######## block 1 ########
block_1/congestion.png
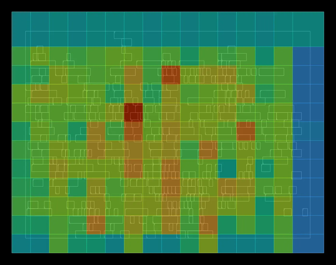

## src/rtl/nibble_sum_accumulator.sv

```systemverilog
// Accumulates WINDOW consecutive adder sums into one saturating frame total
// and presents the result on a valid/ready output with a sticky saturation flag.
module nibble_sum_accumulator #(
    parameter int SUM_W  = 4,
    parameter int ACC_W  = 8,
    parameter int WINDOW = 4
) (
    input  logic             clk,
    input  logic             rst_n,
    input  logic             clear,
    input  logic             in_valid,
    input  logic [SUM_W-1:0] in_sum,
    output logic             in_ready,
    output logic             out_valid,
    input  logic             out_ready,
    output logic [ACC_W-1:0] out_acc,
    output logic             out_sat,
    output logic [7:0]       out_count
);

    typedef enum logic [1:0] {IDLE, ACCUM, DONE} state_t;

    localparam logic [7:0]     WIN8    = 8'(WINDOW);
    localparam logic [ACC_W:0] ACC_MAX = {1'b0, {ACC_W{1'b1}}};

    state_t           state_q, state_d;
    logic [ACC_W-1:0] acc_q, acc_d;
    logic [7:0]       cnt_q, cnt_d;
    logic             sat_q, sat_d;
    logic             in_ready_q, in_ready_d;
    logic             out_valid_q, out_valid_d;
    logic [ACC_W-1:0] out_acc_q, out_acc_d;
    logic             out_sat_q, out_sat_d;
    logic [7:0]       out_count_q, out_count_d;

    logic             accept;
    logic             deliver;
    logic [ACC_W:0]   sum_ext;
    logic [7:0]       cnt_inc;

    assign accept  = in_valid & in_ready_q;
    assign deliver = out_valid_q & out_ready;

    always_comb begin
        state_d     = state_q;
        acc_d       = acc_q;
        cnt_d       = cnt_q;
        sat_d       = sat_q;
        out_valid_d = out_valid_q;
        out_acc_d   = out_acc_q;
        out_sat_d   = out_sat_q;
        out_count_d = out_count_q;
        // One extra bit lets overflow be detected before clamping.
        sum_ext     = {1'b0, acc_q} + (ACC_W+1)'(in_sum);
        cnt_inc     = cnt_q + 8'd1;

        if (clear) begin
            state_d     = IDLE;
            acc_d       = '0;
            cnt_d       = '0;
            sat_d       = 1'b0;
            out_valid_d = 1'b0;
        end else begin
            unique case (state_q)
                IDLE: begin
                    if (accept) begin
                        acc_d = ACC_W'(in_sum);
                        cnt_d = 8'd1;
                        sat_d = 1'b0;
                        if (WINDOW == 1) begin
                            state_d     = DONE;
                            out_valid_d = 1'b1;
                            out_acc_d   = ACC_W'(in_sum);
                            out_sat_d   = 1'b0;
                            out_count_d = 8'd1;
                        end else begin
                            state_d = ACCUM;
                        end
                    end
                end
                ACCUM: begin
                    if (accept) begin
                        if (sum_ext > ACC_MAX) begin
                            acc_d = '1;
                            sat_d = 1'b1;
                        end else begin
                            acc_d = sum_ext[ACC_W-1:0];
                        end
                        cnt_d = cnt_inc;
                        if (cnt_inc == WIN8) begin
                            state_d     = DONE;
                            out_valid_d = 1'b1;
                            out_acc_d   = acc_d;
                            out_sat_d   = sat_d;
                            out_count_d = cnt_inc;
                        end
                    end
                end
                DONE: begin
                    if (deliver) begin
                        state_d     = IDLE;
                        out_valid_d = 1'b0;
                    end
                end
                default: state_d = IDLE;
            endcase
        end

        // Dropping ready on the edge that enters DONE blocks a (WINDOW+1)-th sample.
        in_ready_d = (state_d != DONE) & ~clear;
    end

    always_ff @(posedge clk or negedge rst_n) begin
        if (!rst_n) begin
            state_q     <= IDLE;
            acc_q       <= '0;
            cnt_q       <= '0;
            sat_q       <= 1'b0;
            in_ready_q  <= 1'b0;
            out_valid_q <= 1'b0;
            out_acc_q   <= '0;
            out_sat_q   <= 1'b0;
            out_count_q <= '0;
        end else begin
            state_q     <= state_d;
            acc_q       <= acc_d;
            cnt_q       <= cnt_d;
            sat_q       <= sat_d;
            in_ready_q  <= in_ready_d;
            out_valid_q <= out_valid_d;
            out_acc_q   <= out_acc_d;
            out_sat_q   <= out_sat_d;
            out_count_q <= out_count_d;
        end
    end

    assign in_ready  = in_ready_q;
    assign out_valid = out_valid_q;
    assign out_acc   = out_acc_q;
    assign out_sat   = out_sat_q;
    assign out_count = out_count_q;

endmodule

```

## config.mk

```make
export PLATFORM = sky130hd
export DESIGN_NAME = nibble_sum_accumulator
export DESIGN_NICKNAME = d
export VERILOG_FILES = /design/src/rtl/nibble_sum_accumulator.sv
export SDC_FILE = /design/constraint.sdc
export NUM_CORES = 1
export LEC_CHECK = 0
export ABC_AREA = 1
export CAP_MARGIN = 40
export CORE_ASPECT_RATIO = 0.75
export CORE_MARGIN = 5
export CORE_UTILIZATION = 25
export DETAILED_ROUTE_END_ITERATION = 8
export PLACE_DENSITY_LB_ADDON = 0.12
export SETUP_SLACK_MARGIN = 0.4
export SYNTH_ARGS = -nofsm -noshare
export SYNTH_HDL_FRONTEND = slang
export SYNTH_SLANG_ARGS = --single-unit
```

## constraint.sdc

```tcl
create_clock -name clk -period 1.87 [get_ports clk]
set_clock_uncertainty 0.15 [all_clocks]
set_input_delay 0.374 -clock clk [delete_from_list [all_inputs] [get_ports clk]]
set_output_delay 0.374 -clock clk [all_outputs]
set_load 0.005 [all_outputs]
```

######## block 2 ########
$ cat config.mk
export PLATFORM = sky130hd
export DESIGN_NAME = mips_fetch_flat
export DESIGN_NICKNAME = d
export VERILOG_FILES = /design/src/rtl/mips_pkg.sv /design/src/rtl/mips_fetch_if.sv /design/src/rtl/mips_fetch_fifo.sv /design/src/rtl/mips_fetch.sv /design/src/flat_wrapper.sv
export SDC_FILE = /design/constraint.sdc
export NUM_CORES = 1
export LEC_CHECK = 0
export ABC_AREA = 1
export CAP_MARGIN = 25
export CORE_MARGIN = 4
export CORE_UTILIZATION = 60
export CTS_BUF_LIST = sky130_fd_sc_hd__clkbuf_4 sky130_fd_sc_hd__clkbuf_8
export DETAILED_ROUTE_END_ITERATION = 16
export PLACE_DENSITY = 0.89
export SYNTH_ARGS = -nofsm -noshare
export SYNTH_HDL_FRONTEND = slang
export SYNTH_SLANG_ARGS = --single-unit
export TNS_END_PERCENT = 10
$ cat constraint.sdc
create_clock -name clk -period 6.1 [get_ports clk]
set_input_delay 1.22 -clock clk [delete_from_list [all_inputs] [get_ports clk]]
set_output_delay 1.22 -clock clk [all_outputs]
set_load 0.05 [all_outputs]
$ cat src/rtl/mips_pkg.sv
// Shared MIPS definitions: opcode/funct constants, reset PC and instruction field slices.
// Used by the fetch stage and the control decoder.
package mips_pkg;

  localparam logic [31:0] RESET_PC_DEFAULT = 32'h0000_0000;

  localparam int OP_HI = 31;
  localparam int OP_LO = 26;
  localparam int RS_HI = 25;
  localparam int RS_LO = 21;
  localparam int RT_HI = 20;
  localparam int RT_LO = 16;
  localparam int RD_HI = 15;
  localparam int RD_LO = 11;
  localparam int FN_HI = 5;
  localparam int FN_LO = 0;

  localparam logic [5:0] OP_RTYPE = 6'h00;
  localparam logic [5:0] OP_J     = 6'h02;
  localparam logic [5:0] OP_JAL   = 6'h03;
  localparam logic [5:0] OP_BEQ   = 6'h04;
  localparam logic [5:0] OP_LUI   = 6'h0f;
  localparam logic [5:0] OP_LW    = 6'h23;
  localparam logic [5:0] OP_SW    = 6'h2b;
  localparam logic [5:0] FN_SLL   = 6'h00;
  localparam logic [5:0] FN_SRL   = 6'h02;

  typedef struct packed {
    logic [31:0] pc;
    logic [31:0] word;
  } fetch_entry_t;

  function automatic logic [5:0] op_of(input logic [31:0] i);
    return i[OP_HI:OP_LO];
  endfunction

  function automatic logic [5:0] fn_of(input logic [31:0] i);
    return i[FN_HI:FN_LO];
  endfunction

endpackage

$ cat src/rtl/mips_fetch_if.sv
// Fetch stage bus bundle: imem request/grant/response, redirect, and the
// valid/ready instruction stream towards decode.
interface mips_fetch_if;
  logic        imem_req;
  logic [31:0] imem_addr;
  logic        imem_gnt;
  logic        imem_rvalid;
  logic [31:0] imem_rdata;
  logic        redirect;
  logic [31:0] redirect_pc;
  logic        instr_valid;
  logic        instr_ready;
  logic [31:0] instr;
  logic [31:0] instr_pc;
  logic [5:0]  opcode;
  logic [5:0]  fcode;

  modport master (
    output imem_req, imem_addr,
    input  imem_gnt, imem_rvalid, imem_rdata,
    input  redirect, redirect_pc,
    output instr_valid, instr, instr_pc, opcode, fcode,
    input  instr_ready
  );

  modport slave (
    input  imem_req, imem_addr,
    output imem_gnt, imem_rvalid, imem_rdata,
    output redirect, redirect_pc,
    input  instr_valid, instr, instr_pc, opcode, fcode,
    output instr_ready
  );
endinterface

$ cat src/rtl/mips_fetch_fifo.sv
// Synchronous FIFO with flush; head is read straight from registered storage,
// so a push becomes visible the cycle after it is written.
module mips_fetch_fifo #(
  parameter int W     = 64,
  parameter int DEPTH = 2,
  parameter int CW    = $clog2(DEPTH + 1)
) (
  input  logic          clk,
  input  logic          rst,
  input  logic          flush_i,
  input  logic          push_i,
  input  logic [W-1:0]  data_i,
  input  logic          pop_i,
  output logic [W-1:0]  data_o,
  output logic [CW-1:0] count_o
);
  localparam int AW = $clog2(DEPTH);

  logic [W-1:0]  mem_q [DEPTH];
  logic [AW-1:0] wptr_q, rptr_q;
  logic [CW-1:0] cnt_q;
  logic          do_push, do_pop;

  assign do_pop  = pop_i && (cnt_q != '0);
  // A full FIFO still accepts a push when the head leaves in the same cycle.
  assign do_push = push_i && ((cnt_q != CW'(DEPTH)) || do_pop);

  always_ff @(posedge clk or posedge rst) begin
    if (rst) begin
      for (int i = 0; i < DEPTH; i++) mem_q[i] <= '0;
      wptr_q <= '0;
      rptr_q <= '0;
      cnt_q  <= '0;
    end else if (flush_i) begin
      wptr_q <= '0;
      rptr_q <= '0;
      cnt_q  <= '0;
    end else begin
      if (do_push) begin
        mem_q[wptr_q] <= data_i;
        wptr_q        <= wptr_q + AW'(1);
      end
      if (do_pop) rptr_q <= rptr_q + AW'(1);
      cnt_q <= cnt_q + CW'(do_push) - CW'(do_pop);
    end
  end

  assign data_o  = mem_q[rptr_q];
  assign count_o = cnt_q;

endmodule

$ cat src/rtl/mips_fetch.sv
// MIPS instruction fetch: PC, credit-limited imem reads, in-order buffer, redirect flush.
// Optional MIPS_FETCH_PERF_EN adds perf_fetched / perf_flushed counters.
module mips_fetch
  import mips_pkg::*;
#(
  parameter logic [31:0] RESET_PC = RESET_PC_DEFAULT,
  parameter int          DEPTH    = 2
) (
  input  logic        clk,
  input  logic        rst,
  mips_fetch_if.master bus
`ifdef MIPS_FETCH_PERF_EN
  ,
  output logic [31:0] perf_fetched,
  output logic [31:0] perf_flushed
`endif
);
  localparam int CW = $clog2(DEPTH + 1);
  localparam int SW = CW + 1;

  logic [31:0]   pc_q, pc_d;
  logic [CW-1:0] drop_q, drop_d;
  logic [CW-1:0] outst, occ;
  logic [31:0]   tag;
  logic          gnt, rsp, drop_rsp, buf_push, buf_pop, buf_vld;
  fetch_entry_t  push_e, head;
  logic          unused_rpc;

  assign unused_rpc = ^bus.redirect_pc[1:0];

  assign gnt      = bus.imem_req && bus.imem_gnt;
  assign rsp      = bus.imem_rvalid;
  assign drop_rsp = rsp && ((drop_q != '0) || bus.redirect);
  assign buf_push = rsp && !drop_rsp;
  assign buf_vld  = occ != '0;
  assign buf_pop  = buf_vld && bus.instr_ready && !bus.redirect;

  // Credit: every outstanding read has a reserved buffer slot, so rvalid never stalls.
  assign bus.imem_req  = !rst && ((SW'(outst) + SW'(occ)) < SW'(DEPTH));
  assign bus.imem_addr = pc_q;

  // Tag queue depth tracks granted-but-unreturned reads, dropped ones included.
  mips_fetch_fifo #(.W(32), .DEPTH(DEPTH)) u_tagq (
    .clk     (clk),
    .rst     (rst),
    .flush_i (1'b0),
    .push_i  (gnt),
    .data_i  (pc_q),
    .pop_i   (rsp),
    .data_o  (tag),
    .count_o (outst)
  );

  assign push_e = '{pc: tag, word: bus.imem_rdata};

  mips_fetch_fifo #(.W($bits(fetch_entry_t)), .DEPTH(DEPTH)) u_ibuf (
    .clk     (clk),
    .rst     (rst),
    .flush_i (bus.redirect),
    .push_i  (buf_push),
    .data_i  (push_e),
    .pop_i   (buf_pop),
    .data_o  (head),
    .count_o (occ)
  );

  always_comb begin
    pc_d = pc_q;
    if (bus.redirect) pc_d = {bus.redirect_pc[31:2], 2'b00};
    else if (gnt)     pc_d = pc_q + 32'd4;
  end

  always_comb begin
    drop_d = drop_q;
    if (bus.redirect)               drop_d = outst + CW'(gnt) - CW'(rsp);
    else if (rsp && drop_q != '0)   drop_d = drop_q - CW'(1);
  end

  always_ff @(posedge clk or posedge rst) begin
    if (rst) begin
      pc_q   <= {RESET_PC[31:2], 2'b00};
      drop_q <= '0;
    end else begin
      pc_q   <= pc_d;
      drop_q <= drop_d;
    end
  end

  assign bus.instr_valid = buf_vld;
  assign bus.instr       = head.word;
  assign bus.instr_pc    = head.pc;
  assign bus.opcode      = op_of(head.word);
  assign bus.fcode       = fn_of(head.word);

`ifdef MIPS_FETCH_PERF_EN
  logic [31:0] fet_q, fet_d, fls_q, fls_d;

  always_comb begin
    fet_d = fet_q + 32'(buf_push);
    fls_d = fls_q + 32'(drop_rsp) + (bus.redirect ? 32'(occ) : 32'd0);
  end

  always_ff @(posedge clk or posedge rst) begin
    if (rst) begin
      fet_q <= '0;
      fls_q <= '0;
    end else begin
      fet_q <= fet_d;
      fls_q <= fls_d;
    end
  end

  assign perf_fetched = fet_q;
  assign perf_flushed = fls_q;
`endif

endmodule

$ cat src/flat_wrapper.sv
// flat-port wrapper written by rule: the top's interface ports become plain ports
module mips_fetch_flat import mips_pkg::*;
#(
  parameter logic [31:0] RESET_PC = RESET_PC_DEFAULT,
  parameter int          DEPTH    = 2
)
  (clk, rst, bus_imem_req, bus_imem_addr, bus_imem_gnt, bus_imem_rvalid, bus_imem_rdata, bus_redirect, bus_redirect_pc, bus_instr_valid, bus_instr, bus_instr_pc, bus_opcode, bus_fcode, bus_instr_ready);
  mips_fetch_if bus_i ();
  input  logic clk;
  input  logic rst;
  output wire logic [$bits(bus_i.imem_req)-1:0] bus_imem_req;
  output wire logic [$bits(bus_i.imem_addr)-1:0] bus_imem_addr;
  input wire logic [$bits(bus_i.imem_gnt)-1:0] bus_imem_gnt;
  input wire logic [$bits(bus_i.imem_rvalid)-1:0] bus_imem_rvalid;
  input wire logic [$bits(bus_i.imem_rdata)-1:0] bus_imem_rdata;
  input wire logic [$bits(bus_i.redirect)-1:0] bus_redirect;
  input wire logic [$bits(bus_i.redirect_pc)-1:0] bus_redirect_pc;
  output wire logic [$bits(bus_i.instr_valid)-1:0] bus_instr_valid;
  output wire logic [$bits(bus_i.instr)-1:0] bus_instr;
  output wire logic [$bits(bus_i.instr_pc)-1:0] bus_instr_pc;
  output wire logic [$bits(bus_i.opcode)-1:0] bus_opcode;
  output wire logic [$bits(bus_i.fcode)-1:0] bus_fcode;
  input wire logic [$bits(bus_i.instr_ready)-1:0] bus_instr_ready;
  assign bus_imem_req = bus_i.imem_req;
  assign bus_imem_addr = bus_i.imem_addr;
  assign bus_i.imem_gnt = bus_imem_gnt;
  assign bus_i.imem_rvalid = bus_imem_rvalid;
  assign bus_i.imem_rdata = bus_imem_rdata;
  assign bus_i.redirect = bus_redirect;
  assign bus_i.redirect_pc = bus_redirect_pc;
  assign bus_instr_valid = bus_i.instr_valid;
  assign bus_instr = bus_i.instr;
  assign bus_instr_pc = bus_i.instr_pc;
  assign bus_opcode = bus_i.opcode;
  assign bus_fcode = bus_i.fcode;
  assign bus_i.instr_ready = bus_instr_ready;
  mips_fetch #(.RESET_PC(RESET_PC), .DEPTH(DEPTH)) u_core (.clk(clk), .rst(rst), .bus(bus_i));
endmodule
######## block 3 ########
File: config.mk
export PLATFORM = sky130hd
export DESIGN_NAME = fetch_unit
export DESIGN_NICKNAME = d
export VERILOG_FILES = /design/src/rtl/fetch_unit_pkg.sv /design/src/rtl/fetch_unit_pc_next_sel.sv /design/src/rtl/fetch_unit.sv
export SDC_FILE = /design/constraint.sdc
export NUM_CORES = 1
export LEC_CHECK = 0
export CORE_ASPECT_RATIO = 0.75
export CORE_MARGIN = 4
export CORE_UTILIZATION = 52
export DETAILED_ROUTE_END_ITERATION = 7
export PLACE_DENSITY = 0.88
export SYNTH_ARGS = -nofsm -noshare
export SYNTH_HDL_FRONTEND = slang
export SYNTH_HIERARCHICAL = 1
export SYNTH_SLANG_ARGS = --single-unit
File: constraint.sdc
create_clock -name clk -period 10 [get_ports clk]
set_input_delay 1.5 -clock clk [delete_from_list [all_inputs] [get_ports clk]]
set_output_delay 1.5 -clock clk [all_outputs]
set_load 0.01 [all_outputs]
File: src/rtl/fetch_unit_pkg.sv
`default_nettype none
// ============================================================================
// Module      : fetch_unit_pkg
// Description : Shared constants for the instruction-fetch stage: reset PC,
//               instruction-memory window defaults and the NOP encoding.
// Revision    : 1.0 - initial release
// ============================================================================
package fetch_unit_pkg;

    // Default PC after reset and start of the instruction-memory window
    localparam logic [31:0] DEF_RESET_PC = 32'h0000_3000;
    localparam logic [31:0] DEF_IM_BASE  = 32'h0000_3000;
    localparam int          DEF_IM_WORDS = 1024;

    // Last word-aligned byte address inside the default window
    localparam logic [31:0] DEF_IM_END   = DEF_IM_BASE + 32'(4 * DEF_IM_WORDS) - 32'd4;

    // Bubble / faulting-fetch instruction (sll $0,$0,0)
    localparam logic [31:0] NOP          = 32'h0000_0000;

    // Last valid byte address of a window of the given base and size
    function automatic logic [31:0] window_end(input logic [31:0] base, input int words);
        return base + 32'(4 * words) - 32'd4;
    endfunction

endpackage : fetch_unit_pkg
`default_nettype wire

File: src/rtl/fetch_unit_pc_next_sel.sv
`default_nettype none
// ============================================================================
// Module      : pc_next_sel
// Description : Next-PC priority mux (flush/redirect, stall, redirect, PC+4)
//               and the fetch-address fault comparator for the current PC.
// Revision    : 1.0 - initial release
// ============================================================================
module pc_next_sel #(
    parameter logic [31:0] IM_BASE = 32'h0000_3000,
    parameter logic [31:0] IM_END  = 32'h0000_3FFC
) (
    input  logic [31:0] pc_q,
    input  logic        flush,
    input  logic        stall,
    input  logic        redirect_valid,
    input  logic [31:0] redirect_pc,
    output logic [31:0] pc_d,
    output logic        fault
);

    // Next PC: exception entry beats stall; a plain redirect waits for stall to drop
    always_comb begin
        pc_d = pc_q + 32'd4;
        if (flush) begin
            pc_d = redirect_valid ? redirect_pc : pc_q;
        end else if (stall) begin
            pc_d = pc_q;
        end else if (redirect_valid) begin
            pc_d = redirect_pc;
        end
    end

    // Misaligned or outside the instruction-memory window
    assign fault = (pc_q[1:0] != 2'b00) || (pc_q < IM_BASE) || (pc_q > IM_END);

endmodule : pc_next_sel
`default_nettype wire

File: src/rtl/fetch_unit.sv
`default_nettype none
// ============================================================================
// Module      : fetch_unit
// Description : MIPS instruction-fetch stage. Owns the PC, drives the
//               instruction memory, and registers the returned word into the
//               IF/ID register with fault tagging and a retired-fetch count.
// Revision    : 1.0 - initial release
// ============================================================================
module fetch_unit
    import fetch_unit_pkg::*;
#(
    parameter logic [31:0] RESET_PC = DEF_RESET_PC,
    parameter logic [31:0] IM_BASE  = DEF_IM_BASE,
    parameter int          IM_WORDS = DEF_IM_WORDS,
    parameter int          CNT_W    = 32
) (
    input  logic             clk,
    input  logic             reset,
    input  logic             stall,
    input  logic             flush,
    input  logic             redirect_valid,
    input  logic [31:0]      redirect_pc,
    input  logic [31:0]      IM_Out,
    output logic [31:0]      PC_Out,
    output logic [31:0]      IR_D,
    output logic [31:0]      PC_D,
    output logic [31:0]      PC8_D,
    output logic             valid_D,
    output logic             fault_D,
    output logic [CNT_W-1:0] fetch_cnt
);

    localparam logic [31:0] IM_END = window_end(IM_BASE, IM_WORDS);

    logic [31:0]      pc_q,    pc_d;
    logic [31:0]      ir_q,    ir_d;
    logic [31:0]      pcd_q,   pcd_d;
    logic [31:0]      pc8_q,   pc8_d;
    logic             valid_q, valid_d;
    logic             fault_q, fault_d;
    logic [CNT_W-1:0] cnt_q,   cnt_d;
    logic             w_fault;

    pc_next_sel #(
        .IM_BASE (IM_BASE),
        .IM_END  (IM_END)
    ) u_pc_next_sel (
        .pc_q           (pc_q),
        .flush          (flush),
        .stall          (stall),
        .redirect_valid (redirect_valid),
        .redirect_pc    (redirect_pc),
        .pc_d           (pc_d),
        .fault          (w_fault)
    );

    // IF/ID next state: flush bubbles, stall holds, otherwise capture the fetch
    always_comb begin
        ir_d    = ir_q;
        pcd_d   = pcd_q;
        pc8_d   = pc8_q;
        valid_d = valid_q;
        fault_d = fault_q;
        cnt_d   = cnt_q;
        if (flush) begin
            ir_d    = NOP;
            pcd_d   = 32'd0;
            pc8_d   = 32'd0;
            valid_d = 1'b0;
            fault_d = 1'b0;
        end else if (!stall) begin
            ir_d    = w_fault ? NOP : IM_Out;
            pcd_d   = pc_q;
            pc8_d   = pc_q + 32'd8;
            valid_d = 1'b1;
            fault_d = w_fault;
            if (!w_fault) begin
                cnt_d = cnt_q + CNT_W'(1);
            end
        end
    end

    // PC, IF/ID and counter registers
    always_ff @(posedge clk or posedge reset) begin
        if (reset) begin
            pc_q    <= RESET_PC;
            ir_q    <= 32'd0;
            pcd_q   <= 32'd0;
            pc8_q   <= 32'd0;
            valid_q <= 1'b0;
            fault_q <= 1'b0;
            cnt_q   <= '0;
        end else begin
            pc_q    <= pc_d;
            ir_q    <= ir_d;
            pcd_q   <= pcd_d;
            pc8_q   <= pc8_d;
            valid_q <= valid_d;
            fault_q <= fault_d;
            cnt_q   <= cnt_d;
        end
    end

    assign PC_Out    = pc_q;
    assign IR_D      = ir_q;
    assign PC_D      = pcd_q;
    assign PC8_D     = pc8_q;
    assign valid_D   = valid_q;
    assign fault_D   = fault_q;
    assign fetch_cnt = cnt_q;

endmodule : fetch_unit
`default_nettype wire

block_2/placement_by_type.png
The bar under the picture is 50 µm long.
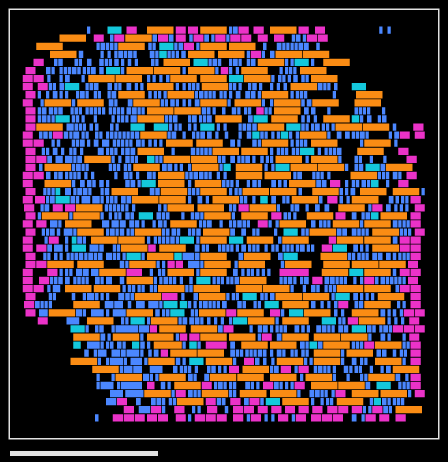
[cyan] clock drivers and dummy loads | cells: 61
[blue] combinational and other logic | cells: 1148
[orange] flops | cells: 224
[magenta] other buffers and delay cells | cells: 187

==> run_results.csv, block 2 <==
group,metric,value,unit
status,status,"finished, final reports clean",
hold_path,hold_end,"u_core.u_tagq.mem_q[19]",
worst_setup_path,r2r-end,"u_core.u_tagq.count_o[1]",
job,drv_cap,0,
logic_synthesis,ys_top_logic_family,"simple AND/OR/NAND/NOR gates",
routing,post_drt_wl_per_cell,15.01,µm
power_and_ir_drop,p_int,3.724,mW
worst_setup_path,endpoint_kind,"output port",
finish,drive_above_1_share,6.111,%
placement,dp_hpwl,17.99,mm
global_routing,grt_pass1_vias,9732,
timing,min_period,3.986,ns
placement,io_buffers,173,
logic_synthesis,edf_count,0,
finish,fin_nets,1677,
floorplanning,die_x,144.1,µm
finish,comb_area,4468,µm²
timing,max-slew-margin-rel,31.89,%
power_and_ir_drop,power-per-cell-area,504.4,nW/µm²
timing,fmax,250.9,MHz
power_and_ir_drop,vdd_ir_drop_max,0.2437,mV
power_and_ir_drop,p_comb,3.10,mW
clock_tree,cts_resized,0,
[block 2: metal layers]
metal | routed length [µm] | part of all wire [%] | GRT usage, % | vias to the layer above
met5 | 0 | 0 | 0 | -
met2 | 13300 | 48 | 44.63 | 428
met1 | 11460 | 41 | 36.84 | 4714
met4 | 528 | 1.9 | 7.806 | 0
li1 | - | - | - | 4806
met3 | 2462 | 8.9 | 6.052 | 48
[block 2: worst max-delay path, cell delays in order, from the launching register on]
cell and delay, ns:
dfrtp_2 0.35, buf_4 0.67, nand2_1 0.09, o21ai_0 0.14, clkdlybuf4s50_1 0.94
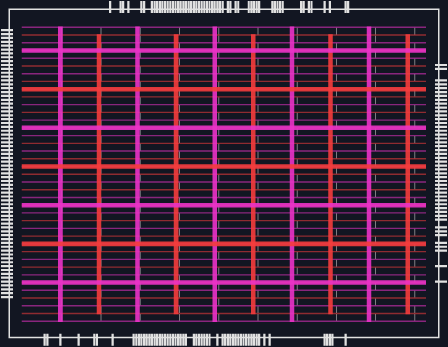
block_3/power_grid.png
Pins as bars on the die edge. Tap cells in gray.
[magenta] VSS
[red] VDD
met1 rails: 39
tap cells: 200
signal pins: 231

block_3/congestion.png
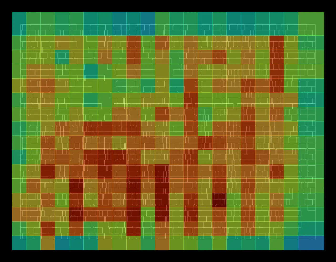
met1 Track Usage GR: 41.26%
busiest layer in global routing: met2
Total Routing Usage GR: 28.80%
Util after Layout: 74.36%

==> run_results.csv, block 3 <==
group,metric,value,unit
global_routing,grt_pass1_vias,7284,
logic_synthesis,simple_gate_share,20.92,%
clock_tree,cts_resized,0,
hold_path,hold_path_depth,1,
placement,post-place-ws,5.510,ns
logic_synthesis,ys_ff,159,
finish,syn_to_final_growth,37.93,%
logic_synthesis,ys_seq_share,50.27,%
timing,slew_violations,0,
routing,drc,0,
worst_setup_path,ff2ff_path_depth,7,
routing,vias,7349,
global_routing,met2_usage,42.28,%
logic_synthesis,mux_area_share,3.918,%
placement,place_area,10280,µm²
finish,fin_nets,1048,
placement,io_buffers,230,
clock_tree,clockRootBuffer,"clkbuf_16",
timing,setup_slack,5.857,ns
worst_setup_path,regToRegStartpoint,"PC_Out[17]",
global_routing,met3_usage,8.668,%
job,warnings,26,
logic_synthesis,postSynthCellCount,770,
status,status,"finished, final reports clean",
power_and_ir_drop,power,1.768,mW
timing,fmax,241.4,MHz
block 3: final cells by class:
class | instances | area (µm²)
clock buffer | 18 | 439.2
clock inverter | 14 | 206.4
fill | 1034 | 3767
inverter | 16 | 65.06
multi-input combinational | 545 | 3637
sequential | 159 | 3981
tap | 200 | 250.2
timing repair buffer | 237 | 2345
block 3: where the power goes:
| group | total (mW) | leakage [nW] | internal [mW] | switching [mW] |
|---|---|---|---|---|
| Combinational | 0.290 | 2.08 | 0.149 | 0.141 |
| Clock | 0.710 | 0.305 | 0.430 | 0.280 |
| Sequential | 0.768 | 2.08 | 0.683 | 0.0854 |
block_1/power_grid.png
Pins as bars on the die edge. Tap cells in gray.
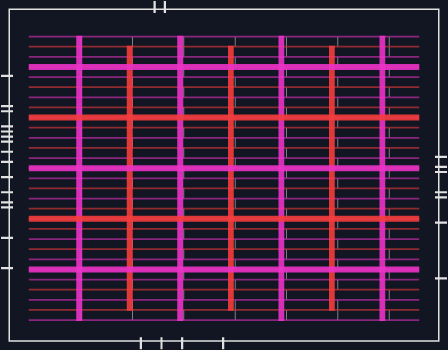
[magenta] VSS
[red] VDD
signal pins: 28
met4 straps: 7
met1 rails: 29
rows: 28
met5 straps: 5
Max rail drop VDD: 0.2619 mV
die outline height: 88.75 µm

Notes on block_1/congestion.png above:
Total Routing Usage GR: 11.89%
grt met2 use: 17.86%
busiest layer in global routing: met2
GRT met3 Usage: 3.691%

==> run_results.csv, block 1 <==
group,metric,value,unit
logic_synthesis,yosys_warnings,0,
timing,setup_viol,1,
clock_tree,clkSinkCount,38,
timing,hold_viol,9,
finish,clockBufferCount,7,
logic_synthesis,synthAdderAreaFrac,3.995,%
routing,vias,1975,
logic_synthesis,synthDominantCellAreaShare,46.00,%
job,warnings,29,
floorplanning,nWellTaps,105,
clock_tree,cts_resized,69,
timing,hold_ws,-0.008626,ns
finish,multi_input_comb_cells,176,
worst_setup_path,cpPeakStageDelay,0.41,ns
worst_setup_path,rrSetupSlack,-0.005,ns
logic_synthesis,edf_count,0,
logic_synthesis,avgSynthCellArea,7.889,µm²
finish,finalNonFillerCells,466,
status,violations,"hold timing, setup timing",
worst_setup_path,r2r-end,"out_acc[7]",
finish,sh_seq_area,29.30,%
logic_synthesis,area_leaders,"dfrtp_1 (46%), nand2_1 (14%), inv_1 (7.8%)",
status,status,"finished, violations left",
routing,drt_wl_total,5.563,mm
worst_setup_path,crit_required,1.94,ns
finish,utilization,40.63,%
floorplanning,rows,28,
clock_tree,post_cts_buffers,28,
global_routing,grt_max_degree,39,
timing,setup_slack,-0.004908,ns
## block 1: sequential cells by signal (all words and copies together), names as in the netlist
signal     cells
sat_q          1
acc_q          8
state_q        2
cnt_q          8
out_acc        8
out_count      8
out_valid      1
in_ready       1
out_sat        1
## block 1: power by group
group / internal (mW) / leakage (nW) / switching (mW)
combinational: 0.160 / 1.07 / 0.162
sequential: 0.837 / 0.519 / 0.0163
clock: 0.298 / 0.0482 / 0.293
## block 1: metal layers
layer	GRT usage (%)	vias up	wire, µm
met4	2.878	0	40
met2	17.86	26	2363
met3	3.691	4	262
met1	16.72	928	2897
li1	-	1017	-
met5	0	-	0

==> notes/layouts.md <==
Pictures saved along the way, in no particular order.

Routed clock nets over the placement.
picture 1
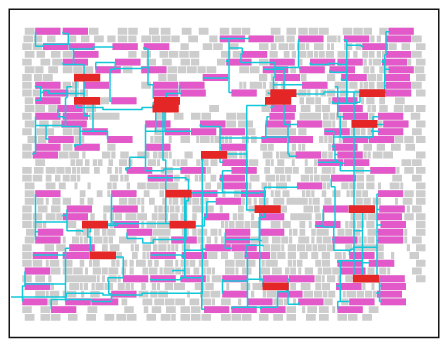
picture 2
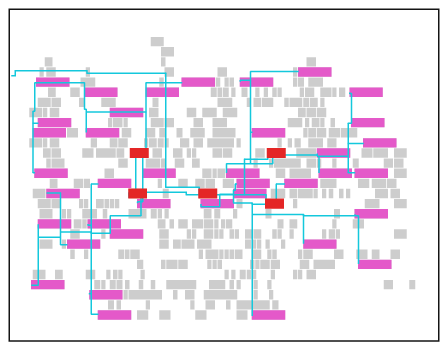
picture 3
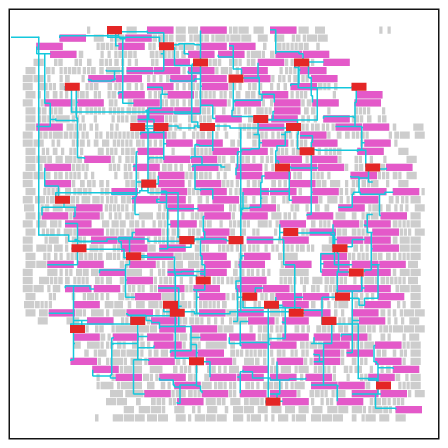
Of these, fewest sequential cells: picture 2
Of these, most sequential cells: picture 3
Picture 2 comes from block 1.
Picture 1 comes from block 3.
Picture 3 comes from block 2.

Key to picture 1:
[red] clock drivers | count: 17
[cyan] clock wires | length: 1920 µm
[magenta] flip-flops | count: 159
flops lie: spread over the die
routed clock nets: 18


######## block 4 ########
block_4/power_grid.png
Pins as bars on the die edge. Tap cells in gray.
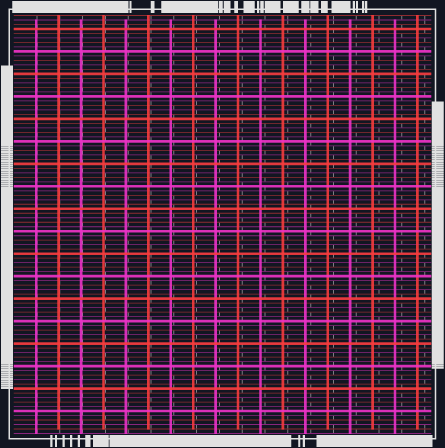

===== src/rtl/blake2_g_pipe.sv =====
// blake2_g_pipe: BLAKE2 G mixing function with a configurable register pipeline.
//   One G evaluation per accepted input. W selects BLAKE2b (64) or BLAKE2s (32)
//   rotation constants. PIPELINES (0..4) register stages split the eight G steps
//   into near-equal slices, and each slice is followed by its register. All
//   stages share one enable, so the pipeline stalls as a whole under
//   backpressure and bubbles stay where they are.
// Ports:
//   i_clk, i_rst            clock, synchronous active-high reset
//   i_a..i_d, i_m0, i_m1    G state words and message words (W bits)
//   i_tag                   sideband tag, returned unchanged with the result
//   i_val / o_rdy           input handshake
//   o_a..o_d, o_tag         result words and the tag of the current output
//   o_val / i_rdy           output handshake
module blake2_g_pipe #(
  parameter int unsigned W         = 64,
  parameter int unsigned PIPELINES = 1,
  parameter int unsigned TAG_W     = 8
) (
  input  logic             i_clk,
  input  logic             i_rst,
  input  logic [W-1:0]     i_a,
  input  logic [W-1:0]     i_b,
  input  logic [W-1:0]     i_c,
  input  logic [W-1:0]     i_d,
  input  logic [W-1:0]     i_m0,
  input  logic [W-1:0]     i_m1,
  input  logic [TAG_W-1:0] i_tag,
  input  logic             i_val,
  output logic             o_rdy,
  output logic [W-1:0]     o_a,
  output logic [W-1:0]     o_b,
  output logic [W-1:0]     o_c,
  output logic [W-1:0]     o_d,
  output logic [TAG_W-1:0] o_tag,
  output logic             o_val,
  input  logic             i_rdy
);

  localparam int unsigned NSTEP = 8;
  localparam int unsigned R1    = (W == 64) ? 32 : 16;
  localparam int unsigned R2    = (W == 64) ? 24 : 12;
  localparam int unsigned R3    = (W == 64) ? 16 : 8;
  localparam int unsigned R4    = (W == 64) ? 63 : 7;
  localparam int unsigned NS    = (PIPELINES == 0) ? 1 : PIPELINES;

  // Elaboration-time parameter legality
  if (W != 64 && W != 32) begin : g_bad_w
    $fatal(1, "blake2_g_pipe: W must be 32 or 64");
  end
  if (PIPELINES > 4) begin : g_bad_p
    $fatal(1, "blake2_g_pipe: PIPELINES must be 0..4");
  end

  // Rotate right by a constant amount
  function automatic logic [W-1:0] rotr(input logic [W-1:0] x, input int unsigned r);
    return (x >> r) | (x << (W - r));
  endfunction

  // Apply G steps [first, last) to the packed {a,b,c,d} state.
  // Step 0 consumes m0 and step 4 consumes m1.
  function automatic logic [4*W-1:0] g_slice(
    input logic [4*W-1:0] st,
    input logic [W-1:0]   m0,
    input logic [W-1:0]   m1,
    input int unsigned    first,
    input int unsigned    last
  );
    logic [W-1:0] a, b, c, d;
    {a, b, c, d} = st;
    for (int unsigned k = 0; k < NSTEP; k++) begin
      if (k >= first && k < last) begin
        case (k)
          0:       a = a + b + m0;
          1:       d = rotr(d ^ a, R1);
          2:       c = c + d;
          3:       b = rotr(b ^ c, R2);
          4:       a = a + b + m1;
          5:       d = rotr(d ^ a, R3);
          6:       c = c + d;
          default: b = rotr(b ^ c, R4);
        endcase
      end
    end
    return {a, b, c, d};
  endfunction

  if (PIPELINES == 0) begin : g_comb
    // Pure combinational path; clock and reset have no function here
    logic unused_clk_rst;
    assign unused_clk_rst        = i_clk ^ i_rst;
    assign {o_a, o_b, o_c, o_d}  = g_slice({i_a, i_b, i_c, i_d}, i_m0, i_m1, 0, NSTEP);
    assign o_tag                 = i_tag;
    assign o_val                 = i_val;
    assign o_rdy                 = i_rdy;
  end else begin : g_pipe
    localparam int unsigned LAST_S = PIPELINES - 1;

    logic [4*W-1:0]   st_q  [NS];
    logic [W-1:0]     m1_q  [NS];
    logic [TAG_W-1:0] tag_q [NS];
    logic             val_q [NS];
    logic             en;

    // Global advance: move when the output slot is free or being taken
    assign en    = i_rdy || !o_val;
    assign o_rdy = en;

    for (genvar s = 0; s < PIPELINES; s++) begin : g_stage
      // Slice boundaries: ceil(8*s/P) .. ceil(8*(s+1)/P)
      localparam int unsigned FIRST = (NSTEP * 32'(s) + PIPELINES - 1) / PIPELINES;
      localparam int unsigned LAST  = (NSTEP * 32'(s + 1) + PIPELINES - 1) / PIPELINES;

      logic [4*W-1:0]   src_st;
      logic [W-1:0]     src_m0;
      logic [W-1:0]     src_m1;
      logic [TAG_W-1:0] src_tag;
      logic             src_val;

      if (s == 0) begin : g_head
        assign src_st  = {i_a, i_b, i_c, i_d};
        assign src_m0  = i_m0;
        assign src_m1  = i_m1;
        assign src_tag = i_tag;
        assign src_val = i_val;
      end else begin : g_link
        // m0 is always consumed by step 0, which lives in the first slice
        assign src_st  = st_q[s-1];
        assign src_m0  = '0;
        assign src_m1  = m1_q[s-1];
        assign src_tag = tag_q[s-1];
        assign src_val = val_q[s-1];
      end

      // Stage register: data and valid clear on reset, hold while stalled
      always_ff @(posedge i_clk) begin
        if (i_rst) begin
          st_q[s]  <= '0;
          m1_q[s]  <= '0;
          tag_q[s] <= '0;
          val_q[s] <= 1'b0;
        end else if (en) begin
          st_q[s]  <= g_slice(src_st, src_m0, src_m1, FIRST, LAST);
          m1_q[s]  <= (LAST <= NSTEP / 2) ? src_m1 : '0;
          tag_q[s] <= src_tag;
          val_q[s] <= src_val;
        end
      end
    end

    assign {o_a, o_b, o_c, o_d} = st_q[LAST_S];
    assign o_tag                = tag_q[LAST_S];
    assign o_val                = val_q[LAST_S];
  end

endmodule

===== config.mk =====
export PLATFORM = sky130hd
export DESIGN_NAME = blake2_g_pipe
export DESIGN_NICKNAME = d
export VERILOG_FILES = /design/src/rtl/blake2_g_pipe.sv
export SDC_FILE = /design/constraint.sdc
export NUM_CORES = 1
export LEC_CHECK = 0
export CORE_AREA = 2 2 255 257
export CTS_CLUSTER_DIAMETER = 120
export CTS_CLUSTER_SIZE = 25
export DETAILED_ROUTE_END_ITERATION = 10
export DIE_AREA = 0 0 257 259
export PLACE_DENSITY = 0.75
export SLEW_MARGIN = 25
export SYNTH_ARGS = -nofsm -noshare
export SYNTH_HDL_FRONTEND = slang
export SYNTH_SLANG_ARGS = --single-unit

===== constraint.sdc =====
create_clock -name i_clk -period 17.4 [get_ports i_clk]
set_clock_uncertainty 0.15 [all_clocks]
set_input_delay 3.48 -clock i_clk [delete_from_list [all_inputs] [get_ports i_clk]]
set_output_delay 3.48 -clock i_clk [all_outputs]
set_load 0.02 [all_outputs]

######## block 5 ########
--- src/rtl/frame_swap_pkg.sv ---
// frame_swap_pkg: shared state encoding and video constants
// for the camera/VGA double-buffer scheduler.
package frame_swap_pkg;

  typedef enum logic [1:0] {
    WAIT_SOF,
    FILL,
    READY
  } state_e;

  localparam int H_RES        = 640;
  localparam int V_RES        = 480;
  localparam int FRAME_PIXELS = H_RES * V_RES;

endpackage

--- src/rtl/frame_swap_ctrl_sat_counter.sv ---
// sat_counter: increment-by-one statistics counter that sticks
// at all-ones instead of wrapping.
module sat_counter
  import frame_swap_pkg::*;
#(
  parameter int CNT_W = 8
) (
  input  logic             clk,
  input  logic             rst_n,
  input  logic             inc,
  output logic [CNT_W-1:0] count
);

  logic [CNT_W-1:0] cnt_q, cnt_d;

  always_comb begin
    cnt_d = cnt_q;
    if (inc && (cnt_q != '1))
      cnt_d = cnt_q + CNT_W'(1);
  end

  always_ff @(posedge clk) begin
    if (!rst_n) cnt_q <= '0;
    else        cnt_q <= cnt_d;
  end

  assign count = cnt_q;

endmodule

--- src/rtl/frame_swap_ctrl.sv ---
// frame_swap_ctrl: tear-free double-buffer bank scheduler between
// capture and VGA scan-out. Stats counters need FRAME_SWAP_STATS_EN.
module frame_swap_ctrl #(
  parameter int   ADDR_W       = 19,
  parameter int   DATA_W       = 12,
  parameter int   FRAME_PIXELS = frame_swap_pkg::FRAME_PIXELS,
  parameter int   CNT_W        = 8,
  parameter logic VSYNC_ACTIVE = 1'b0
) (
  input  logic              clk25,
  input  logic              resetn,
  input  logic              cam_sof,
  input  logic              cam_eof,
  input  logic              cam_we,
  input  logic [ADDR_W-1:0] cam_addr,
  input  logic [DATA_W-1:0] cam_data,
  input  logic              vga_vsync,
  input  logic [ADDR_W-1:0] vga_addr,
  output logic              fb_we,
  output logic [ADDR_W:0]   fb_waddr,
  output logic [DATA_W-1:0] fb_wdata,
  output logic [ADDR_W:0]   fb_raddr,
  output logic              front_bank,
  output logic              swap_pulse,
  output logic [CNT_W-1:0]  drop_count,
  output logic [CNT_W-1:0]  err_count
);
  import frame_swap_pkg::*;

  localparam logic [ADDR_W-1:0] FULL = ADDR_W'(FRAME_PIXELS);

  state_e            state_q, state_d;
  logic              wr_bank_q, wr_bank_d;
  logic              rd_bank_q, rd_bank_d;
  logic [ADDR_W-1:0] pix_cnt_q, pix_cnt_d;
  logic              fb_we_q, fb_we_d;
  logic [ADDR_W:0]   fb_waddr_q, fb_waddr_d;
  logic [DATA_W-1:0] fb_wdata_q, fb_wdata_d;
  logic              swap_q, swap_d;
  logic              vsync_q;
  logic              vs_edge;
  logic              drop_inc;
  logic              err_inc;

  assign vs_edge = (vsync_q != VSYNC_ACTIVE) &&
                   (vga_vsync == VSYNC_ACTIVE);

  always_comb begin
    state_d    = state_q;
    wr_bank_d  = wr_bank_q;
    rd_bank_d  = rd_bank_q;
    pix_cnt_d  = pix_cnt_q;
    fb_we_d    = 1'b0;
    fb_waddr_d = fb_waddr_q;
    fb_wdata_d = fb_wdata_q;
    swap_d     = 1'b0;
    drop_inc   = 1'b0;
    err_inc    = 1'b0;
    unique case (state_q)
      WAIT_SOF: begin
        if (cam_sof) begin
          state_d   = FILL;
          pix_cnt_d = '0;
        end
      end
      FILL: begin
        if (cam_we && (pix_cnt_q < FULL)) begin
          fb_we_d    = 1'b1;
          fb_waddr_d = {wr_bank_q, cam_addr};
          fb_wdata_d = cam_data;
          pix_cnt_d  = pix_cnt_q + ADDR_W'(1);
        end
        // eof is judged first; a coincident sof then restarts the fill
        if (cam_eof) begin
          if (pix_cnt_q == FULL) begin
            state_d = READY;
          end else begin
            state_d = WAIT_SOF;
            err_inc = 1'b1;
          end
        end else if (cam_sof) begin
          err_inc = 1'b1;
        end
        if (cam_sof) begin
          state_d   = FILL;
          pix_cnt_d = '0;
        end
      end
      READY: begin
        if (vs_edge) begin
          rd_bank_d = wr_bank_q;
          wr_bank_d = ~wr_bank_q;
          swap_d    = 1'b1;
          state_d   = cam_sof ? FILL : WAIT_SOF;
          if (cam_sof) pix_cnt_d = '0;
        end else if (cam_sof) begin
          drop_inc = 1'b1;
        end
      end
      default: state_d = WAIT_SOF;
    endcase
  end

  always_ff @(posedge clk25) begin
    if (!resetn) begin
      state_q    <= WAIT_SOF;
      wr_bank_q  <= 1'b1;
      rd_bank_q  <= 1'b0;
      pix_cnt_q  <= '0;
      fb_we_q    <= 1'b0;
      fb_waddr_q <= '0;
      fb_wdata_q <= '0;
      swap_q     <= 1'b0;
      vsync_q    <= ~VSYNC_ACTIVE;
    end else begin
      state_q    <= state_d;
      wr_bank_q  <= wr_bank_d;
      rd_bank_q  <= rd_bank_d;
      pix_cnt_q  <= pix_cnt_d;
      fb_we_q    <= fb_we_d;
      fb_waddr_q <= fb_waddr_d;
      fb_wdata_q <= fb_wdata_d;
      swap_q     <= swap_d;
      vsync_q    <= vga_vsync;
    end
  end

  assign fb_we      = fb_we_q;
  assign fb_waddr   = fb_waddr_q;
  assign fb_wdata   = fb_wdata_q;
  assign fb_raddr   = {rd_bank_q, vga_addr};
  assign front_bank = rd_bank_q;
  assign swap_pulse = swap_q;

`ifdef FRAME_SWAP_STATS_EN
  sat_counter #(.CNT_W(CNT_W)) u_drop_cnt (
    .clk   (clk25),
    .rst_n (resetn),
    .inc   (drop_inc),
    .count (drop_count)
  );

  sat_counter #(.CNT_W(CNT_W)) u_err_cnt (
    .clk   (clk25),
    .rst_n (resetn),
    .inc   (err_inc),
    .count (err_count)
  );
`else
  logic unused_stats;
  assign unused_stats = drop_inc ^ err_inc;
  assign drop_count   = '0;
  assign err_count    = '0;
`endif

endmodule

--- config.mk ---
export PLATFORM = sky130hd
export DESIGN_NAME = frame_swap_ctrl
export DESIGN_NICKNAME = d
export VERILOG_FILES = /design/src/rtl/frame_swap_pkg.sv /design/src/rtl/frame_swap_ctrl_sat_counter.sv /design/src/rtl/frame_swap_ctrl.sv
export SDC_FILE = /design/constraint.sdc
export NUM_CORES = 1
export LEC_CHECK = 0
export CORE_ASPECT_RATIO = 0.8
export CORE_MARGIN = 2
export CORE_UTILIZATION = 38
export DETAILED_ROUTE_END_ITERATION = 10
export GPL_ROUTABILITY_DRIVEN = 0
export GPL_TIMING_DRIVEN = 0
export PLACE_DENSITY = 0.86
export SLEW_MARGIN = 40
export SYNTH_ARGS = -nofsm -noshare
export SYNTH_HDL_FRONTEND = slang
export SYNTH_SLANG_ARGS = --single-unit
--- constraint.sdc ---
create_clock -name clk25 -period 1.63 [get_ports clk25]
set_clock_uncertainty 0.05 [all_clocks]
set_input_delay 0.163 -clock clk25 [delete_from_list [all_inputs] [get_ports clk25]]
set_output_delay 0.163 -clock clk25 [all_outputs]
set_load 0.01 [all_outputs]
######## block 6 ########
--- src/rtl/kbd_typeahead_pkg.sv ---
// Shared types and constants for the keyboard type-ahead buffer.
package kbd_pkg;
    localparam int unsigned KBD_STRB_BIT = 7;
    localparam int unsigned KBD_CODE_W   = 7;

    typedef enum logic [1:0] {
        IDLE     = 2'd0,
        CLEAR    = 2'd1,
        WAIT_LOW = 2'd2
    } kbd_ack_state_t;
endpackage

--- src/rtl/kbd_typeahead_if.sv ---
// Controller-side and CPU-side signals of the type-ahead buffer.
interface kbd_typeahead_if #(
    parameter int unsigned DEPTH = 16
);
    logic [7:0]              kbd_in;
    logic                    kbd_clr_out;
    logic                    clr_strb;
    logic                    flush;
    logic [7:0]              dout;
    logic [$clog2(DEPTH):0]  fifo_count;
    logic                    overflow;

    modport master (
        output kbd_in, clr_strb, flush,
        input  kbd_clr_out, dout, fifo_count, overflow
    );

    modport slave (
        input  kbd_in, clr_strb, flush,
        output kbd_clr_out, dout, fifo_count, overflow
    );
endinterface

--- src/rtl/kbd_typeahead_fifo.sv ---
// Synchronous FIFO of key codes; flush overrides push and pop in the same cycle.
module typeahead_fifo
    import kbd_pkg::*;
#(
    parameter int unsigned DEPTH = 16,
    localparam int unsigned AW = $clog2(DEPTH),
    localparam int unsigned CW = AW + 1
) (
    input  logic                  clk_i,
    input  logic                  rst_ni,
    input  logic                  push_i,
    input  logic                  pop_i,
    input  logic                  flush_i,
    input  logic [KBD_CODE_W-1:0] wdata_i,
    output logic [KBD_CODE_W-1:0] rdata_o,
    output logic                  full_o,
    output logic                  empty_o,
    output logic [CW-1:0]         count_o
);
    logic [KBD_CODE_W-1:0] mem_q [DEPTH];
    logic [AW-1:0]         wr_ptr_q, wr_ptr_d;
    logic [AW-1:0]         rd_ptr_q, rd_ptr_d;
    logic [CW-1:0]         count_q, count_d;
    logic                  push_ok, pop_ok;

    assign full_o  = (count_q == CW'(DEPTH));
    assign empty_o = (count_q == '0);
    assign count_o = count_q;
    assign rdata_o = mem_q[rd_ptr_q];

    // A full FIFO still accepts a push when a pop frees the slot on the same edge.
    assign pop_ok  = pop_i && !empty_o && !flush_i;
    assign push_ok = push_i && (!full_o || pop_ok) && !flush_i;

    always_comb begin
        wr_ptr_d = wr_ptr_q;
        rd_ptr_d = rd_ptr_q;
        count_d  = count_q;
        if (flush_i) begin
            wr_ptr_d = '0;
            rd_ptr_d = '0;
            count_d  = '0;
        end else begin
            if (push_ok) wr_ptr_d = wr_ptr_q + 1'b1;
            if (pop_ok)  rd_ptr_d = rd_ptr_q + 1'b1;
            if (push_ok && !pop_ok) count_d = count_q + 1'b1;
            if (pop_ok && !push_ok) count_d = count_q - 1'b1;
        end
    end

    always_ff @(posedge clk_i or negedge rst_ni) begin
        if (!rst_ni) begin
            wr_ptr_q <= '0;
            rd_ptr_q <= '0;
            count_q  <= '0;
        end else begin
            wr_ptr_q <= wr_ptr_d;
            rd_ptr_q <= rd_ptr_d;
            count_q  <= count_d;
        end
    end

    always_ff @(posedge clk_i) begin
        if (push_ok) mem_q[wr_ptr_q] <= wdata_i;
    end
endmodule

--- src/rtl/kbd_typeahead.sv ---
// Type-ahead buffer: acknowledges PS/2 controller keys, queues them, and
// presents an Apple-style strobe/key register to the CPU.
module kbd_typeahead
    import kbd_pkg::*;
#(
    parameter int unsigned DEPTH        = 16,
    parameter int unsigned CLR_CYCLES   = 4,
    parameter int unsigned WAIT_TIMEOUT = 255
) (
    input  logic            clock,
    input  logic            reset_n,
    kbd_typeahead_if.slave  bus
);
    localparam int unsigned CW   = $clog2(DEPTH) + 1;
    localparam int unsigned TMAX = (CLR_CYCLES > WAIT_TIMEOUT) ? CLR_CYCLES : WAIT_TIMEOUT;
    localparam int unsigned TW   = $clog2(TMAX + 1);

    kbd_ack_state_t        state_q, state_d;
    logic [TW-1:0]         cnt_q, cnt_d;
    logic [1:0]            sync_q;
    logic [7:0]            dout_q, dout_d;
    logic                  ovf_q, ovf_d;
    logic                  strb_s, push, pop, full, empty;
    logic [KBD_CODE_W-1:0] head_code;
    logic [CW-1:0]         count;

    assign strb_s          = sync_q[1];
    assign bus.kbd_clr_out = (state_q == CLEAR);
    assign bus.dout        = dout_q;
    assign bus.fifo_count  = count;
    assign bus.overflow    = ovf_q;

    always_comb begin
        state_d = state_q;
        cnt_d   = cnt_q;
        push    = 1'b0;
        unique case (state_q)
            IDLE: begin
                if (strb_s) begin
                    push    = 1'b1;
                    state_d = CLEAR;
                    cnt_d   = '0;
                end
            end
            CLEAR: begin
                if (cnt_q == TW'(CLR_CYCLES - 1)) begin
                    state_d = WAIT_LOW;
                    cnt_d   = '0;
                end else begin
                    cnt_d = cnt_q + 1'b1;
                end
            end
            WAIT_LOW: begin
                // A strobe stuck high gets another clear pulse but is never re-pushed.
                if (!strb_s) begin
                    state_d = IDLE;
                    cnt_d   = '0;
                end else if (cnt_q == TW'(WAIT_TIMEOUT - 1)) begin
                    state_d = CLEAR;
                    cnt_d   = '0;
                end else begin
                    cnt_d = cnt_q + 1'b1;
                end
            end
            default: begin
                state_d = IDLE;
                cnt_d   = '0;
            end
        endcase
    end

    // CPU strobe clear beats a refill so the strobe drops for a cycle between keys.
    assign pop = !dout_q[KBD_STRB_BIT] && !empty && !bus.clr_strb && !bus.flush;

    always_comb begin
        dout_d = dout_q;
        ovf_d  = ovf_q;
        if (bus.flush) begin
            dout_d[KBD_STRB_BIT] = 1'b0;
            ovf_d                = 1'b0;
        end else begin
            if (bus.clr_strb)   dout_d[KBD_STRB_BIT] = 1'b0;
            else if (pop)       dout_d = {1'b1, head_code};
            if (push && full && !pop) ovf_d = 1'b1;
        end
    end

    always_ff @(posedge clock or negedge reset_n) begin
        if (!reset_n) begin
            state_q <= CLEAR;
            cnt_q   <= '0;
            sync_q  <= '0;
            dout_q  <= '0;
            ovf_q   <= 1'b0;
        end else begin
            state_q <= state_d;
            cnt_q   <= cnt_d;
            sync_q  <= {sync_q[0], bus.kbd_in[KBD_STRB_BIT]};
            dout_q  <= dout_d;
            ovf_q   <= ovf_d;
        end
    end

    typeahead_fifo #(
        .DEPTH (DEPTH)
    ) u_fifo (
        .clk_i   (clock),
        .rst_ni  (reset_n),
        .push_i  (push),
        .pop_i   (pop),
        .flush_i (bus.flush),
        .wdata_i (bus.kbd_in[KBD_CODE_W-1:0]),
        .rdata_o (head_code),
        .full_o  (full),
        .empty_o (empty),
        .count_o (count)
    );
endmodule

--- src/flat_wrapper.sv ---
// flat-port wrapper written by rule: the top's interface ports become plain ports
module kbd_typeahead_flat import kbd_pkg::*;
#(
    parameter int unsigned DEPTH        = 16,
    parameter int unsigned CLR_CYCLES   = 4,
    parameter int unsigned WAIT_TIMEOUT = 255
)
  (clock, reset_n, bus_kbd_in, bus_clr_strb, bus_flush, bus_kbd_clr_out, bus_dout, bus_fifo_count, bus_overflow);
  kbd_typeahead_if #(.DEPTH(DEPTH)) bus_i ();
  input  logic clock;
  input  logic reset_n;
  input wire logic [$bits(bus_i.kbd_in)-1:0] bus_kbd_in;
  input wire logic [$bits(bus_i.clr_strb)-1:0] bus_clr_strb;
  input wire logic [$bits(bus_i.flush)-1:0] bus_flush;
  output wire logic [$bits(bus_i.kbd_clr_out)-1:0] bus_kbd_clr_out;
  output wire logic [$bits(bus_i.dout)-1:0] bus_dout;
  output wire logic [$bits(bus_i.fifo_count)-1:0] bus_fifo_count;
  output wire logic [$bits(bus_i.overflow)-1:0] bus_overflow;
  assign bus_i.kbd_in = bus_kbd_in;
  assign bus_i.clr_strb = bus_clr_strb;
  assign bus_i.flush = bus_flush;
  assign bus_kbd_clr_out = bus_i.kbd_clr_out;
  assign bus_dout = bus_i.dout;
  assign bus_fifo_count = bus_i.fifo_count;
  assign bus_overflow = bus_i.overflow;
  kbd_typeahead #(.DEPTH(DEPTH), .CLR_CYCLES(CLR_CYCLES), .WAIT_TIMEOUT(WAIT_TIMEOUT)) u_core (.clock(clock), .reset_n(reset_n), .bus(bus_i));
endmodule
--- config.mk ---
export PLATFORM = sky130hd
export DESIGN_NAME = kbd_typeahead_flat
export DESIGN_NICKNAME = d
export VERILOG_FILES = /design/src/rtl/kbd_typeahead_pkg.sv /design/src/rtl/kbd_typeahead_if.sv /design/src/rtl/kbd_typeahead_fifo.sv /design/src/rtl/kbd_typeahead.sv /design/src/flat_wrapper.sv
export SDC_FILE = /design/constraint.sdc
export NUM_CORES = 1
export LEC_CHECK = 0
export CORE_MARGIN = 4
export CORE_UTILIZATION = 45
export CTS_CLUSTER_DIAMETER = 150
export DETAILED_ROUTE_END_ITERATION = 10
export GPL_TIMING_DRIVEN = 0
export SLEW_MARGIN = 0
export SYNTH_ARGS = -nofsm -noshare
export SYNTH_HDL_FRONTEND = slang
export SYNTH_SLANG_ARGS = --single-unit
--- constraint.sdc ---
create_clock -name clock -period 2.65 [get_ports clock]
set_input_delay 0.53 -clock clock [delete_from_list [all_inputs] [get_ports clock]]
set_output_delay 0.53 -clock clock [all_outputs]
set_load 0.02 [all_outputs]
######## block 7 ########
===== src/rtl/vga_capture_rx.sv =====
// VGA capture receiver: registers raw sync/colour pins, measures line and
// frame timing, locks onto a stable timing and emits active pixels with
// coordinates two clocks after the pins.
// Optional build macro FRAME_CRC_EN adds a per-frame CRC-16-CCITT over the
// emitted pixels; without it frame_crc and crc_valid are tied to 0.
// Ports:
//   clk, rst                 clock (one pixel per cycle), sync active-high reset
//   vga_hsync, vga_vsync     sync pins, polarity set by SYNC_NEG
//   vga_r, vga_g, vga_b      4-bit colour pins
//   pix_valid/x/y/rgb        captured active pixel, coordinates and {r,g,b}
//   pix_sof, pix_eol         first pixel of frame, last pixel of line
//   line_len, frame_lines    last measured clocks per line / lines per frame
//   locked, lost             in LOCKED state / one-cycle pulse on leaving it
//   frame_crc, crc_valid     per-frame CRC and its strobe
module vga_capture_rx #(
  parameter int unsigned H_START  = 144,
  parameter int unsigned H_ACTIVE = 640,
  parameter int unsigned V_START  = 35,
  parameter int unsigned V_ACTIVE = 480,
  parameter int unsigned SYNC_NEG = 1
) (
  input  logic        clk,
  input  logic        rst,
  input  logic        vga_hsync,
  input  logic        vga_vsync,
  input  logic [3:0]  vga_r,
  input  logic [3:0]  vga_g,
  input  logic [3:0]  vga_b,
  output logic        pix_valid,
  output logic [9:0]  pix_x,
  output logic [9:0]  pix_y,
  output logic [11:0] pix_rgb,
  output logic        pix_sof,
  output logic        pix_eol,
  output logic [11:0] line_len,
  output logic [9:0]  frame_lines,
  output logic        locked,
  output logic        lost,
  output logic [15:0] frame_crc,
  output logic        crc_valid
);

  localparam logic [12:0] H_LO   = 13'(H_START);
  localparam logic [12:0] H_HI   = 13'(H_START + H_ACTIVE);
  localparam logic [11:0] H_LAST = 12'(H_START + H_ACTIVE - 1);
  localparam logic [10:0] V_LO   = 11'(V_START);
  localparam logic [10:0] V_HI   = 11'(V_START + V_ACTIVE);

  typedef enum logic [1:0] {SEARCH, TRACK, LOCKED} state_t;

  state_t      state, state_next;
  logic        hs_act, vs_act, hs_q, vs_q, hs_prev, vs_prev, hs_edge, vs_edge;
  logic [11:0] rgb_q, h_reg, h_cnt, h_inc, ll_new;
  logic [9:0]  v_reg, v_cnt, v_inc;
  logic [11:0] prev_ll;
  logic [9:0]  prev_fl;
  logic        prev_ok, line_ok, first_line, line_ok_c, frame_match, timeout;
  logic        lost_d, locked_d, h_in, v_in, valid_d;

  assign hs_act = (SYNC_NEG != 0) ? ~vga_hsync : vga_hsync;
  assign vs_act = (SYNC_NEG != 0) ? ~vga_vsync : vga_vsync;

  // Input register; sync history starts "active" so a sync already asserted
  // at reset release is not taken as an edge.
  always_ff @(posedge clk) begin
    if (rst) begin
      hs_q    <= 1'b1;
      vs_q    <= 1'b1;
      hs_prev <= 1'b1;
      vs_prev <= 1'b1;
      rgb_q   <= '0;
    end else begin
      hs_q    <= hs_act;
      vs_q    <= vs_act;
      hs_prev <= hs_q;
      vs_prev <= vs_q;
      rgb_q   <= {vga_r, vga_g, vga_b};
    end
  end

  assign hs_edge = hs_q & ~hs_prev;
  assign vs_edge = vs_q & ~vs_prev;

  // Counters are 0 in the assertion cycle itself; h_reg holds the saturated
  // successor, so at an hsync edge it already equals the finished line length.
  always_comb begin
    h_cnt = hs_edge ? 12'd0 : h_reg;
    h_inc = (h_cnt == 12'hFFF) ? h_cnt : h_cnt + 12'd1;
    v_inc = (v_reg == 10'h3FF) ? v_reg : v_reg + 10'd1;
    v_cnt = v_reg;
    if (vs_edge)      v_cnt = 10'd0;
    else if (hs_edge) v_cnt = v_inc;
  end

  // Frame consistency: every line after the first one of a frame must repeat
  // the previous line length; the previous frame must itself have been clean.
  always_comb begin
    ll_new      = hs_edge ? h_reg : line_len;
    line_ok_c   = line_ok & (~hs_edge | first_line | (h_reg == line_len));
    frame_match = line_ok_c & prev_ok & (ll_new == prev_ll) & (v_inc == prev_fl);
    timeout     = (h_cnt == 12'hFFF);
  end

  always_ff @(posedge clk) begin
    if (rst) begin
      h_reg       <= '0;
      v_reg       <= '0;
      line_len    <= '0;
      frame_lines <= '0;
      prev_ll     <= '0;
      prev_fl     <= '0;
      prev_ok     <= 1'b0;
      line_ok     <= 1'b1;
      first_line  <= 1'b1;
    end else begin
      h_reg <= h_inc;
      v_reg <= v_cnt;
      if (hs_edge) line_len <= h_reg;
      if (vs_edge) begin
        frame_lines <= v_inc;
        prev_ll     <= ll_new;
        prev_fl     <= v_inc;
        prev_ok     <= (state == SEARCH) ? 1'b0 : line_ok_c;
        line_ok     <= 1'b1;
        first_line  <= 1'b1;
      end else begin
        line_ok <= line_ok_c;
        if (hs_edge) first_line <= 1'b0;
      end
    end
  end

  // State register
  always_ff @(posedge clk) begin
    if (rst) begin
      state  <= SEARCH;
      locked <= 1'b0;
      lost   <= 1'b0;
    end else begin
      state  <= state_next;
      locked <= locked_d;
      lost   <= lost_d;
    end
  end

  // Next-state logic; a missing hsync overrides everything
  always_comb begin
    state_next = state;
    case (state)
      SEARCH: if (vs_edge) state_next = TRACK;
      TRACK:  if (vs_edge && frame_match) state_next = LOCKED;
      LOCKED: if (vs_edge && !frame_match) state_next = TRACK;
      default: state_next = SEARCH;
    endcase
    if (timeout) state_next = SEARCH;
  end

  // Output decode
  always_comb begin
    locked_d = (state_next == LOCKED);
    lost_d   = (state == LOCKED) && (state_next != LOCKED);
  end

  // Pixel stage: second register level after the input register
  always_comb begin
    h_in    = ({1'b0, h_cnt} >= H_LO) && ({1'b0, h_cnt} < H_HI);
    v_in    = ({1'b0, v_cnt} >= V_LO) && ({1'b0, v_cnt} < V_HI);
    valid_d = h_in & v_in & (state == LOCKED);
  end

  always_ff @(posedge clk) begin
    if (rst || !valid_d) begin
      pix_valid <= 1'b0;
      pix_x     <= '0;
      pix_y     <= '0;
      pix_rgb   <= '0;
      pix_sof   <= 1'b0;
      pix_eol   <= 1'b0;
    end else begin
      pix_valid <= 1'b1;
      pix_x     <= 10'(h_cnt - 12'(H_START));
      pix_y     <= v_cnt - 10'(V_START);
      pix_rgb   <= rgb_q;
      pix_sof   <= (h_cnt == 12'(H_START)) && (v_cnt == 10'(V_START));
      pix_eol   <= (h_cnt == H_LAST);
    end
  end

`ifdef FRAME_CRC_EN
  function automatic logic [15:0] crc_step(input logic [15:0] c, input logic [11:0] d);
    logic [15:0] r;
    r = c;
    for (int i = 11; i >= 0; i--) begin
      if (r[15] ^ d[i]) r = {r[14:0], 1'b0} ^ 16'h1021;
      else              r = {r[14:0], 1'b0};
    end
    return r;
  endfunction

  logic [15:0] crc, crc_fold;
  logic        seen_lock;

  assign crc_fold = pix_valid ? crc_step(crc, pix_rgb) : crc;

  // Per-frame CRC; the strobe is only raised for frames that were locked
  always_ff @(posedge clk) begin
    if (rst) begin
      crc       <= 16'hFFFF;
      frame_crc <= 16'hFFFF;
      crc_valid <= 1'b0;
      seen_lock <= 1'b0;
    end else if (vs_edge) begin
      frame_crc <= crc_fold;
      crc       <= 16'hFFFF;
      crc_valid <= seen_lock | locked;
      seen_lock <= 1'b0;
    end else begin
      crc       <= crc_fold;
      crc_valid <= 1'b0;
      seen_lock <= seen_lock | locked;
    end
  end
`else
  assign frame_crc = '0;
  assign crc_valid = 1'b0;
`endif

endmodule


===== config.mk =====
export PLATFORM = sky130hd
export DESIGN_NAME = vga_capture_rx
export DESIGN_NICKNAME = d
export VERILOG_FILES = /design/src/rtl/vga_capture_rx.sv
export SDC_FILE = /design/constraint.sdc
export NUM_CORES = 1
export LEC_CHECK = 0
export CORE_MARGIN = 2
export CORE_UTILIZATION = 50
export CTS_CLUSTER_DIAMETER = 80
export DETAILED_ROUTE_END_ITERATION = 6
export HOLD_SLACK_MARGIN = 0.02
export PLACE_DENSITY_LB_ADDON = 0.1
export REMOVE_ABC_BUFFERS = 1
export SYNTH_ARGS = -nofsm -noshare
export SYNTH_HDL_FRONTEND = slang
export SYNTH_SLANG_ARGS = --single-unit

===== constraint.sdc =====
create_clock -name clk -period 7.23 [get_ports clk]
set_clock_uncertainty 0.05 [all_clocks]
set_input_delay 0.723 -clock clk [delete_from_list [all_inputs] [get_ports clk]]
set_output_delay 0.723 -clock clk [all_outputs]
set_load 0.03 [all_outputs]

block_5/power_grid.png
Pins as bars on the die edge. Tap cells in gray.
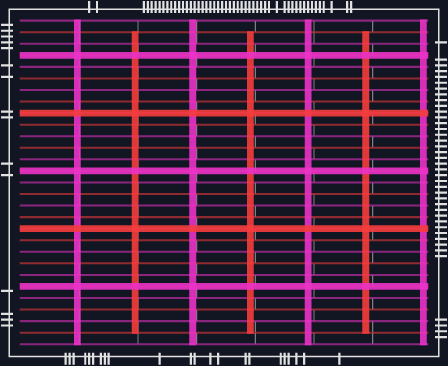
[red] VDD
[magenta] VSS
tap cells: 90
met1 rails: 29

block_5/clk_routes.png
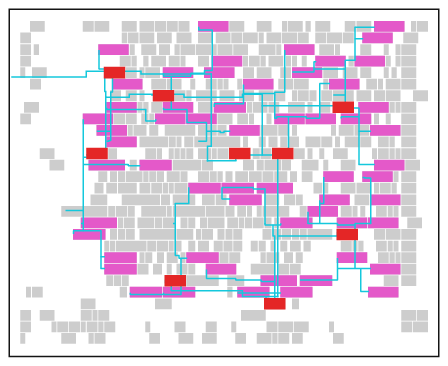
[cyan] clock wires | length: 785 µm
[red] clock drivers | count: 9
[magenta] flip-flops | count: 58
flops lie: spread over the die
routed clock nets: 10

==> run_results.csv, block 5 <==
group,metric,value,unit
status,status,"finished, violations left",
status,violations,"setup timing",
logic_synthesis,aoi_share,19.36,%
finish,fillers,583,
job,warnings,30,
logic_synthesis,mux_area_share,0,%
worst_setup_path,cp_top_family,"simple AND/OR/NAND/NOR gates",
floorplanning,die_y,81.38,µm
hold_path,hold_path_depth,3,
job,drv_cap,0,
placement,dp_hpwl,5.431,mm
placement,post-place-ws,-0.4345,ns
timing,setup_slack,-0.1145,ns
timing,slew_violations,0,
worst_setup_path,crit_required,1.87,ns
logic_synthesis,ys_chip_area,2844,µm²
logic_synthesis,yosysTopAreaCell,"dfxtp_1",
timing,setup_viol,6,
[block 5: worst max path at each step]
stage / from / end / slack, ns / cells past startpoint
after CTS: pix_cnt_q[5] / state_q[1] / -0.05 / 5
after detailed placement: cam_sof / pix_cnt_q[16] / -0.43 / 6
after floorplan: state_q[0] / pix_cnt_q[16] / -0.002 / 6
after global routing: pix_cnt_q[5] / state_q[1] / -0.16 / 5
final: pix_cnt_q[5] / state_q[1] / -0.11 / 5
after global placement: cam_sof / pix_cnt_q[16] / -0.42 / 6
block_6/clk_routes.png
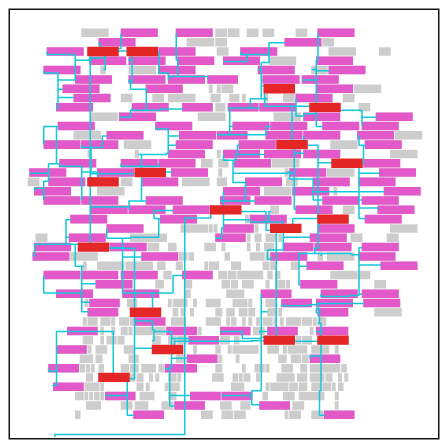
[red] clock drivers | count: 17
[cyan] clock wires | length: 1700 µm
[magenta] flip-flops | count: 146
flops lie: spread over the die
routed clock nets: 18
Fin Clk Skew: 0.01043 ns
clk latency of the worst-skew pair: 0.42 ns

block_6/placement_by_type.png
The bar under the picture is 20 µm long.
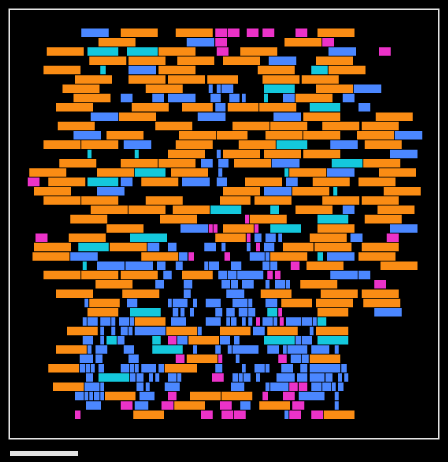
[blue] combinational and other logic | cells: 209
[magenta] other buffers and delay cells | cells: 47
[cyan] clock drivers and dummy loads | cells: 32
[orange] flops | cells: 146

==> run_results.csv, block 6 <==
group,metric,value,unit
logic_synthesis,synthTopCellsByCount,"edfxtp_1 (112), dfrtp_1 (33), nor2_1 (33)",
finish,comb-cell-share,26.64,%
global_routing,grt_pass1_vias,3447,
logic_synthesis,mux_area_share,13.57,%
logic_synthesis,area_leaders,"edfxtp_1 (55%), dfrtp_1 (13%), mux4_2 (10%)",
status,status,"finished, final reports clean",
finish,sh_seq_area,57.62,%
finish,comb_area,1949,µm²
placement,gp_congestion,0.8158,
placement,dp_cells,572,
global_routing,grt_usage,17.00,%
finish,clock_cell_area_share,7.403,%
clock_tree,cts_resized,14,
logic_synthesis,synthDominantCellAreaShare,54.60,%
worst_setup_path,crit_type,"register to register",
logic_synthesis,synth_cell_types,46,
logic_synthesis,yosys.area_share.xor_xnor,1.991,%
routing,vias,3354,
logic_synthesis,async_flop_share,23.29,%
finish,fin_nets,446,
clock_tree,cts_tree,"built",
routing,via_per_inst,5.498,
block 6: routing by layer:
layer / GRT usage [%] / routed length (µm)
met3: 4.179 / 598
met4: 6.760 / 237
met2: 25.69 / 5965
met5: 0 / 0
met1: 23.97 / 5586
block 6: layout by cell type, fill, tap and decap left out, drive strengths merged, types with 5 or more instances in the layout:
master	count
inv	9
a221oi	7
xor2	10
edfxtp	112
nor2	33
dfrtp	33
o21ai	5
ha	13
nand4	5
mux2i	16
and2	14
a21oi	7
nor3	5
clkbuf	31
clkdlybuf4s50	24
nand2	20
mux4	28
buf	15
block_4/clk_routes.png
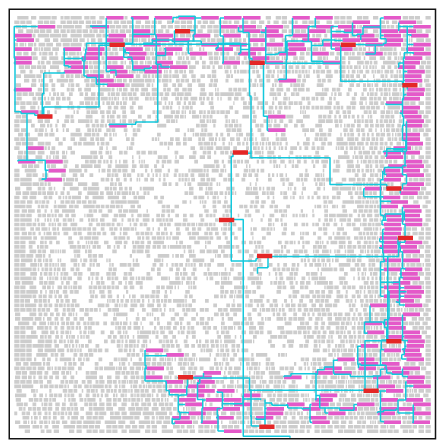
[red] clock drivers | count: 15
[magenta] flip-flops | count: 265
[cyan] clock wires | length: 3380 µm
flops lie: spread over the die
routed clock nets: 16
clk latency of the worst-skew pair: 0.56 ns

## Picture notes: block_4/power_grid.png
[magenta] VSS
[red] VDD
met5 straps: 18
rows: 93
met1 rails: 94
Die X: 257 µm
Core Box Area: 63880 µm²
die outline height: 259 µm

==> run_results.csv, block 4 <==
group,metric,value,unit
routing,wl_met3,18.54,mm
global_routing,met1_usage,60.25,%
logic_synthesis,synthAdderAreaFrac,19.17,%
routing,wl_met2,67.92,mm
routing,drt_wl_total,159.7,mm
logic_synthesis,synthDominantCellAreaShare,26.62,%
finish,fillers,4826,
timing,worst_slew_pin_slew,1.169,ns
hold_path,hold_path_depth,3,
placement,post-place-ws,-0.6558,ns
status,status,"finished, final reports clean",
finish,utilization,71.36,%
==> block 4: cell type report <==
type / count / area [µm²] / area share [%]
timing repair buffer: 1708 / 14500 / 31.81
sequential: 265 / 7958 / 17.46
inverter: 192 / 720.7 / 1.581
clock buffer: 15 / 375.4 / 0.8234
multi-input combinational: 2694 / 20890 / 45.83
clock inverter: 5 / 55.05 / 0.1208
antenna: 7 / 17.52 / 0.03842
tap: 855 / 1070 / 2.347
==> block 4: state kept, by name (all words and copies together) (netlist names) <==
| name | flops |
|---|---|
| g_pipe.val_q | 1 |
| g_pipe.st_q | 256 |
| g_pipe.tag_q | 8 |
block_7/power_grid.png
Pins as bars on the die edge. Tap cells in gray.
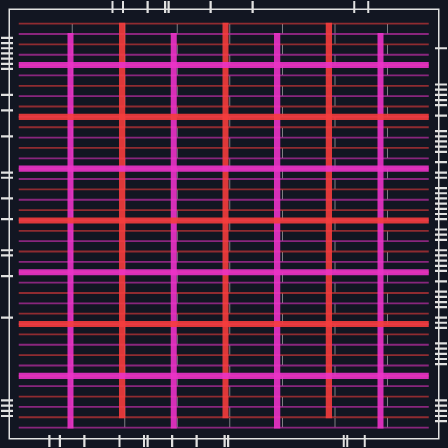
[magenta] VSS
[red] VDD
tap cells: 143
rows: 39

==> run_results.csv, block 7 <==
group,metric,value,unit
status,status,"finished, final reports clean",
floorplanning,chip_area,12630,µm²
routing,post_drt_wl_per_cell,16.40,µm
floorplanning,io_pins,92,
worst_setup_path,critical_path_buf_inv_count,1,
routing,via_per_inst,5.604,
clock_tree,hold_buffers,0,
logic_synthesis,postSynthCellCount,655,
logic_synthesis,aoi_share,21.07,%
floorplanning,fp_util,51.44,%
finish,final_cell_mix,"dfxtp_1 (114), nor2_1 (73), clkdlybuf4s50_1 (73)",
logic_synthesis,syn_area,5873,µm²
timing,setup-tns-final,0,ns
logic_synthesis,ys_chip_area,5873,µm²
finish,ff_count,114,
finish,n_all_inverters,30,
logic_synthesis,avgSynthCellArea,8.967,µm²
routing,vias,4780,
routing,drc,0,
finish,multi_input_comb_cells,455,
worst_setup_path,crit_required,7.48,ns
routing,ant_nets,0,
global_routing,met3_usage,6.210,%
worst_setup_path,crit_start,"v_reg[0]",
block 7: worst register-to-register path, delay by kind of cell (launching register included):
| kind | cells | cell delay [ns] |
|---|---|---|
| fa+ha+maj | 2 | 0.64 |
| buf+inv | 1 | 0.16 |
| xor+xnor | 1 | 0.23 |
| compound gates | 2 | 0.69 |
| simple gates | 4 | 1.40 |
| flops | 1 | 0.50 |
block 7: per-stage QoR:
step	area [µm²]	cells	worst slack [ns]
6_report	7121	853	3.457
5_1_grt	7121	853	3.178
4_1_cts	7121	853	3.454
3_5_place_dp	6491	821	3.481
3_3_place_gp	6491	821	3.605
2_1_floorplan	5515	599	1.888

######## block 8 ########
block_8/layer_met2.png
The bar under the picture is 10 µm long.
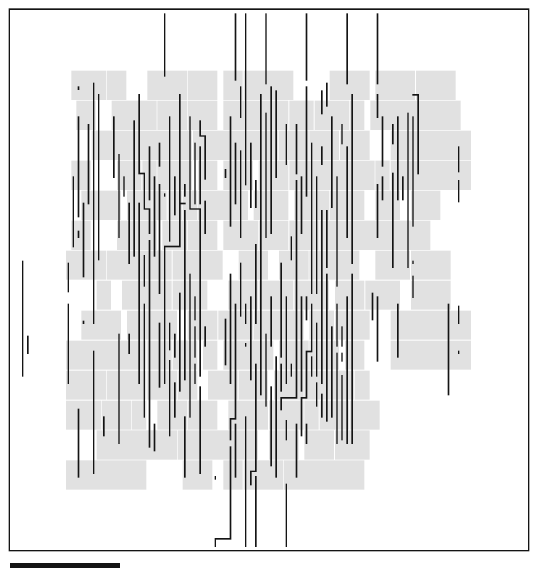

$ cat src/rtl/addsub_bist_checker_golden.sv
// Combinational reference for a two's-complement adder/subtractor.
module addsub_golden #(
    parameter int WIDTH = 8
) (
    input  logic [WIDTH-1:0] a,
    input  logic [WIDTH-1:0] b,
    input  logic             op,
    output logic [WIDTH-1:0] exp_sum,
    output logic             exp_ovf
);
    // Wrap-around result and signed overflow from the operand/result sign bits
    always_comb begin
        exp_sum = op ? (a - b) : (a + b);
        if (op)
            exp_ovf = (a[WIDTH-1] != b[WIDTH-1]) && (exp_sum[WIDTH-1] != a[WIDTH-1]);
        else
            exp_ovf = (a[WIDTH-1] == b[WIDTH-1]) && (exp_sum[WIDTH-1] != a[WIDTH-1]);
    end
endmodule

$ cat config.mk
export PLATFORM = sky130hd
export DESIGN_NAME = addsub_golden
export DESIGN_NICKNAME = d
export VERILOG_FILES = /design/src/rtl/addsub_bist_checker_golden.sv
export SDC_FILE = /design/constraint.sdc
export NUM_CORES = 1
export LEC_CHECK = 0
export CORE_AREA = 5 5 42 44
export DETAILED_ROUTE_END_ITERATION = 8
export DIE_AREA = 0 0 47 49
export PLACE_DENSITY = 0.8
export SYNTH_ARGS = -nofsm -noshare
export SYNTH_HDL_FRONTEND = slang
export SYNTH_SLANG_ARGS = --single-unit
export TNS_END_PERCENT = 10
$ cat constraint.sdc
create_clock -name vclk -period 3.6
set_input_delay 0.72 -clock vclk [all_inputs]
set_output_delay 0.72 -clock vclk [all_outputs]
set_load 0.05 [all_outputs]
######## block 9 ########
<file path="src/rtl/dma_burst_scheduler.sv">
// dma_burst_scheduler: shares one AHB transfer engine between NUM_CHAN DMA
// channels. Each channel's transfer is split into bursts of at most BURST_MAX
// words that never cross a 1 KB boundary on either the source or the
// destination side. Channels are granted round-robin, one burst per grant.
//
// Command handshake: cmd_valid rises with all cmd_* fields already valid and
// holds them stable until the cycle in which cmd_valid && cmd_ready are both
// high at a clk edge; cmd_valid drops the following cycle. After that, exactly
// one xfer_done or xfer_err pulse closes the burst; these pulses are ignored
// unless a burst is outstanding.
module dma_burst_scheduler #(
  parameter int NUM_CHAN  = 4,
  parameter int ADDR_W    = 32,
  parameter int LEN_W     = 16,
  parameter int BURST_MAX = 16,
  localparam int CW = $clog2(NUM_CHAN),
  localparam int BW = $clog2(BURST_MAX) + 1
) (
  input  logic                       clk,
  input  logic                       rst_n,
  input  logic [NUM_CHAN-1:0]        ch_start,
  input  logic [NUM_CHAN*ADDR_W-1:0] ch_src,
  input  logic [NUM_CHAN*ADDR_W-1:0] ch_dst,
  input  logic [NUM_CHAN*LEN_W-1:0]  ch_len,
  output logic [NUM_CHAN-1:0]        ch_busy,
  output logic [NUM_CHAN-1:0]        ch_done,
  output logic [NUM_CHAN-1:0]        ch_err,
  output logic                       cmd_valid,
  input  logic                       cmd_ready,
  output logic [CW-1:0]              cmd_chan,
  output logic [ADDR_W-1:0]          cmd_src,
  output logic [ADDR_W-1:0]          cmd_dst,
  output logic [BW-1:0]              cmd_beats,
  input  logic                       xfer_done,
  input  logic                       xfer_err,
  output logic [1:0]                 dbg_state
);

  typedef enum logic [1:0] {
    S_IDLE  = 2'd0,
    S_ARB   = 2'd1,
    S_ISSUE = 2'd2,
    S_WAIT  = 2'd3
  } state_e;

  localparam logic [BW-1:0]    BM_BW  = BW'(BURST_MAX);
  localparam logic [8:0]       BM_9   = 9'(BURST_MAX);
  localparam logic [LEN_W-1:0] BM_LEN = LEN_W'(BURST_MAX);

  state_e                state_q, state_d;
  logic [CW-1:0]         rr_q, rr_d;
  logic [ADDR_W-1:0]     src_q [NUM_CHAN];
  logic [ADDR_W-1:0]     src_d [NUM_CHAN];
  logic [ADDR_W-1:0]     dst_q [NUM_CHAN];
  logic [ADDR_W-1:0]     dst_d [NUM_CHAN];
  logic [LEN_W-1:0]      rem_q [NUM_CHAN];
  logic [LEN_W-1:0]      rem_d [NUM_CHAN];
  logic [NUM_CHAN-1:0]   busy_q, busy_d;
  logic [NUM_CHAN-1:0]   done_q, done_d;
  logic [NUM_CHAN-1:0]   err_q, err_d;
  logic                  cmd_valid_q, cmd_valid_d;
  logic [CW-1:0]         cmd_chan_q, cmd_chan_d;
  logic [ADDR_W-1:0]     cmd_src_q, cmd_src_d;
  logic [ADDR_W-1:0]     cmd_dst_q, cmd_dst_d;
  logic [BW-1:0]         cmd_beats_q, cmd_beats_d;

  logic                  win_found;
  logic [CW-1:0]         win_idx;
  logic [CW-1:0]         scan_idx;
  logic [8:0]            src_room, dst_room;
  logic [BW-1:0]         win_beats;
  logic [LEN_W-1:0]      rem_after;

  // Clamp a word count to BURST_MAX, returned at beat-count width.
  function automatic logic [BW-1:0] clamp_room(input logic [8:0] r);
    return (r >= BM_9) ? BM_BW : r[BW-1:0];
  endfunction

  function automatic logic [BW-1:0] min_beats(input logic [BW-1:0] a,
                                              input logic [BW-1:0] b);
    return (a < b) ? a : b;
  endfunction

  // Round-robin pick: first busy channel at or after rr_q, with wrap.
  always_comb begin
    win_found = 1'b0;
    win_idx   = '0;
    scan_idx  = '0;
    for (int i = 0; i < NUM_CHAN; i++) begin
      scan_idx = rr_q + CW'(i);
      if (!win_found && busy_q[scan_idx]) begin
        win_found = 1'b1;
        win_idx   = scan_idx;
      end
    end
  end

  // Burst size for the winner: min of remaining, BURST_MAX and the words left
  // before the next 1 KB boundary of src and of dst.
  always_comb begin
    src_room  = 9'd256 - {1'b0, src_q[win_idx][9:2]};
    dst_room  = 9'd256 - {1'b0, dst_q[win_idx][9:2]};
    win_beats = (rem_q[win_idx] >= BM_LEN) ? BM_BW : rem_q[win_idx][BW-1:0];
    win_beats = min_beats(win_beats, clamp_room(src_room));
    win_beats = min_beats(win_beats, clamp_room(dst_room));
  end

  assign rem_after = rem_q[cmd_chan_q] - {{(LEN_W-BW){1'b0}}, cmd_beats_q};

  // Channel loads, FSM next state and burst bookkeeping.
  always_comb begin
    state_d     = state_q;
    rr_d        = rr_q;
    src_d       = src_q;
    dst_d       = dst_q;
    rem_d       = rem_q;
    busy_d      = busy_q;
    done_d      = '0;
    err_d       = err_q;
    cmd_valid_d = cmd_valid_q;
    cmd_chan_d  = cmd_chan_q;
    cmd_src_d   = cmd_src_q;
    cmd_dst_d   = cmd_dst_q;
    cmd_beats_d = cmd_beats_q;

    // A start on an idle channel loads it; starts on busy channels are dropped.
    for (int i = 0; i < NUM_CHAN; i++) begin
      if (ch_start[i] && !busy_q[i]) begin
        src_d[i] = ch_src[i*ADDR_W +: ADDR_W];
        dst_d[i] = ch_dst[i*ADDR_W +: ADDR_W];
        rem_d[i] = ch_len[i*LEN_W +: LEN_W];
        err_d[i] = 1'b0;
        if (ch_len[i*LEN_W +: LEN_W] != '0) busy_d[i] = 1'b1;
        else                                done_d[i] = 1'b1;
      end
    end

    case (state_q)
      S_IDLE: begin
        if (|busy_d) state_d = S_ARB;
      end
      S_ARB: begin
        if (win_found) begin
          cmd_chan_d  = win_idx;
          cmd_src_d   = src_q[win_idx];
          cmd_dst_d   = dst_q[win_idx];
          cmd_beats_d = win_beats;
          cmd_valid_d = 1'b1;
          rr_d        = win_idx + CW'(1);
          state_d     = S_ISSUE;
        end else begin
          state_d = S_IDLE;
        end
      end
      S_ISSUE: begin
        if (cmd_ready) begin
          cmd_valid_d = 1'b0;
          state_d     = S_WAIT;
        end
      end
      S_WAIT: begin
        if (xfer_err) begin
          err_d[cmd_chan_q]  = 1'b1;
          busy_d[cmd_chan_q] = 1'b0;
          state_d = (|busy_d) ? S_ARB : S_IDLE;
        end else if (xfer_done) begin
          rem_d[cmd_chan_q] = rem_after;
          src_d[cmd_chan_q] = src_q[cmd_chan_q] + {{(ADDR_W-BW-2){1'b0}}, cmd_beats_q, 2'b00};
          dst_d[cmd_chan_q] = dst_q[cmd_chan_q] + {{(ADDR_W-BW-2){1'b0}}, cmd_beats_q, 2'b00};
          if (rem_after == '0) begin
            done_d[cmd_chan_q] = 1'b1;
            busy_d[cmd_chan_q] = 1'b0;
          end
          state_d = (|busy_d) ? S_ARB : S_IDLE;
        end
      end
      default: state_d = S_IDLE;
    endcase
  end

  // State and channel registers with synchronous active-low reset.
  always_ff @(posedge clk) begin
    if (!rst_n) begin
      state_q     <= S_IDLE;
      rr_q        <= '0;
      busy_q      <= '0;
      done_q      <= '0;
      err_q       <= '0;
      cmd_valid_q <= 1'b0;
      cmd_chan_q  <= '0;
      cmd_src_q   <= '0;
      cmd_dst_q   <= '0;
      cmd_beats_q <= '0;
      for (int i = 0; i < NUM_CHAN; i++) begin
        src_q[i] <= '0;
        dst_q[i] <= '0;
        rem_q[i] <= '0;
      end
    end else begin
      state_q     <= state_d;
      rr_q        <= rr_d;
      busy_q      <= busy_d;
      done_q      <= done_d;
      err_q       <= err_d;
      cmd_valid_q <= cmd_valid_d;
      cmd_chan_q  <= cmd_chan_d;
      cmd_src_q   <= cmd_src_d;
      cmd_dst_q   <= cmd_dst_d;
      cmd_beats_q <= cmd_beats_d;
      for (int i = 0; i < NUM_CHAN; i++) begin
        src_q[i] <= src_d[i];
        dst_q[i] <= dst_d[i];
        rem_q[i] <= rem_d[i];
      end
    end
  end

  assign ch_busy   = busy_q;
  assign ch_done   = done_q;
  assign ch_err    = err_q;
  assign cmd_valid = cmd_valid_q;
  assign cmd_chan  = cmd_chan_q;
  assign cmd_src   = cmd_src_q;
  assign cmd_dst   = cmd_dst_q;
  assign cmd_beats = cmd_beats_q;
  assign dbg_state = state_q;

endmodule

</file>
<file path="config.mk">
export PLATFORM = sky130hd
export DESIGN_NAME = dma_burst_scheduler
export DESIGN_NICKNAME = d
export VERILOG_FILES = /design/src/rtl/dma_burst_scheduler.sv
export SDC_FILE = /design/constraint.sdc
export NUM_CORES = 2
export LEC_CHECK = 0
export ABC_AREA = 0
export CAP_MARGIN = 20
export CORE_ASPECT_RATIO = 0.9
export CORE_MARGIN = 4
export CORE_UTILIZATION = 35
export CTS_BUF_LIST = sky130_fd_sc_hd__clkbuf_2 sky130_fd_sc_hd__clkbuf_4 sky130_fd_sc_hd__clkbuf_8
export CTS_CLUSTER_SIZE = 10
export DETAILED_ROUTE_END_ITERATION = 8
export PLACE_DENSITY = 0.62
export SYNTH_ARGS = -nofsm -noshare
export SYNTH_HDL_FRONTEND = slang
export SYNTH_SLANG_ARGS = --single-unit
export TNS_END_PERCENT = 100
</file>
<file path="constraint.sdc">
create_clock -name clk -period 12.4 [get_ports clk]
set_input_delay 1.86 -clock clk [delete_from_list [all_inputs] [get_ports clk]]
set_output_delay 1.86 -clock clk [all_outputs]
set_load 0.01 [all_outputs]
</file>
######## block 10 ########
<file path="src/rtl/pipelined_control_unit.sv">
// Decode/control stage: turns an opcode into ALU/memory/jump/write-back controls held in a valid/ready register.
// Latency: one cycle from accept to out_valid; one instruction per cycle when out_ready stays high and no hazard.
// Backpressure: in_ready drops on flush, load-use hazard, or a held bundle with out_ready low; a hazard inserts one bubble.
module pipelined_control_unit #(
  parameter int OP_CODE_BITS  = 6,
  parameter int ALU_OP_BITS   = 4,
  parameter int MEM_OP_BITS   = 2,
  parameter int JUMP_BITS     = 4,
  parameter int REG_ADDR_BITS = 5,
  parameter int CNT_BITS      = 16
) (
  input  logic                     clk,
  input  logic                     rst_n,
  input  logic                     in_valid,
  output logic                     in_ready,
  input  logic [OP_CODE_BITS-1:0]  opcode,
  input  logic [REG_ADDR_BITS-1:0] rs,
  input  logic [REG_ADDR_BITS-1:0] rt,
  input  logic [REG_ADDR_BITS-1:0] rd,
  input  logic                     flush,
  output logic                     out_valid,
  input  logic                     out_ready,
  output logic [ALU_OP_BITS-1:0]   alu_op,
  output logic                     alu_src,
  output logic [MEM_OP_BITS-1:0]   mem_op,
  output logic                     mem_to_reg,
  output logic                     address_src,
  output logic [JUMP_BITS-1:0]     jop,
  output logic                     reg_write,
  output logic [REG_ADDR_BITS-1:0] dst,
  output logic [CNT_BITS-1:0]      bubble_count
);

  localparam logic [MEM_OP_BITS-1:0] MEM_NOP   = MEM_OP_BITS'(0);
  localparam logic [MEM_OP_BITS-1:0] MEM_READ  = MEM_OP_BITS'(1);
  localparam logic [MEM_OP_BITS-1:0] MEM_WRITE = MEM_OP_BITS'(2);

  logic [1:0] op_class;
  logic [3:0] sub_op;

  logic [ALU_OP_BITS-1:0]   dec_alu_op;
  logic                     dec_alu_src;
  logic [MEM_OP_BITS-1:0]   dec_mem_op;
  logic                     dec_mem_to_reg;
  logic                     dec_address_src;
  logic [JUMP_BITS-1:0]     dec_jop;
  logic                     dec_reg_write;
  logic [REG_ADDR_BITS-1:0] dec_dst;
  logic                     dec_uses_rs;
  logic                     dec_uses_rt;

  logic                     hazard;

  logic                     out_valid_q, out_valid_d;
  logic [ALU_OP_BITS-1:0]   alu_op_q, alu_op_d;
  logic                     alu_src_q, alu_src_d;
  logic [MEM_OP_BITS-1:0]   mem_op_q, mem_op_d;
  logic                     mem_to_reg_q, mem_to_reg_d;
  logic                     address_src_q, address_src_d;
  logic [JUMP_BITS-1:0]     jop_q, jop_d;
  logic                     reg_write_q, reg_write_d;
  logic [REG_ADDR_BITS-1:0] dst_q, dst_d;
  logic [CNT_BITS-1:0]      bubble_count_q, bubble_count_d;

  assign op_class = opcode[OP_CODE_BITS-1 -: 2];
  assign sub_op   = opcode[3:0];

  // Decode the incoming opcode into a control bundle plus which source fields it reads.
  always_comb begin
    dec_alu_op      = '0;
    dec_alu_src     = 1'b0;
    dec_mem_op      = MEM_NOP;
    dec_mem_to_reg  = 1'b0;
    dec_address_src = 1'b0;
    dec_jop         = '0;
    dec_reg_write   = 1'b0;
    dec_dst         = rt;
    dec_uses_rs     = 1'b0;
    dec_uses_rt     = 1'b0;
    case (op_class)
      2'b00: begin
        dec_alu_op    = ALU_OP_BITS'(sub_op);
        dec_reg_write = 1'b1;
        dec_dst       = rd;
        dec_uses_rs   = 1'b1;
        dec_uses_rt   = 1'b1;
      end
      2'b01: begin
        dec_alu_op    = ALU_OP_BITS'(sub_op);
        dec_alu_src   = 1'b1;
        dec_reg_write = 1'b1;
        dec_uses_rs   = 1'b1;
      end
      2'b10: begin
        dec_uses_rs = 1'b1;
        case (sub_op)
          4'd0, 4'd2: begin
            dec_mem_op     = MEM_READ;
            dec_mem_to_reg = 1'b1;
            dec_reg_write  = 1'b1;
          end
          4'd1, 4'd3: begin
            dec_mem_op  = MEM_WRITE;
            dec_uses_rt = 1'b1;
          end
          default: dec_mem_op = MEM_NOP;
        endcase
        dec_address_src = (sub_op == 4'd2) || (sub_op == 4'd3);
      end
      default: begin
        if (sub_op < 4'd10) dec_jop = JUMP_BITS'(sub_op) + JUMP_BITS'(1);
      end
    endcase
  end

  // Load-use hazard: a held load whose destination feeds a source of the incoming instruction.
  always_comb begin
    hazard = 1'b0;
    if (in_valid && out_valid_q && (mem_op_q == MEM_READ) && (dst_q != '0))
      hazard = (dec_uses_rs && (dst_q == rs)) || (dec_uses_rt && (dst_q == rt));
  end

  assign in_ready = !flush && !hazard && (!out_valid_q || out_ready);

  // Next pipeline-register contents: flush beats accept, which beats bubble, consume and hold.
  always_comb begin
    out_valid_d    = out_valid_q;
    alu_op_d       = alu_op_q;
    alu_src_d      = alu_src_q;
    mem_op_d       = mem_op_q;
    mem_to_reg_d   = mem_to_reg_q;
    address_src_d  = address_src_q;
    jop_d          = jop_q;
    reg_write_d    = reg_write_q;
    dst_d          = dst_q;
    bubble_count_d = bubble_count_q;
    if (flush) begin
      out_valid_d = 1'b0;
    end else if (in_valid && in_ready) begin
      out_valid_d   = 1'b1;
      alu_op_d      = dec_alu_op;
      alu_src_d     = dec_alu_src;
      mem_op_d      = dec_mem_op;
      mem_to_reg_d  = dec_mem_to_reg;
      address_src_d = dec_address_src;
      jop_d         = dec_jop;
      reg_write_d   = dec_reg_write;
      dst_d         = dec_dst;
    end else if (hazard && out_ready) begin
      out_valid_d = 1'b0;
      if (bubble_count_q != '1) bubble_count_d = bubble_count_q + CNT_BITS'(1);
    end else if (out_ready) begin
      out_valid_d = 1'b0;
    end
  end

  // Pipeline register and bubble counter; reset clears everything, including a stalled load.
  always_ff @(posedge clk or negedge rst_n) begin
    if (!rst_n) begin
      out_valid_q    <= 1'b0;
      alu_op_q       <= '0;
      alu_src_q      <= 1'b0;
      mem_op_q       <= '0;
      mem_to_reg_q   <= 1'b0;
      address_src_q  <= 1'b0;
      jop_q          <= '0;
      reg_write_q    <= 1'b0;
      dst_q          <= '0;
      bubble_count_q <= '0;
    end else begin
      out_valid_q    <= out_valid_d;
      alu_op_q       <= alu_op_d;
      alu_src_q      <= alu_src_d;
      mem_op_q       <= mem_op_d;
      mem_to_reg_q   <= mem_to_reg_d;
      address_src_q  <= address_src_d;
      jop_q          <= jop_d;
      reg_write_q    <= reg_write_d;
      dst_q          <= dst_d;
      bubble_count_q <= bubble_count_d;
    end
  end

  assign out_valid    = out_valid_q;
  assign alu_op       = alu_op_q;
  assign alu_src      = alu_src_q;
  assign mem_op       = mem_op_q;
  assign mem_to_reg   = mem_to_reg_q;
  assign address_src  = address_src_q;
  assign jop          = jop_q;
  assign reg_write    = reg_write_q;
  assign dst          = dst_q;
  assign bubble_count = bubble_count_q;

endmodule

</file>
<file path="config.mk">
export PLATFORM = sky130hd
export DESIGN_NAME = pipelined_control_unit
export DESIGN_NICKNAME = d
export VERILOG_FILES = /design/src/rtl/pipelined_control_unit.sv
export SDC_FILE = /design/constraint.sdc
export NUM_CORES = 1
export LEC_CHECK = 0
export ABC_AREA = 1
export CELL_PAD_IN_SITES_DETAIL_PLACEMENT = 1
export CELL_PAD_IN_SITES_GLOBAL_PLACEMENT = 1
export CORE_MARGIN = 1.5
export CORE_UTILIZATION = 31
export DETAILED_ROUTE_END_ITERATION = 16
export PLACE_DENSITY = 0.82
export SLEW_MARGIN = 20
export SYNTH_ARGS = -nofsm -noshare
export SYNTH_HDL_FRONTEND = slang
export SYNTH_SLANG_ARGS = --single-unit
</file>
<file path="constraint.sdc">
create_clock -name clk -period 1.6 [get_ports clk]
set_input_delay 0.24 -clock clk [delete_from_list [all_inputs] [get_ports clk]]
set_output_delay 0.24 -clock clk [all_outputs]
set_load 0.05 [all_outputs]
</file>
block_10/clk_routes.png
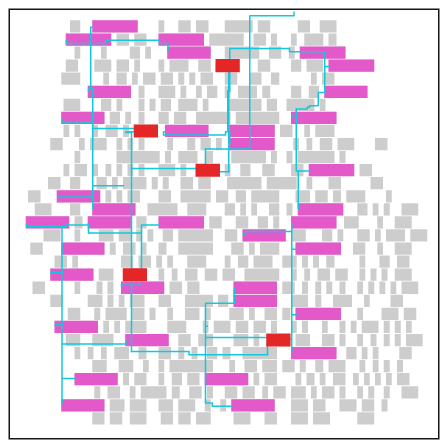
[red] clock drivers | count: 5
[cyan] clock wires | length: 582 µm
[magenta] flip-flops | count: 36
routed clock nets: 6

==> run_results.csv, block 10 <==
group,metric,value,unit
timing,setup_slack,-0.4176,ns
clock_tree,clk_latency,0.31,ns
clock_tree,numCtsBuffers,5,
placement,place_area,3442,µm²
timing,rsz0062_at_grt,"yes",
global_routing,met1_usage,24.27,%
timing,setup_viol,37,
job,drv_cap,0,
status,violations,"setup timing",
timing,worst_slew_pin_slew,0.4912,ns
logic_synthesis,yosys.area_share.xor_xnor,1.089,%
floorplanning,io_pins,63,
worst_setup_path,regToRegStartpoint,"dst[0]",
finish,postLayoutCellArea,3854,µm²
status,status,"finished, violations left",
[block 10: timing repair]
| action | CTS | global route |
|---|---|---|
| endpoints found under the setup margin | 37 | 37 |
| buffers inserted | 9 | 4 |
| cloned | 2 | 2 |
| gates resized | 13 | 35 |
| hold buffers | 1 | 0 |
| endpoints found under the hold margin | 17 | 0 |
| pin swaps | 9 | 23 |
[block 10: cell type report]
class                           instances  area share, %
Multi-Input combinational cell        217          35.07
Timing Repair Buffer                  129          30.81
Sequential cell                        36          23.86
Inverter                               48          4.708
Tap cell                               99          3.214
Clock buffer                            8          2.338
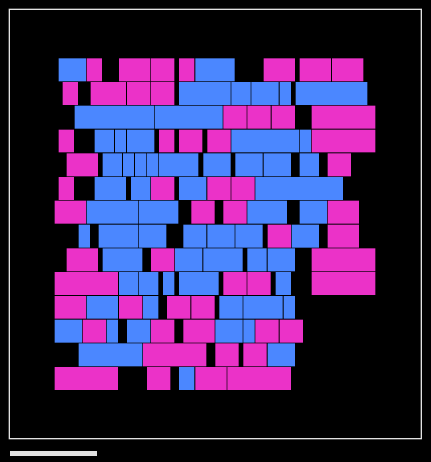
block_8/placement_by_type.png
The bar under the picture is 10 µm long.
[magenta] other buffers and delay cells | cells: 55
[blue] combinational and other logic | cells: 61
Seq/total area: 0%
Core Box Area: 1401 µm²
Row Count: 14
Util after Layout: 80.80%

About block_8/layer_met2.png:
wire length on this layer: 1040 µm
share of all routed wire: 58%
nets with wire on the layer: 136
via count: 656
grt met2 use: 25.79%
DRT Wirelength: 1.807 mm

==> run_results.csv, block 8 <==
group,metric,value,unit
status,status,"finished, final reports clean",
floorplanning,chip_area,2303,µm²
placement,post-place-ws,-0.4000,ns
floorplanning,io_pins,26,
logic_synthesis,syn-num-nets,88,
placement,gp_congestion,0.7508,
routing,post_drt_wl_per_cell,13.69,µm
global_routing,grt_pass1_wl,2.325,mm
job,warnings,33,
timing,hold_viol,0,
worst_setup_path,path_common_cell,"buf_4",
placement,place_area,1046,µm²
timing,max-slew-margin-rel,66.38,%
finish,ff_latch_area,0,µm²
logic_synthesis,yosysTopAreaCell,"ha_1",
global_routing,grt_pass1_vias,623,
power_and_ir_drop,cellLeakagePower,0.5249,nW
logic_synthesis,yosys.area_share.xor_xnor,26.49,%
hold_path,hp-start,"op",
logic_synthesis,ys_seq_share,0,%
placement,dp_cells,126,
logic_synthesis,aoi_share,20.27,%
worst_setup_path,endpoint_kind,"output port",
finish,comb-cell-share,47.85,%
floorplanning,die_y,49,µm
routing,wl_met3,110,µm
[block 8: tightest hold or removal path, cell delays in order]
cell and delay, ns:
clkbuf_2 0.21, buf_4 0.17, xor2_1 0.06, nand2_1 0.10
mux2i_4 0.08, buf_12 0.15
[block 8: report_power, final]
part	switching, mW	total [mW]	internal [mW]
logic	0.218	0.444	0.226
clock network	0	0	0
registers	0	0	0
total	0.218	0.444	0.226
[block 8: final timing paths]
check | cells after the start | endpoint | slack (ns)
setup / recovery | 11 | exp_ovf | 0.02
hold / removal | 6 | exp_ovf | 2.21
block_9/congestion.png
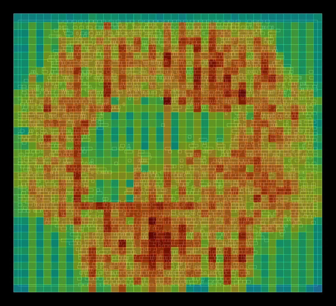
met1 Track Usage GR: 37.48%
busiest layer in global routing: met2

==> run_results.csv, block 9 <==
group,metric,value,unit
routing,first_pass_iters,8,
worst_setup_path,endpoint_kind,"register",
floorplanning,rows,90,
routing,top_layer_used,"met4",
timing,worst_slew_pin_slew,1.163,ns
worst_setup_path,ff2ff_path_depth,25,
logic_synthesis,ys_chip_area,23950,µm²
logic_synthesis,ys_ff,408,
finish,buffer_area_share,14.55,%
clock_tree,clk_latency,0.68,ns
finish,postLayoutCellArea,30310,µm²
logic_synthesis,syn_area,23950,µm²
finish,largest_class,"logic gates",
worst_setup_path,cpPeakStageDelay,0.88,ns
floorplanning,die_y,256.2,µm
finish,ff_latch_area,8175,µm²
placement,gp_congestion,0.9362,
floorplanning,die_x,283.7,µm
status,status,"finished, final reports clean",
floorplanning,io_pins,415,
global_routing,grt_usage,26.79,%
power_and_ir_drop,power,4.123,mW
clock_tree,htreeDepth,3,
routing,wl_met1,44.01,mm
timing,setup_viol,0,
power_and_ir_drop,p_seq_share,36.1,%
power_and_ir_drop,cellLeakagePower,10.65,nW
==> block 9: logic make-up (layout without fill, tap and decap cells) <==
logic type                 Yosys count  in the layout  synth area share (%)
DFF                                408            408                 34.10
other                                0              1                     0
xor gates and xnor gates            75             75                 2.743
adders and majority gates           30             30                 1.661
muxes                              166            166                 11.20
buffers and inverters              299            633                 5.104
AOI/OAI and AO/OA                  620            620                 18.14
and+or+nand+nor                   1427           1427                 27.04

######## block 11 ########
block_11/clk_routes.png
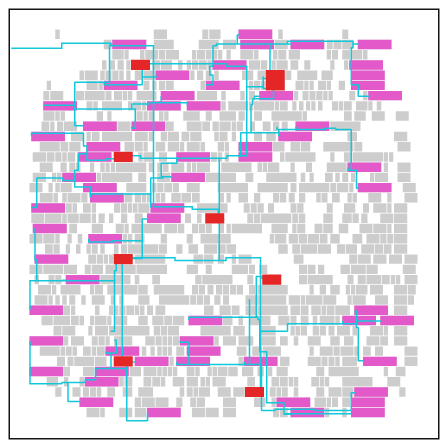

<file path="src/rtl/load_scoreboard_if.sv">
// Hazard-control bundle between the 5-stage pipeline and the load scoreboard.
// LOAD_SCOREBOARD_PERF_EN adds the stall performance counters to the bundle.
interface load_scoreboard_if #(
    parameter int unsigned NREGS = 32
);
    localparam int unsigned RW = $clog2(NREGS);

    logic [RW-1:0]    RS1D;
    logic [RW-1:0]    RS2D;
    logic [RW-1:0]    RdD;
    logic             ValidD;
    logic             LoadD;
    logic [RW-1:0]    RdM;
    logic             LoadM;
    logic             MemReqM;
    logic             MemReadyM;
    logic             BranchTakenE;
    logic             StallF;
    logic             StallD;
    logic             FlushD;
    logic             StallE;
    logic             FlushE;
    logic             StallM;
    logic             FlushW;
    logic [NREGS-1:0] PendingMask;
`ifdef LOAD_SCOREBOARD_PERF_EN
    logic [31:0]      LuStallCnt;
    logic [31:0]      MemStallCnt;

    modport master (
        output RS1D, RS2D, RdD, ValidD, LoadD, RdM, LoadM, MemReqM, MemReadyM, BranchTakenE,
        input  StallF, StallD, FlushD, StallE, FlushE, StallM, FlushW, PendingMask,
        input  LuStallCnt, MemStallCnt
    );
    modport slave (
        input  RS1D, RS2D, RdD, ValidD, LoadD, RdM, LoadM, MemReqM, MemReadyM, BranchTakenE,
        output StallF, StallD, FlushD, StallE, FlushE, StallM, FlushW, PendingMask,
        output LuStallCnt, MemStallCnt
    );
`else
    modport master (
        output RS1D, RS2D, RdD, ValidD, LoadD, RdM, LoadM, MemReqM, MemReadyM, BranchTakenE,
        input  StallF, StallD, FlushD, StallE, FlushE, StallM, FlushW, PendingMask
    );
    modport slave (
        input  RS1D, RS2D, RdD, ValidD, LoadD, RdM, LoadM, MemReqM, MemReadyM, BranchTakenE,
        output StallF, StallD, FlushD, StallE, FlushE, StallM, FlushW, PendingMask
    );
`endif
endinterface

</file>
<file path="src/rtl/load_scoreboard.sv">
// Load scoreboard: tracks in-flight load destinations and produces stall/flush controls.
// Optional stall performance counters are enabled with LOAD_SCOREBOARD_PERF_EN.
module load_scoreboard #(
    parameter int unsigned NREGS = 32,
    parameter int unsigned CNT_W = 2
) (
    input logic              clk,
    input logic              rst,
    load_scoreboard_if.slave bus
);
    localparam logic [CNT_W-1:0] CNT_MAX = '1;

    logic [CNT_W-1:0] cnt_q [NREGS];
    logic [CNT_W-1:0] cnt_d [NREGS];
    logic [NREGS-1:0] pending_mask;

    logic mem_stall;
    logic lu_stall;
    logic src1_busy;
    logic src2_busy;
    logic issue;
    logic retire;
    logic same_reg;
    logic inc_ovf;
    logic dec_unf;

    // Hazard conditions; sources are checked whether or not the instruction reads them.
    always_comb begin
        mem_stall = bus.MemReqM && !bus.MemReadyM;
        src1_busy = (bus.RS1D != '0) && (cnt_q[bus.RS1D] != '0);
        src2_busy = (bus.RS2D != '0) && (cnt_q[bus.RS2D] != '0);
        lu_stall  = bus.ValidD && (src1_busy || src2_busy);
        issue     = bus.ValidD && bus.LoadD && (bus.RdD != '0) &&
                    !mem_stall && !bus.BranchTakenE && !lu_stall;
        retire    = bus.LoadM && (bus.RdM != '0) && bus.MemReqM && bus.MemReadyM;
        same_reg  = bus.RdD == bus.RdM;
        inc_ovf   = issue && !(retire && same_reg) && (cnt_q[bus.RdD] == CNT_MAX);
        dec_unf   = retire && !(issue && same_reg) && (cnt_q[bus.RdM] == '0);
    end

    // Prioritised pipeline controls; a memory wait freezes everything up to M.
    always_comb begin
        bus.StallF = 1'b0;
        bus.StallD = 1'b0;
        bus.FlushD = 1'b0;
        bus.StallE = 1'b0;
        bus.FlushE = 1'b0;
        bus.StallM = 1'b0;
        bus.FlushW = 1'b0;
        if (rst) begin
            if (mem_stall) begin
                bus.StallF = 1'b1;
                bus.StallD = 1'b1;
                bus.StallE = 1'b1;
                bus.StallM = 1'b1;
                bus.FlushW = 1'b1;
            end else if (bus.BranchTakenE) begin
                bus.FlushD = 1'b1;
                bus.FlushE = 1'b1;
            end else if (lu_stall) begin
                bus.StallF = 1'b1;
                bus.StallD = 1'b1;
                bus.FlushE = 1'b1;
            end
        end
    end

    always_comb begin
        pending_mask = '0;
        for (int unsigned r = 1; r < NREGS; r++) begin
            pending_mask[r] = cnt_q[r] != '0;
        end
        bus.PendingMask = pending_mask;
    end

    // Issue and retire of the same register cancel; out-of-range moves saturate.
    always_comb begin
        cnt_d    = cnt_q;
        cnt_d[0] = '0;
        if (!(issue && retire && same_reg)) begin
            if (issue && (cnt_q[bus.RdD] != CNT_MAX)) begin
                cnt_d[bus.RdD] = cnt_q[bus.RdD] + CNT_W'(1);
            end
            if (retire && (cnt_q[bus.RdM] != '0)) begin
                cnt_d[bus.RdM] = cnt_q[bus.RdM] - CNT_W'(1);
            end
        end
    end

    always_ff @(posedge clk or negedge rst) begin
        if (!rst) begin
            for (int unsigned r = 0; r < NREGS; r++) begin
                cnt_q[r] <= '0;
            end
        end else begin
            for (int unsigned r = 0; r < NREGS; r++) begin
                cnt_q[r] <= cnt_d[r];
            end
        end
    end

`ifdef LOAD_SCOREBOARD_PERF_EN
    logic [31:0] lu_cnt_q;
    logic [31:0] lu_cnt_d;
    logic [31:0] mem_cnt_q;
    logic [31:0] mem_cnt_d;

    // Free-running stall counters, wrapping at 2^32.
    always_comb begin
        lu_cnt_d  = lu_cnt_q;
        mem_cnt_d = mem_cnt_q;
        if (mem_stall) begin
            mem_cnt_d = mem_cnt_q + 32'(1);
        end else if (!bus.BranchTakenE && lu_stall) begin
            lu_cnt_d = lu_cnt_q + 32'(1);
        end
        bus.LuStallCnt  = lu_cnt_q;
        bus.MemStallCnt = mem_cnt_q;
    end

    always_ff @(posedge clk or negedge rst) begin
        if (!rst) begin
            lu_cnt_q  <= '0;
            mem_cnt_q <= '0;
        end else begin
            lu_cnt_q  <= lu_cnt_d;
            mem_cnt_q <= mem_cnt_d;
        end
    end
`endif

    // Counter overflow/underflow means the pipeline broke the load protocol.
    a_no_inc_ovf: assert property (@(posedge clk) disable iff (!rst) !inc_ovf);
    a_no_dec_unf: assert property (@(posedge clk) disable iff (!rst) !dec_unf);

endmodule

</file>
<file path="src/flat_wrapper.sv">
// flat-port wrapper written by rule: the top's interface ports become plain ports
module load_scoreboard_flat 
#(
    parameter int unsigned NREGS = 32,
    parameter int unsigned CNT_W = 2
)
  (clk, rst, bus_RS1D, bus_RS2D, bus_RdD, bus_ValidD, bus_LoadD, bus_RdM, bus_LoadM, bus_MemReqM, bus_MemReadyM, bus_BranchTakenE, bus_StallF, bus_StallD, bus_FlushD, bus_StallE, bus_FlushE, bus_StallM, bus_FlushW, bus_PendingMask);
  load_scoreboard_if #(.NREGS(NREGS)) bus_i ();
  input logic clk;
  input logic rst;
  input wire logic [$bits(bus_i.RS1D)-1:0] bus_RS1D;
  input wire logic [$bits(bus_i.RS2D)-1:0] bus_RS2D;
  input wire logic [$bits(bus_i.RdD)-1:0] bus_RdD;
  input wire logic [$bits(bus_i.ValidD)-1:0] bus_ValidD;
  input wire logic [$bits(bus_i.LoadD)-1:0] bus_LoadD;
  input wire logic [$bits(bus_i.RdM)-1:0] bus_RdM;
  input wire logic [$bits(bus_i.LoadM)-1:0] bus_LoadM;
  input wire logic [$bits(bus_i.MemReqM)-1:0] bus_MemReqM;
  input wire logic [$bits(bus_i.MemReadyM)-1:0] bus_MemReadyM;
  input wire logic [$bits(bus_i.BranchTakenE)-1:0] bus_BranchTakenE;
  output wire logic [$bits(bus_i.StallF)-1:0] bus_StallF;
  output wire logic [$bits(bus_i.StallD)-1:0] bus_StallD;
  output wire logic [$bits(bus_i.FlushD)-1:0] bus_FlushD;
  output wire logic [$bits(bus_i.StallE)-1:0] bus_StallE;
  output wire logic [$bits(bus_i.FlushE)-1:0] bus_FlushE;
  output wire logic [$bits(bus_i.StallM)-1:0] bus_StallM;
  output wire logic [$bits(bus_i.FlushW)-1:0] bus_FlushW;
  output wire logic [$bits(bus_i.PendingMask)-1:0] bus_PendingMask;
  assign bus_i.RS1D = bus_RS1D;
  assign bus_i.RS2D = bus_RS2D;
  assign bus_i.RdD = bus_RdD;
  assign bus_i.ValidD = bus_ValidD;
  assign bus_i.LoadD = bus_LoadD;
  assign bus_i.RdM = bus_RdM;
  assign bus_i.LoadM = bus_LoadM;
  assign bus_i.MemReqM = bus_MemReqM;
  assign bus_i.MemReadyM = bus_MemReadyM;
  assign bus_i.BranchTakenE = bus_BranchTakenE;
  assign bus_StallF = bus_i.StallF;
  assign bus_StallD = bus_i.StallD;
  assign bus_FlushD = bus_i.FlushD;
  assign bus_StallE = bus_i.StallE;
  assign bus_FlushE = bus_i.FlushE;
  assign bus_StallM = bus_i.StallM;
  assign bus_FlushW = bus_i.FlushW;
  assign bus_PendingMask = bus_i.PendingMask;
  load_scoreboard #(.NREGS(NREGS), .CNT_W(CNT_W)) u_core (.clk(clk), .rst(rst), .bus(bus_i));
endmodule
</file>
<file path="config.mk">
export PLATFORM = sky130hd
export DESIGN_NAME = load_scoreboard_flat
export DESIGN_NICKNAME = d
export VERILOG_FILES = /design/src/rtl/load_scoreboard_if.sv /design/src/rtl/load_scoreboard.sv /design/src/flat_wrapper.sv
export SDC_FILE = /design/constraint.sdc
export NUM_CORES = 1
export LEC_CHECK = 0
export CORE_MARGIN = 5
export CORE_UTILIZATION = 60
export DETAILED_ROUTE_END_ITERATION = 7
export PLACE_DENSITY = 0.84
export SYNTH_ARGS = -nofsm -noshare
export SYNTH_HDL_FRONTEND = slang
export SYNTH_SLANG_ARGS = --single-unit
</file>
<file path="constraint.sdc">
create_clock -name clk -period 6.73 [get_ports clk]
set_input_delay 1.0095 -clock clk [delete_from_list [all_inputs] [get_ports clk]]
set_output_delay 1.0095 -clock clk [all_outputs]
set_load 0.02 [all_outputs]
</file>
######## block 12 ########
[config.mk]
export PLATFORM = sky130hd
export DESIGN_NAME = instr_fetch_prefetch
export DESIGN_NICKNAME = d
export VERILOG_FILES = /design/src/rtl/instr_fetch_prefetch.sv
export SDC_FILE = /design/constraint.sdc
export NUM_CORES = 1
export LEC_CHECK = 0
export ABC_AREA = 1
export CORE_MARGIN = 2
export CORE_UTILIZATION = 63
export CTS_BUF_LIST = sky130_fd_sc_hd__clkbuf_4 sky130_fd_sc_hd__clkbuf_8
export DETAILED_ROUTE_END_ITERATION = 12
export GPL_ROUTABILITY_DRIVEN = 0
export PLACE_DENSITY = 0.88
export SYNTH_ARGS = -nofsm -noshare
export SYNTH_HDL_FRONTEND = slang
export SYNTH_SLANG_ARGS = --single-unit
[constraint.sdc]
create_clock -name clk -period 7.2 [get_ports clk]
set_input_delay 2.16 -clock clk [delete_from_list [all_inputs] [get_ports clk]]
set_output_delay 2.16 -clock clk [all_outputs]
set_load 0.01 [all_outputs]
[src/rtl/instr_fetch_prefetch.sv]
// Decoupled instruction fetch: request/response memory port with bounded
// outstanding fetches and a prefetch FIFO feeding decode.
module instr_fetch_prefetch #(
  parameter logic [31:0] PC_RESET_ADDR   = 32'h0000_0000,
  parameter int          FIFO_DEPTH      = 4,
  parameter int          MAX_OUTSTANDING = 2
) (
  input  logic        clk,
  input  logic        rst_n,
  input  logic        JumpFlag,
  input  logic [31:0] JumpAddr,
  output logic        imem_req_valid,
  input  logic        imem_req_ready,
  output logic [31:0] imem_req_addr,
  input  logic        imem_rsp_valid,
  input  logic [31:0] imem_rsp_data,
  output logic        if_valid,
  input  logic        if_ready,
  output logic [31:0] if_pc,
  output logic [31:0] if_instr
);

  localparam int OW = $clog2(MAX_OUTSTANDING + 1);
  localparam int CW = $clog2(FIFO_DEPTH + 1);
  localparam int PW = $clog2(FIFO_DEPTH);
  localparam int SW = CW + 1;

  logic [31:0]   fetch_pc;
  logic [31:0]   rsp_pc;
  logic [OW-1:0] outstanding;
  logic [OW-1:0] drop_cnt;
  logic [CW-1:0] count;
  logic [PW-1:0] wr_ptr;
  logic [PW-1:0] rd_ptr;
  logic [31:0]   mem_pc    [FIFO_DEPTH];
  logic [31:0]   mem_instr [FIFO_DEPTH];

  logic        req_fire;
  logic        push;
  logic        pop;
  logic [31:0] target;

  assign target = {JumpAddr[31:2], 2'b00};

  // Outstanding plus buffered entries never exceeds FIFO_DEPTH,
  // so every response that is kept has a free slot.
  assign imem_req_valid = rst_n && !JumpFlag
    && (outstanding < OW'(MAX_OUTSTANDING))
    && ((SW'(outstanding) + SW'(count)) < SW'(FIFO_DEPTH));
  assign imem_req_addr  = fetch_pc;

  assign req_fire = imem_req_valid && imem_req_ready;
  assign push     = imem_rsp_valid && (drop_cnt == '0) && !JumpFlag;
  assign pop      = if_valid && if_ready && !JumpFlag;

  assign if_valid = (count != '0);
  assign if_pc    = if_valid ? mem_pc[rd_ptr]    : 32'h0;
  assign if_instr = if_valid ? mem_instr[rd_ptr] : 32'h0;

  always_ff @(posedge clk) begin
    if (push) begin
      mem_pc[wr_ptr]    <= rsp_pc;
      mem_instr[wr_ptr] <= imem_rsp_data;
    end
  end

  always_ff @(posedge clk or negedge rst_n) begin
    if (!rst_n) begin
      fetch_pc    <= PC_RESET_ADDR;
      rsp_pc      <= PC_RESET_ADDR;
      outstanding <= '0;
      drop_cnt    <= '0;
      count       <= '0;
      wr_ptr      <= '0;
      rd_ptr      <= '0;
    end else if (JumpFlag) begin
      // A response arriving with the redirect is itself stale.
      fetch_pc    <= target;
      rsp_pc      <= target;
      outstanding <= outstanding - OW'(imem_rsp_valid);
      drop_cnt    <= outstanding - OW'(imem_rsp_valid);
      count       <= '0;
      wr_ptr      <= '0;
      rd_ptr      <= '0;
    end else begin
      if (req_fire) fetch_pc <= fetch_pc + 32'd4;
      outstanding <= outstanding + OW'(req_fire)
                   - OW'(imem_rsp_valid);
      if (imem_rsp_valid && drop_cnt != '0)
        drop_cnt <= drop_cnt - OW'(1);
      if (push) begin
        rsp_pc <= rsp_pc + 32'd4;
        wr_ptr <= wr_ptr + PW'(1);
      end
      if (pop) rd_ptr <= rd_ptr + PW'(1);
      count <= count + CW'(push) - CW'(pop);
    end
  end

endmodule

block_12/flops_by_reg.png
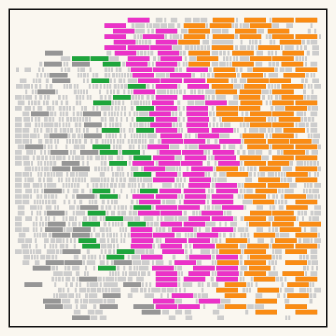
[green] `rsp_pc` | placed flops: 30
[magenta] `mem_pc` | placed flops: 120
[orange] `mem_instr` | placed flops: 128
Seq/total area: 53.31%
P_seq: 2.40 mW

==> run_results.csv, block 12 <==
group,metric,value,unit
clock_tree,hold_buffers,0,
logic_synthesis,ys_cells,1497,
status,status,"finished, final reports clean",
finish,final_cell_mix,"nor2_1 (349), edfxtp_1 (248), nand2_1 (234)",
worst_setup_path,crit_type,"primary input to output port",
logic_synthesis,edf_count,248,
logic_synthesis,mux_area_share,0,%
logic_synthesis,postSynthCellCount,1497,
logic_synthesis,yosys.area_share.xor_xnor,0.6622,%
logic_synthesis,async_flop_share,22.26,%
hold_path,hp-start,"drop_cnt[1]",
finish,fillers,1450,
global_routing,antenna_found_initial,0,
routing,drt_wl_total,35.87,mm
logic_synthesis,syn_area,14550,µm²
clock_tree,path_clk_slew,0.06,ns
power_and_ir_drop,pwr-share-comb,30.9,%
-- block 12: layout make-up --
| class | instances | share of cell area, % |
|---|---|---|
| Timing Repair Buffer | 176 | 9.930 |
| Multi-Input combinational cell | 1005 | 26.77 |
| Clock buffer | 66 | 4.849 |
| Clock inverter | 20 | 0.7227 |
| Inverter | 109 | 2.363 |
| Sequential cell | 319 | 53.31 |
| Tap cell | 285 | 2.060 |
block_11/layer_met4.png
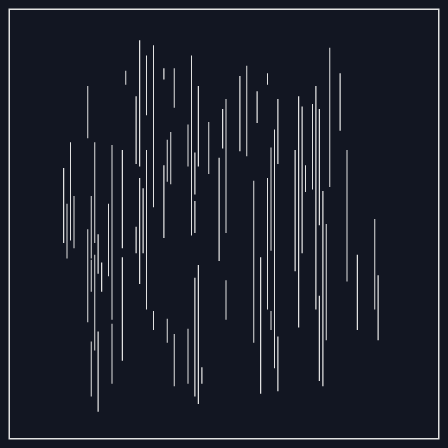
longest straight run: 63.2 µm
nets with wire on the layer: 61
wire length on this layer: 1740 µm
share of all routed wire: 6.8%
via count: 7399
DRT Wirelength: 25.52 mm

Notes on block_11/clk_routes.png above:
[cyan] clock wires | length: 1170 µm
[magenta] flip-flops | count: 64
[red] clock drivers | count: 9
routed clock nets: 10
flops lie: spread over the die
clock group share of total power: 27.5%
Fin Clk Skew: 0.01896 ns

==> run_results.csv, block 11 <==
group,metric,value,unit
finish,comb_area,4255,µm²
worst_setup_path,cp_top_family,"buffers and inverters",
power_and_ir_drop,power_clock,405,µW
status,status,"finished, final reports clean",
timing,fmax,185.8,MHz
logic_synthesis,ys_cells,796,
hold_path,min_path_type,"register to register",
power_and_ir_drop,powerSeq,548,µW
finish,drive_above_1_share,13.22,%
power_and_ir_drop,p_int,888.9,µW
worst_setup_path,cp-endpoint,"bus_FlushE",
power_and_ir_drop,cellLeakagePower,2.687,nW
routing,first_pass_iters,7,
finish,finalNonFillerCells,972,
global_routing,busiest_layer,"met2",
worst_setup_path,regToRegStartpoint,"u_core.cnt_q[30]",
global_routing,met3_usage,12.41,%
worst_setup_path,crit_start,"bus_RS2D[1]",
power_and_ir_drop,swShare,39.67,%
routing,wl_met2,10.90,mm
hold_path,hp-start,"u_core.cnt_q[35]",
worst_setup_path,cp_cell_sequence,"clkdlybuf4s50_1, nor3_1, a21oi_1, mux4_2, nand3b_1, nand4_1, or2_2, a21oi_1, nor2_1, clkdlybuf4s50_1",
placement,dp_cells,957,
hold_path,hold_end,"u_core.cnt_q[35]",
finish,utilization,68.27,%
clock_tree,cts_resized,0,
finish,syn_to_final_growth,12.73,%
finish,multi_input_comb_cells,595,
floorplanning,chip_area,12980,µm²
finish,fillers,903,
block 11: synth_stat cells (all sizes together) (2+ instances only):
cell type / n
dfrtp: 64
mux2i: 27
nor3b: 6
nand4: 4
o211a: 2
or3b: 2
mux2: 7
buf: 34
nor3: 43
mux4: 33
ha: 2
nor2: 81
inv: 78
a221oi: 59
xor2: 5
o21a: 2
and3b: 3
o221a: 2
o22ai: 2
and2: 5
a222oi: 2
o21ai: 62
or3: 3
nand2: 71
a22o: 3
nand2b: 5
or2: 9
nor2b: 7
a22oi: 11
clkbuf: 27
nand3b: 9
a21oi: 38
nor4: 59
nand3: 10
a211oi: 2
and3: 8

==> gallery <==
Track usage over the die.
Plate I
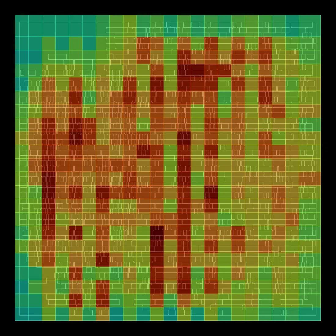
Plate II
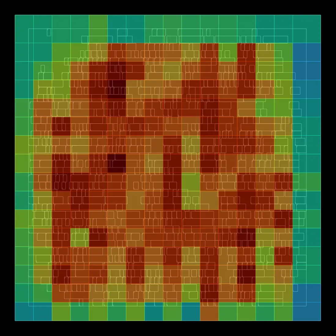
block 12: Plate I
block 11: Plate II
- highest track usage: Plate II
- most wire per cell: Plate II



==> gallery <==
Floorplan with the power grid.
Pins as bars on the die edge. Tap cells in gray.
image #1
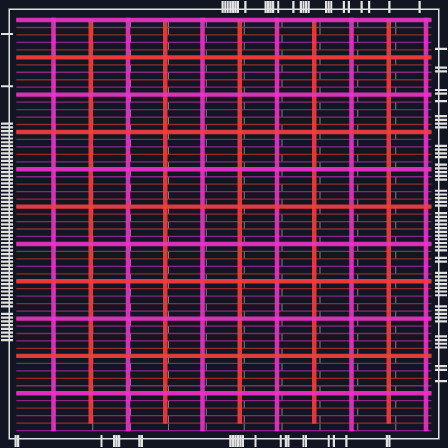
image #2
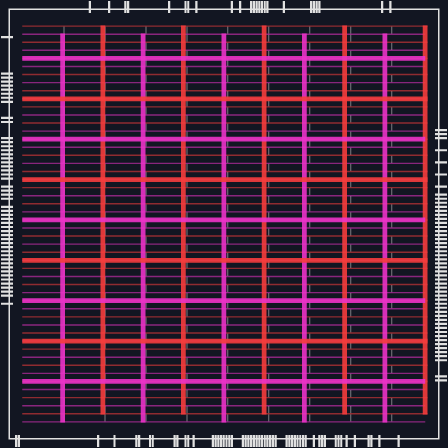
image #3
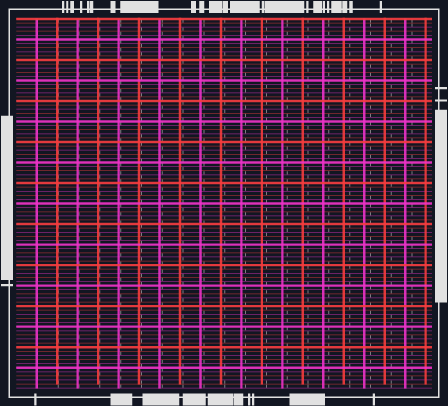
image #4
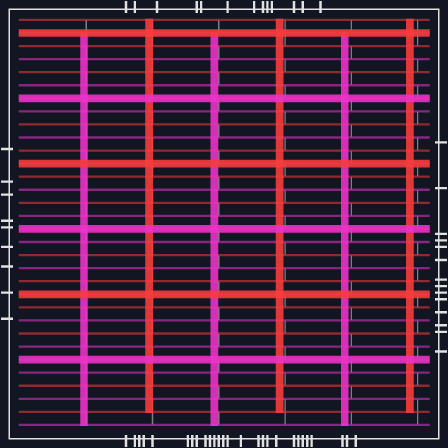
image #5
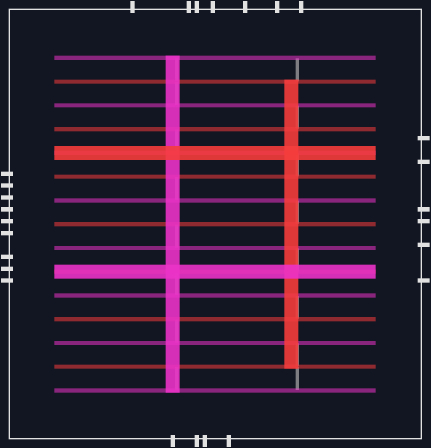
image #6
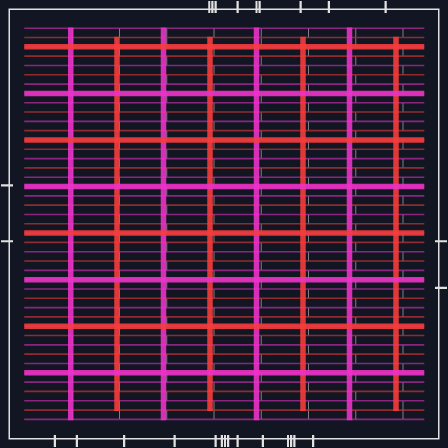
- block 2 = image #2
- block 12 = image #1
- block 10 = image #4
- block 6 = image #6
- block 8 = image #5
- block 9 = image #3
Of these, largest die: image #3
Of these, smallest die: image #5

Key to image #6:
[magenta] VSS
[red] VDD
met1 rails: 43
met5 straps: 8
tap cells: 176
signal pins: 27
met4 straps: 8


==> screenshots <==
Placed cells, one color a class.
(a)
The bar under the picture is 50 µm long.
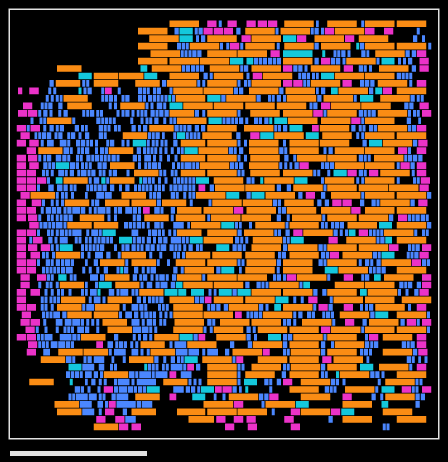
(b)
The bar under the picture is 50 µm long.
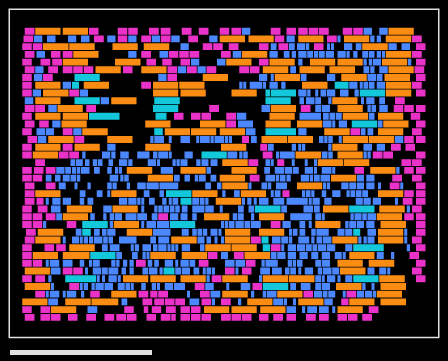
(c)
The bar under the picture is 20 µm long.
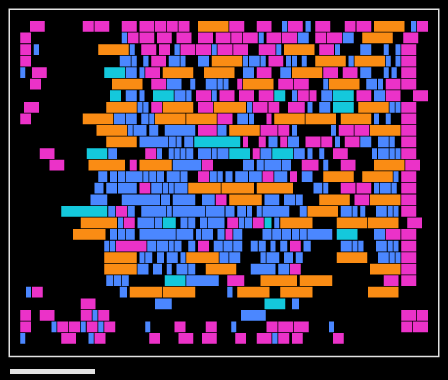
(d)
The bar under the picture is 100 µm long.
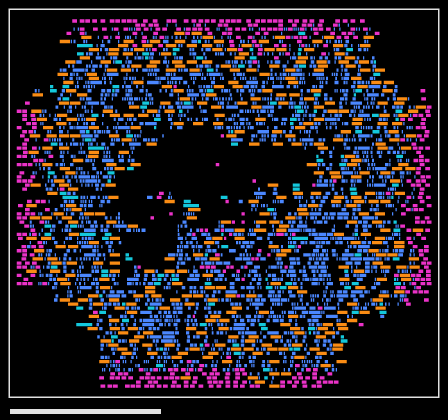
(e)
The bar under the picture is 100 µm long.
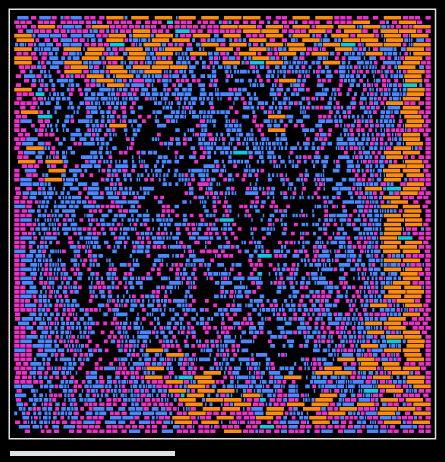
(f)
The bar under the picture is 20 µm long.
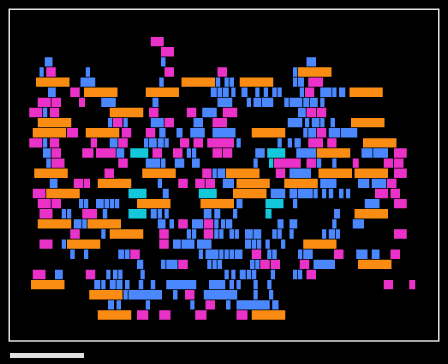
(b) is block 3.
(e) is block 4.
(c) is block 5.
(f) is block 1.
(a) is block 12.
(d) is block 9.

Key to (d):
[cyan] clock drivers and dummy loads | cells: 142
[magenta] other buffers and delay cells | cells: 450
[orange] flops | cells: 408
[blue] combinational and other logic | cells: 2359

Power is estimated from default activity; no workload was simulated.
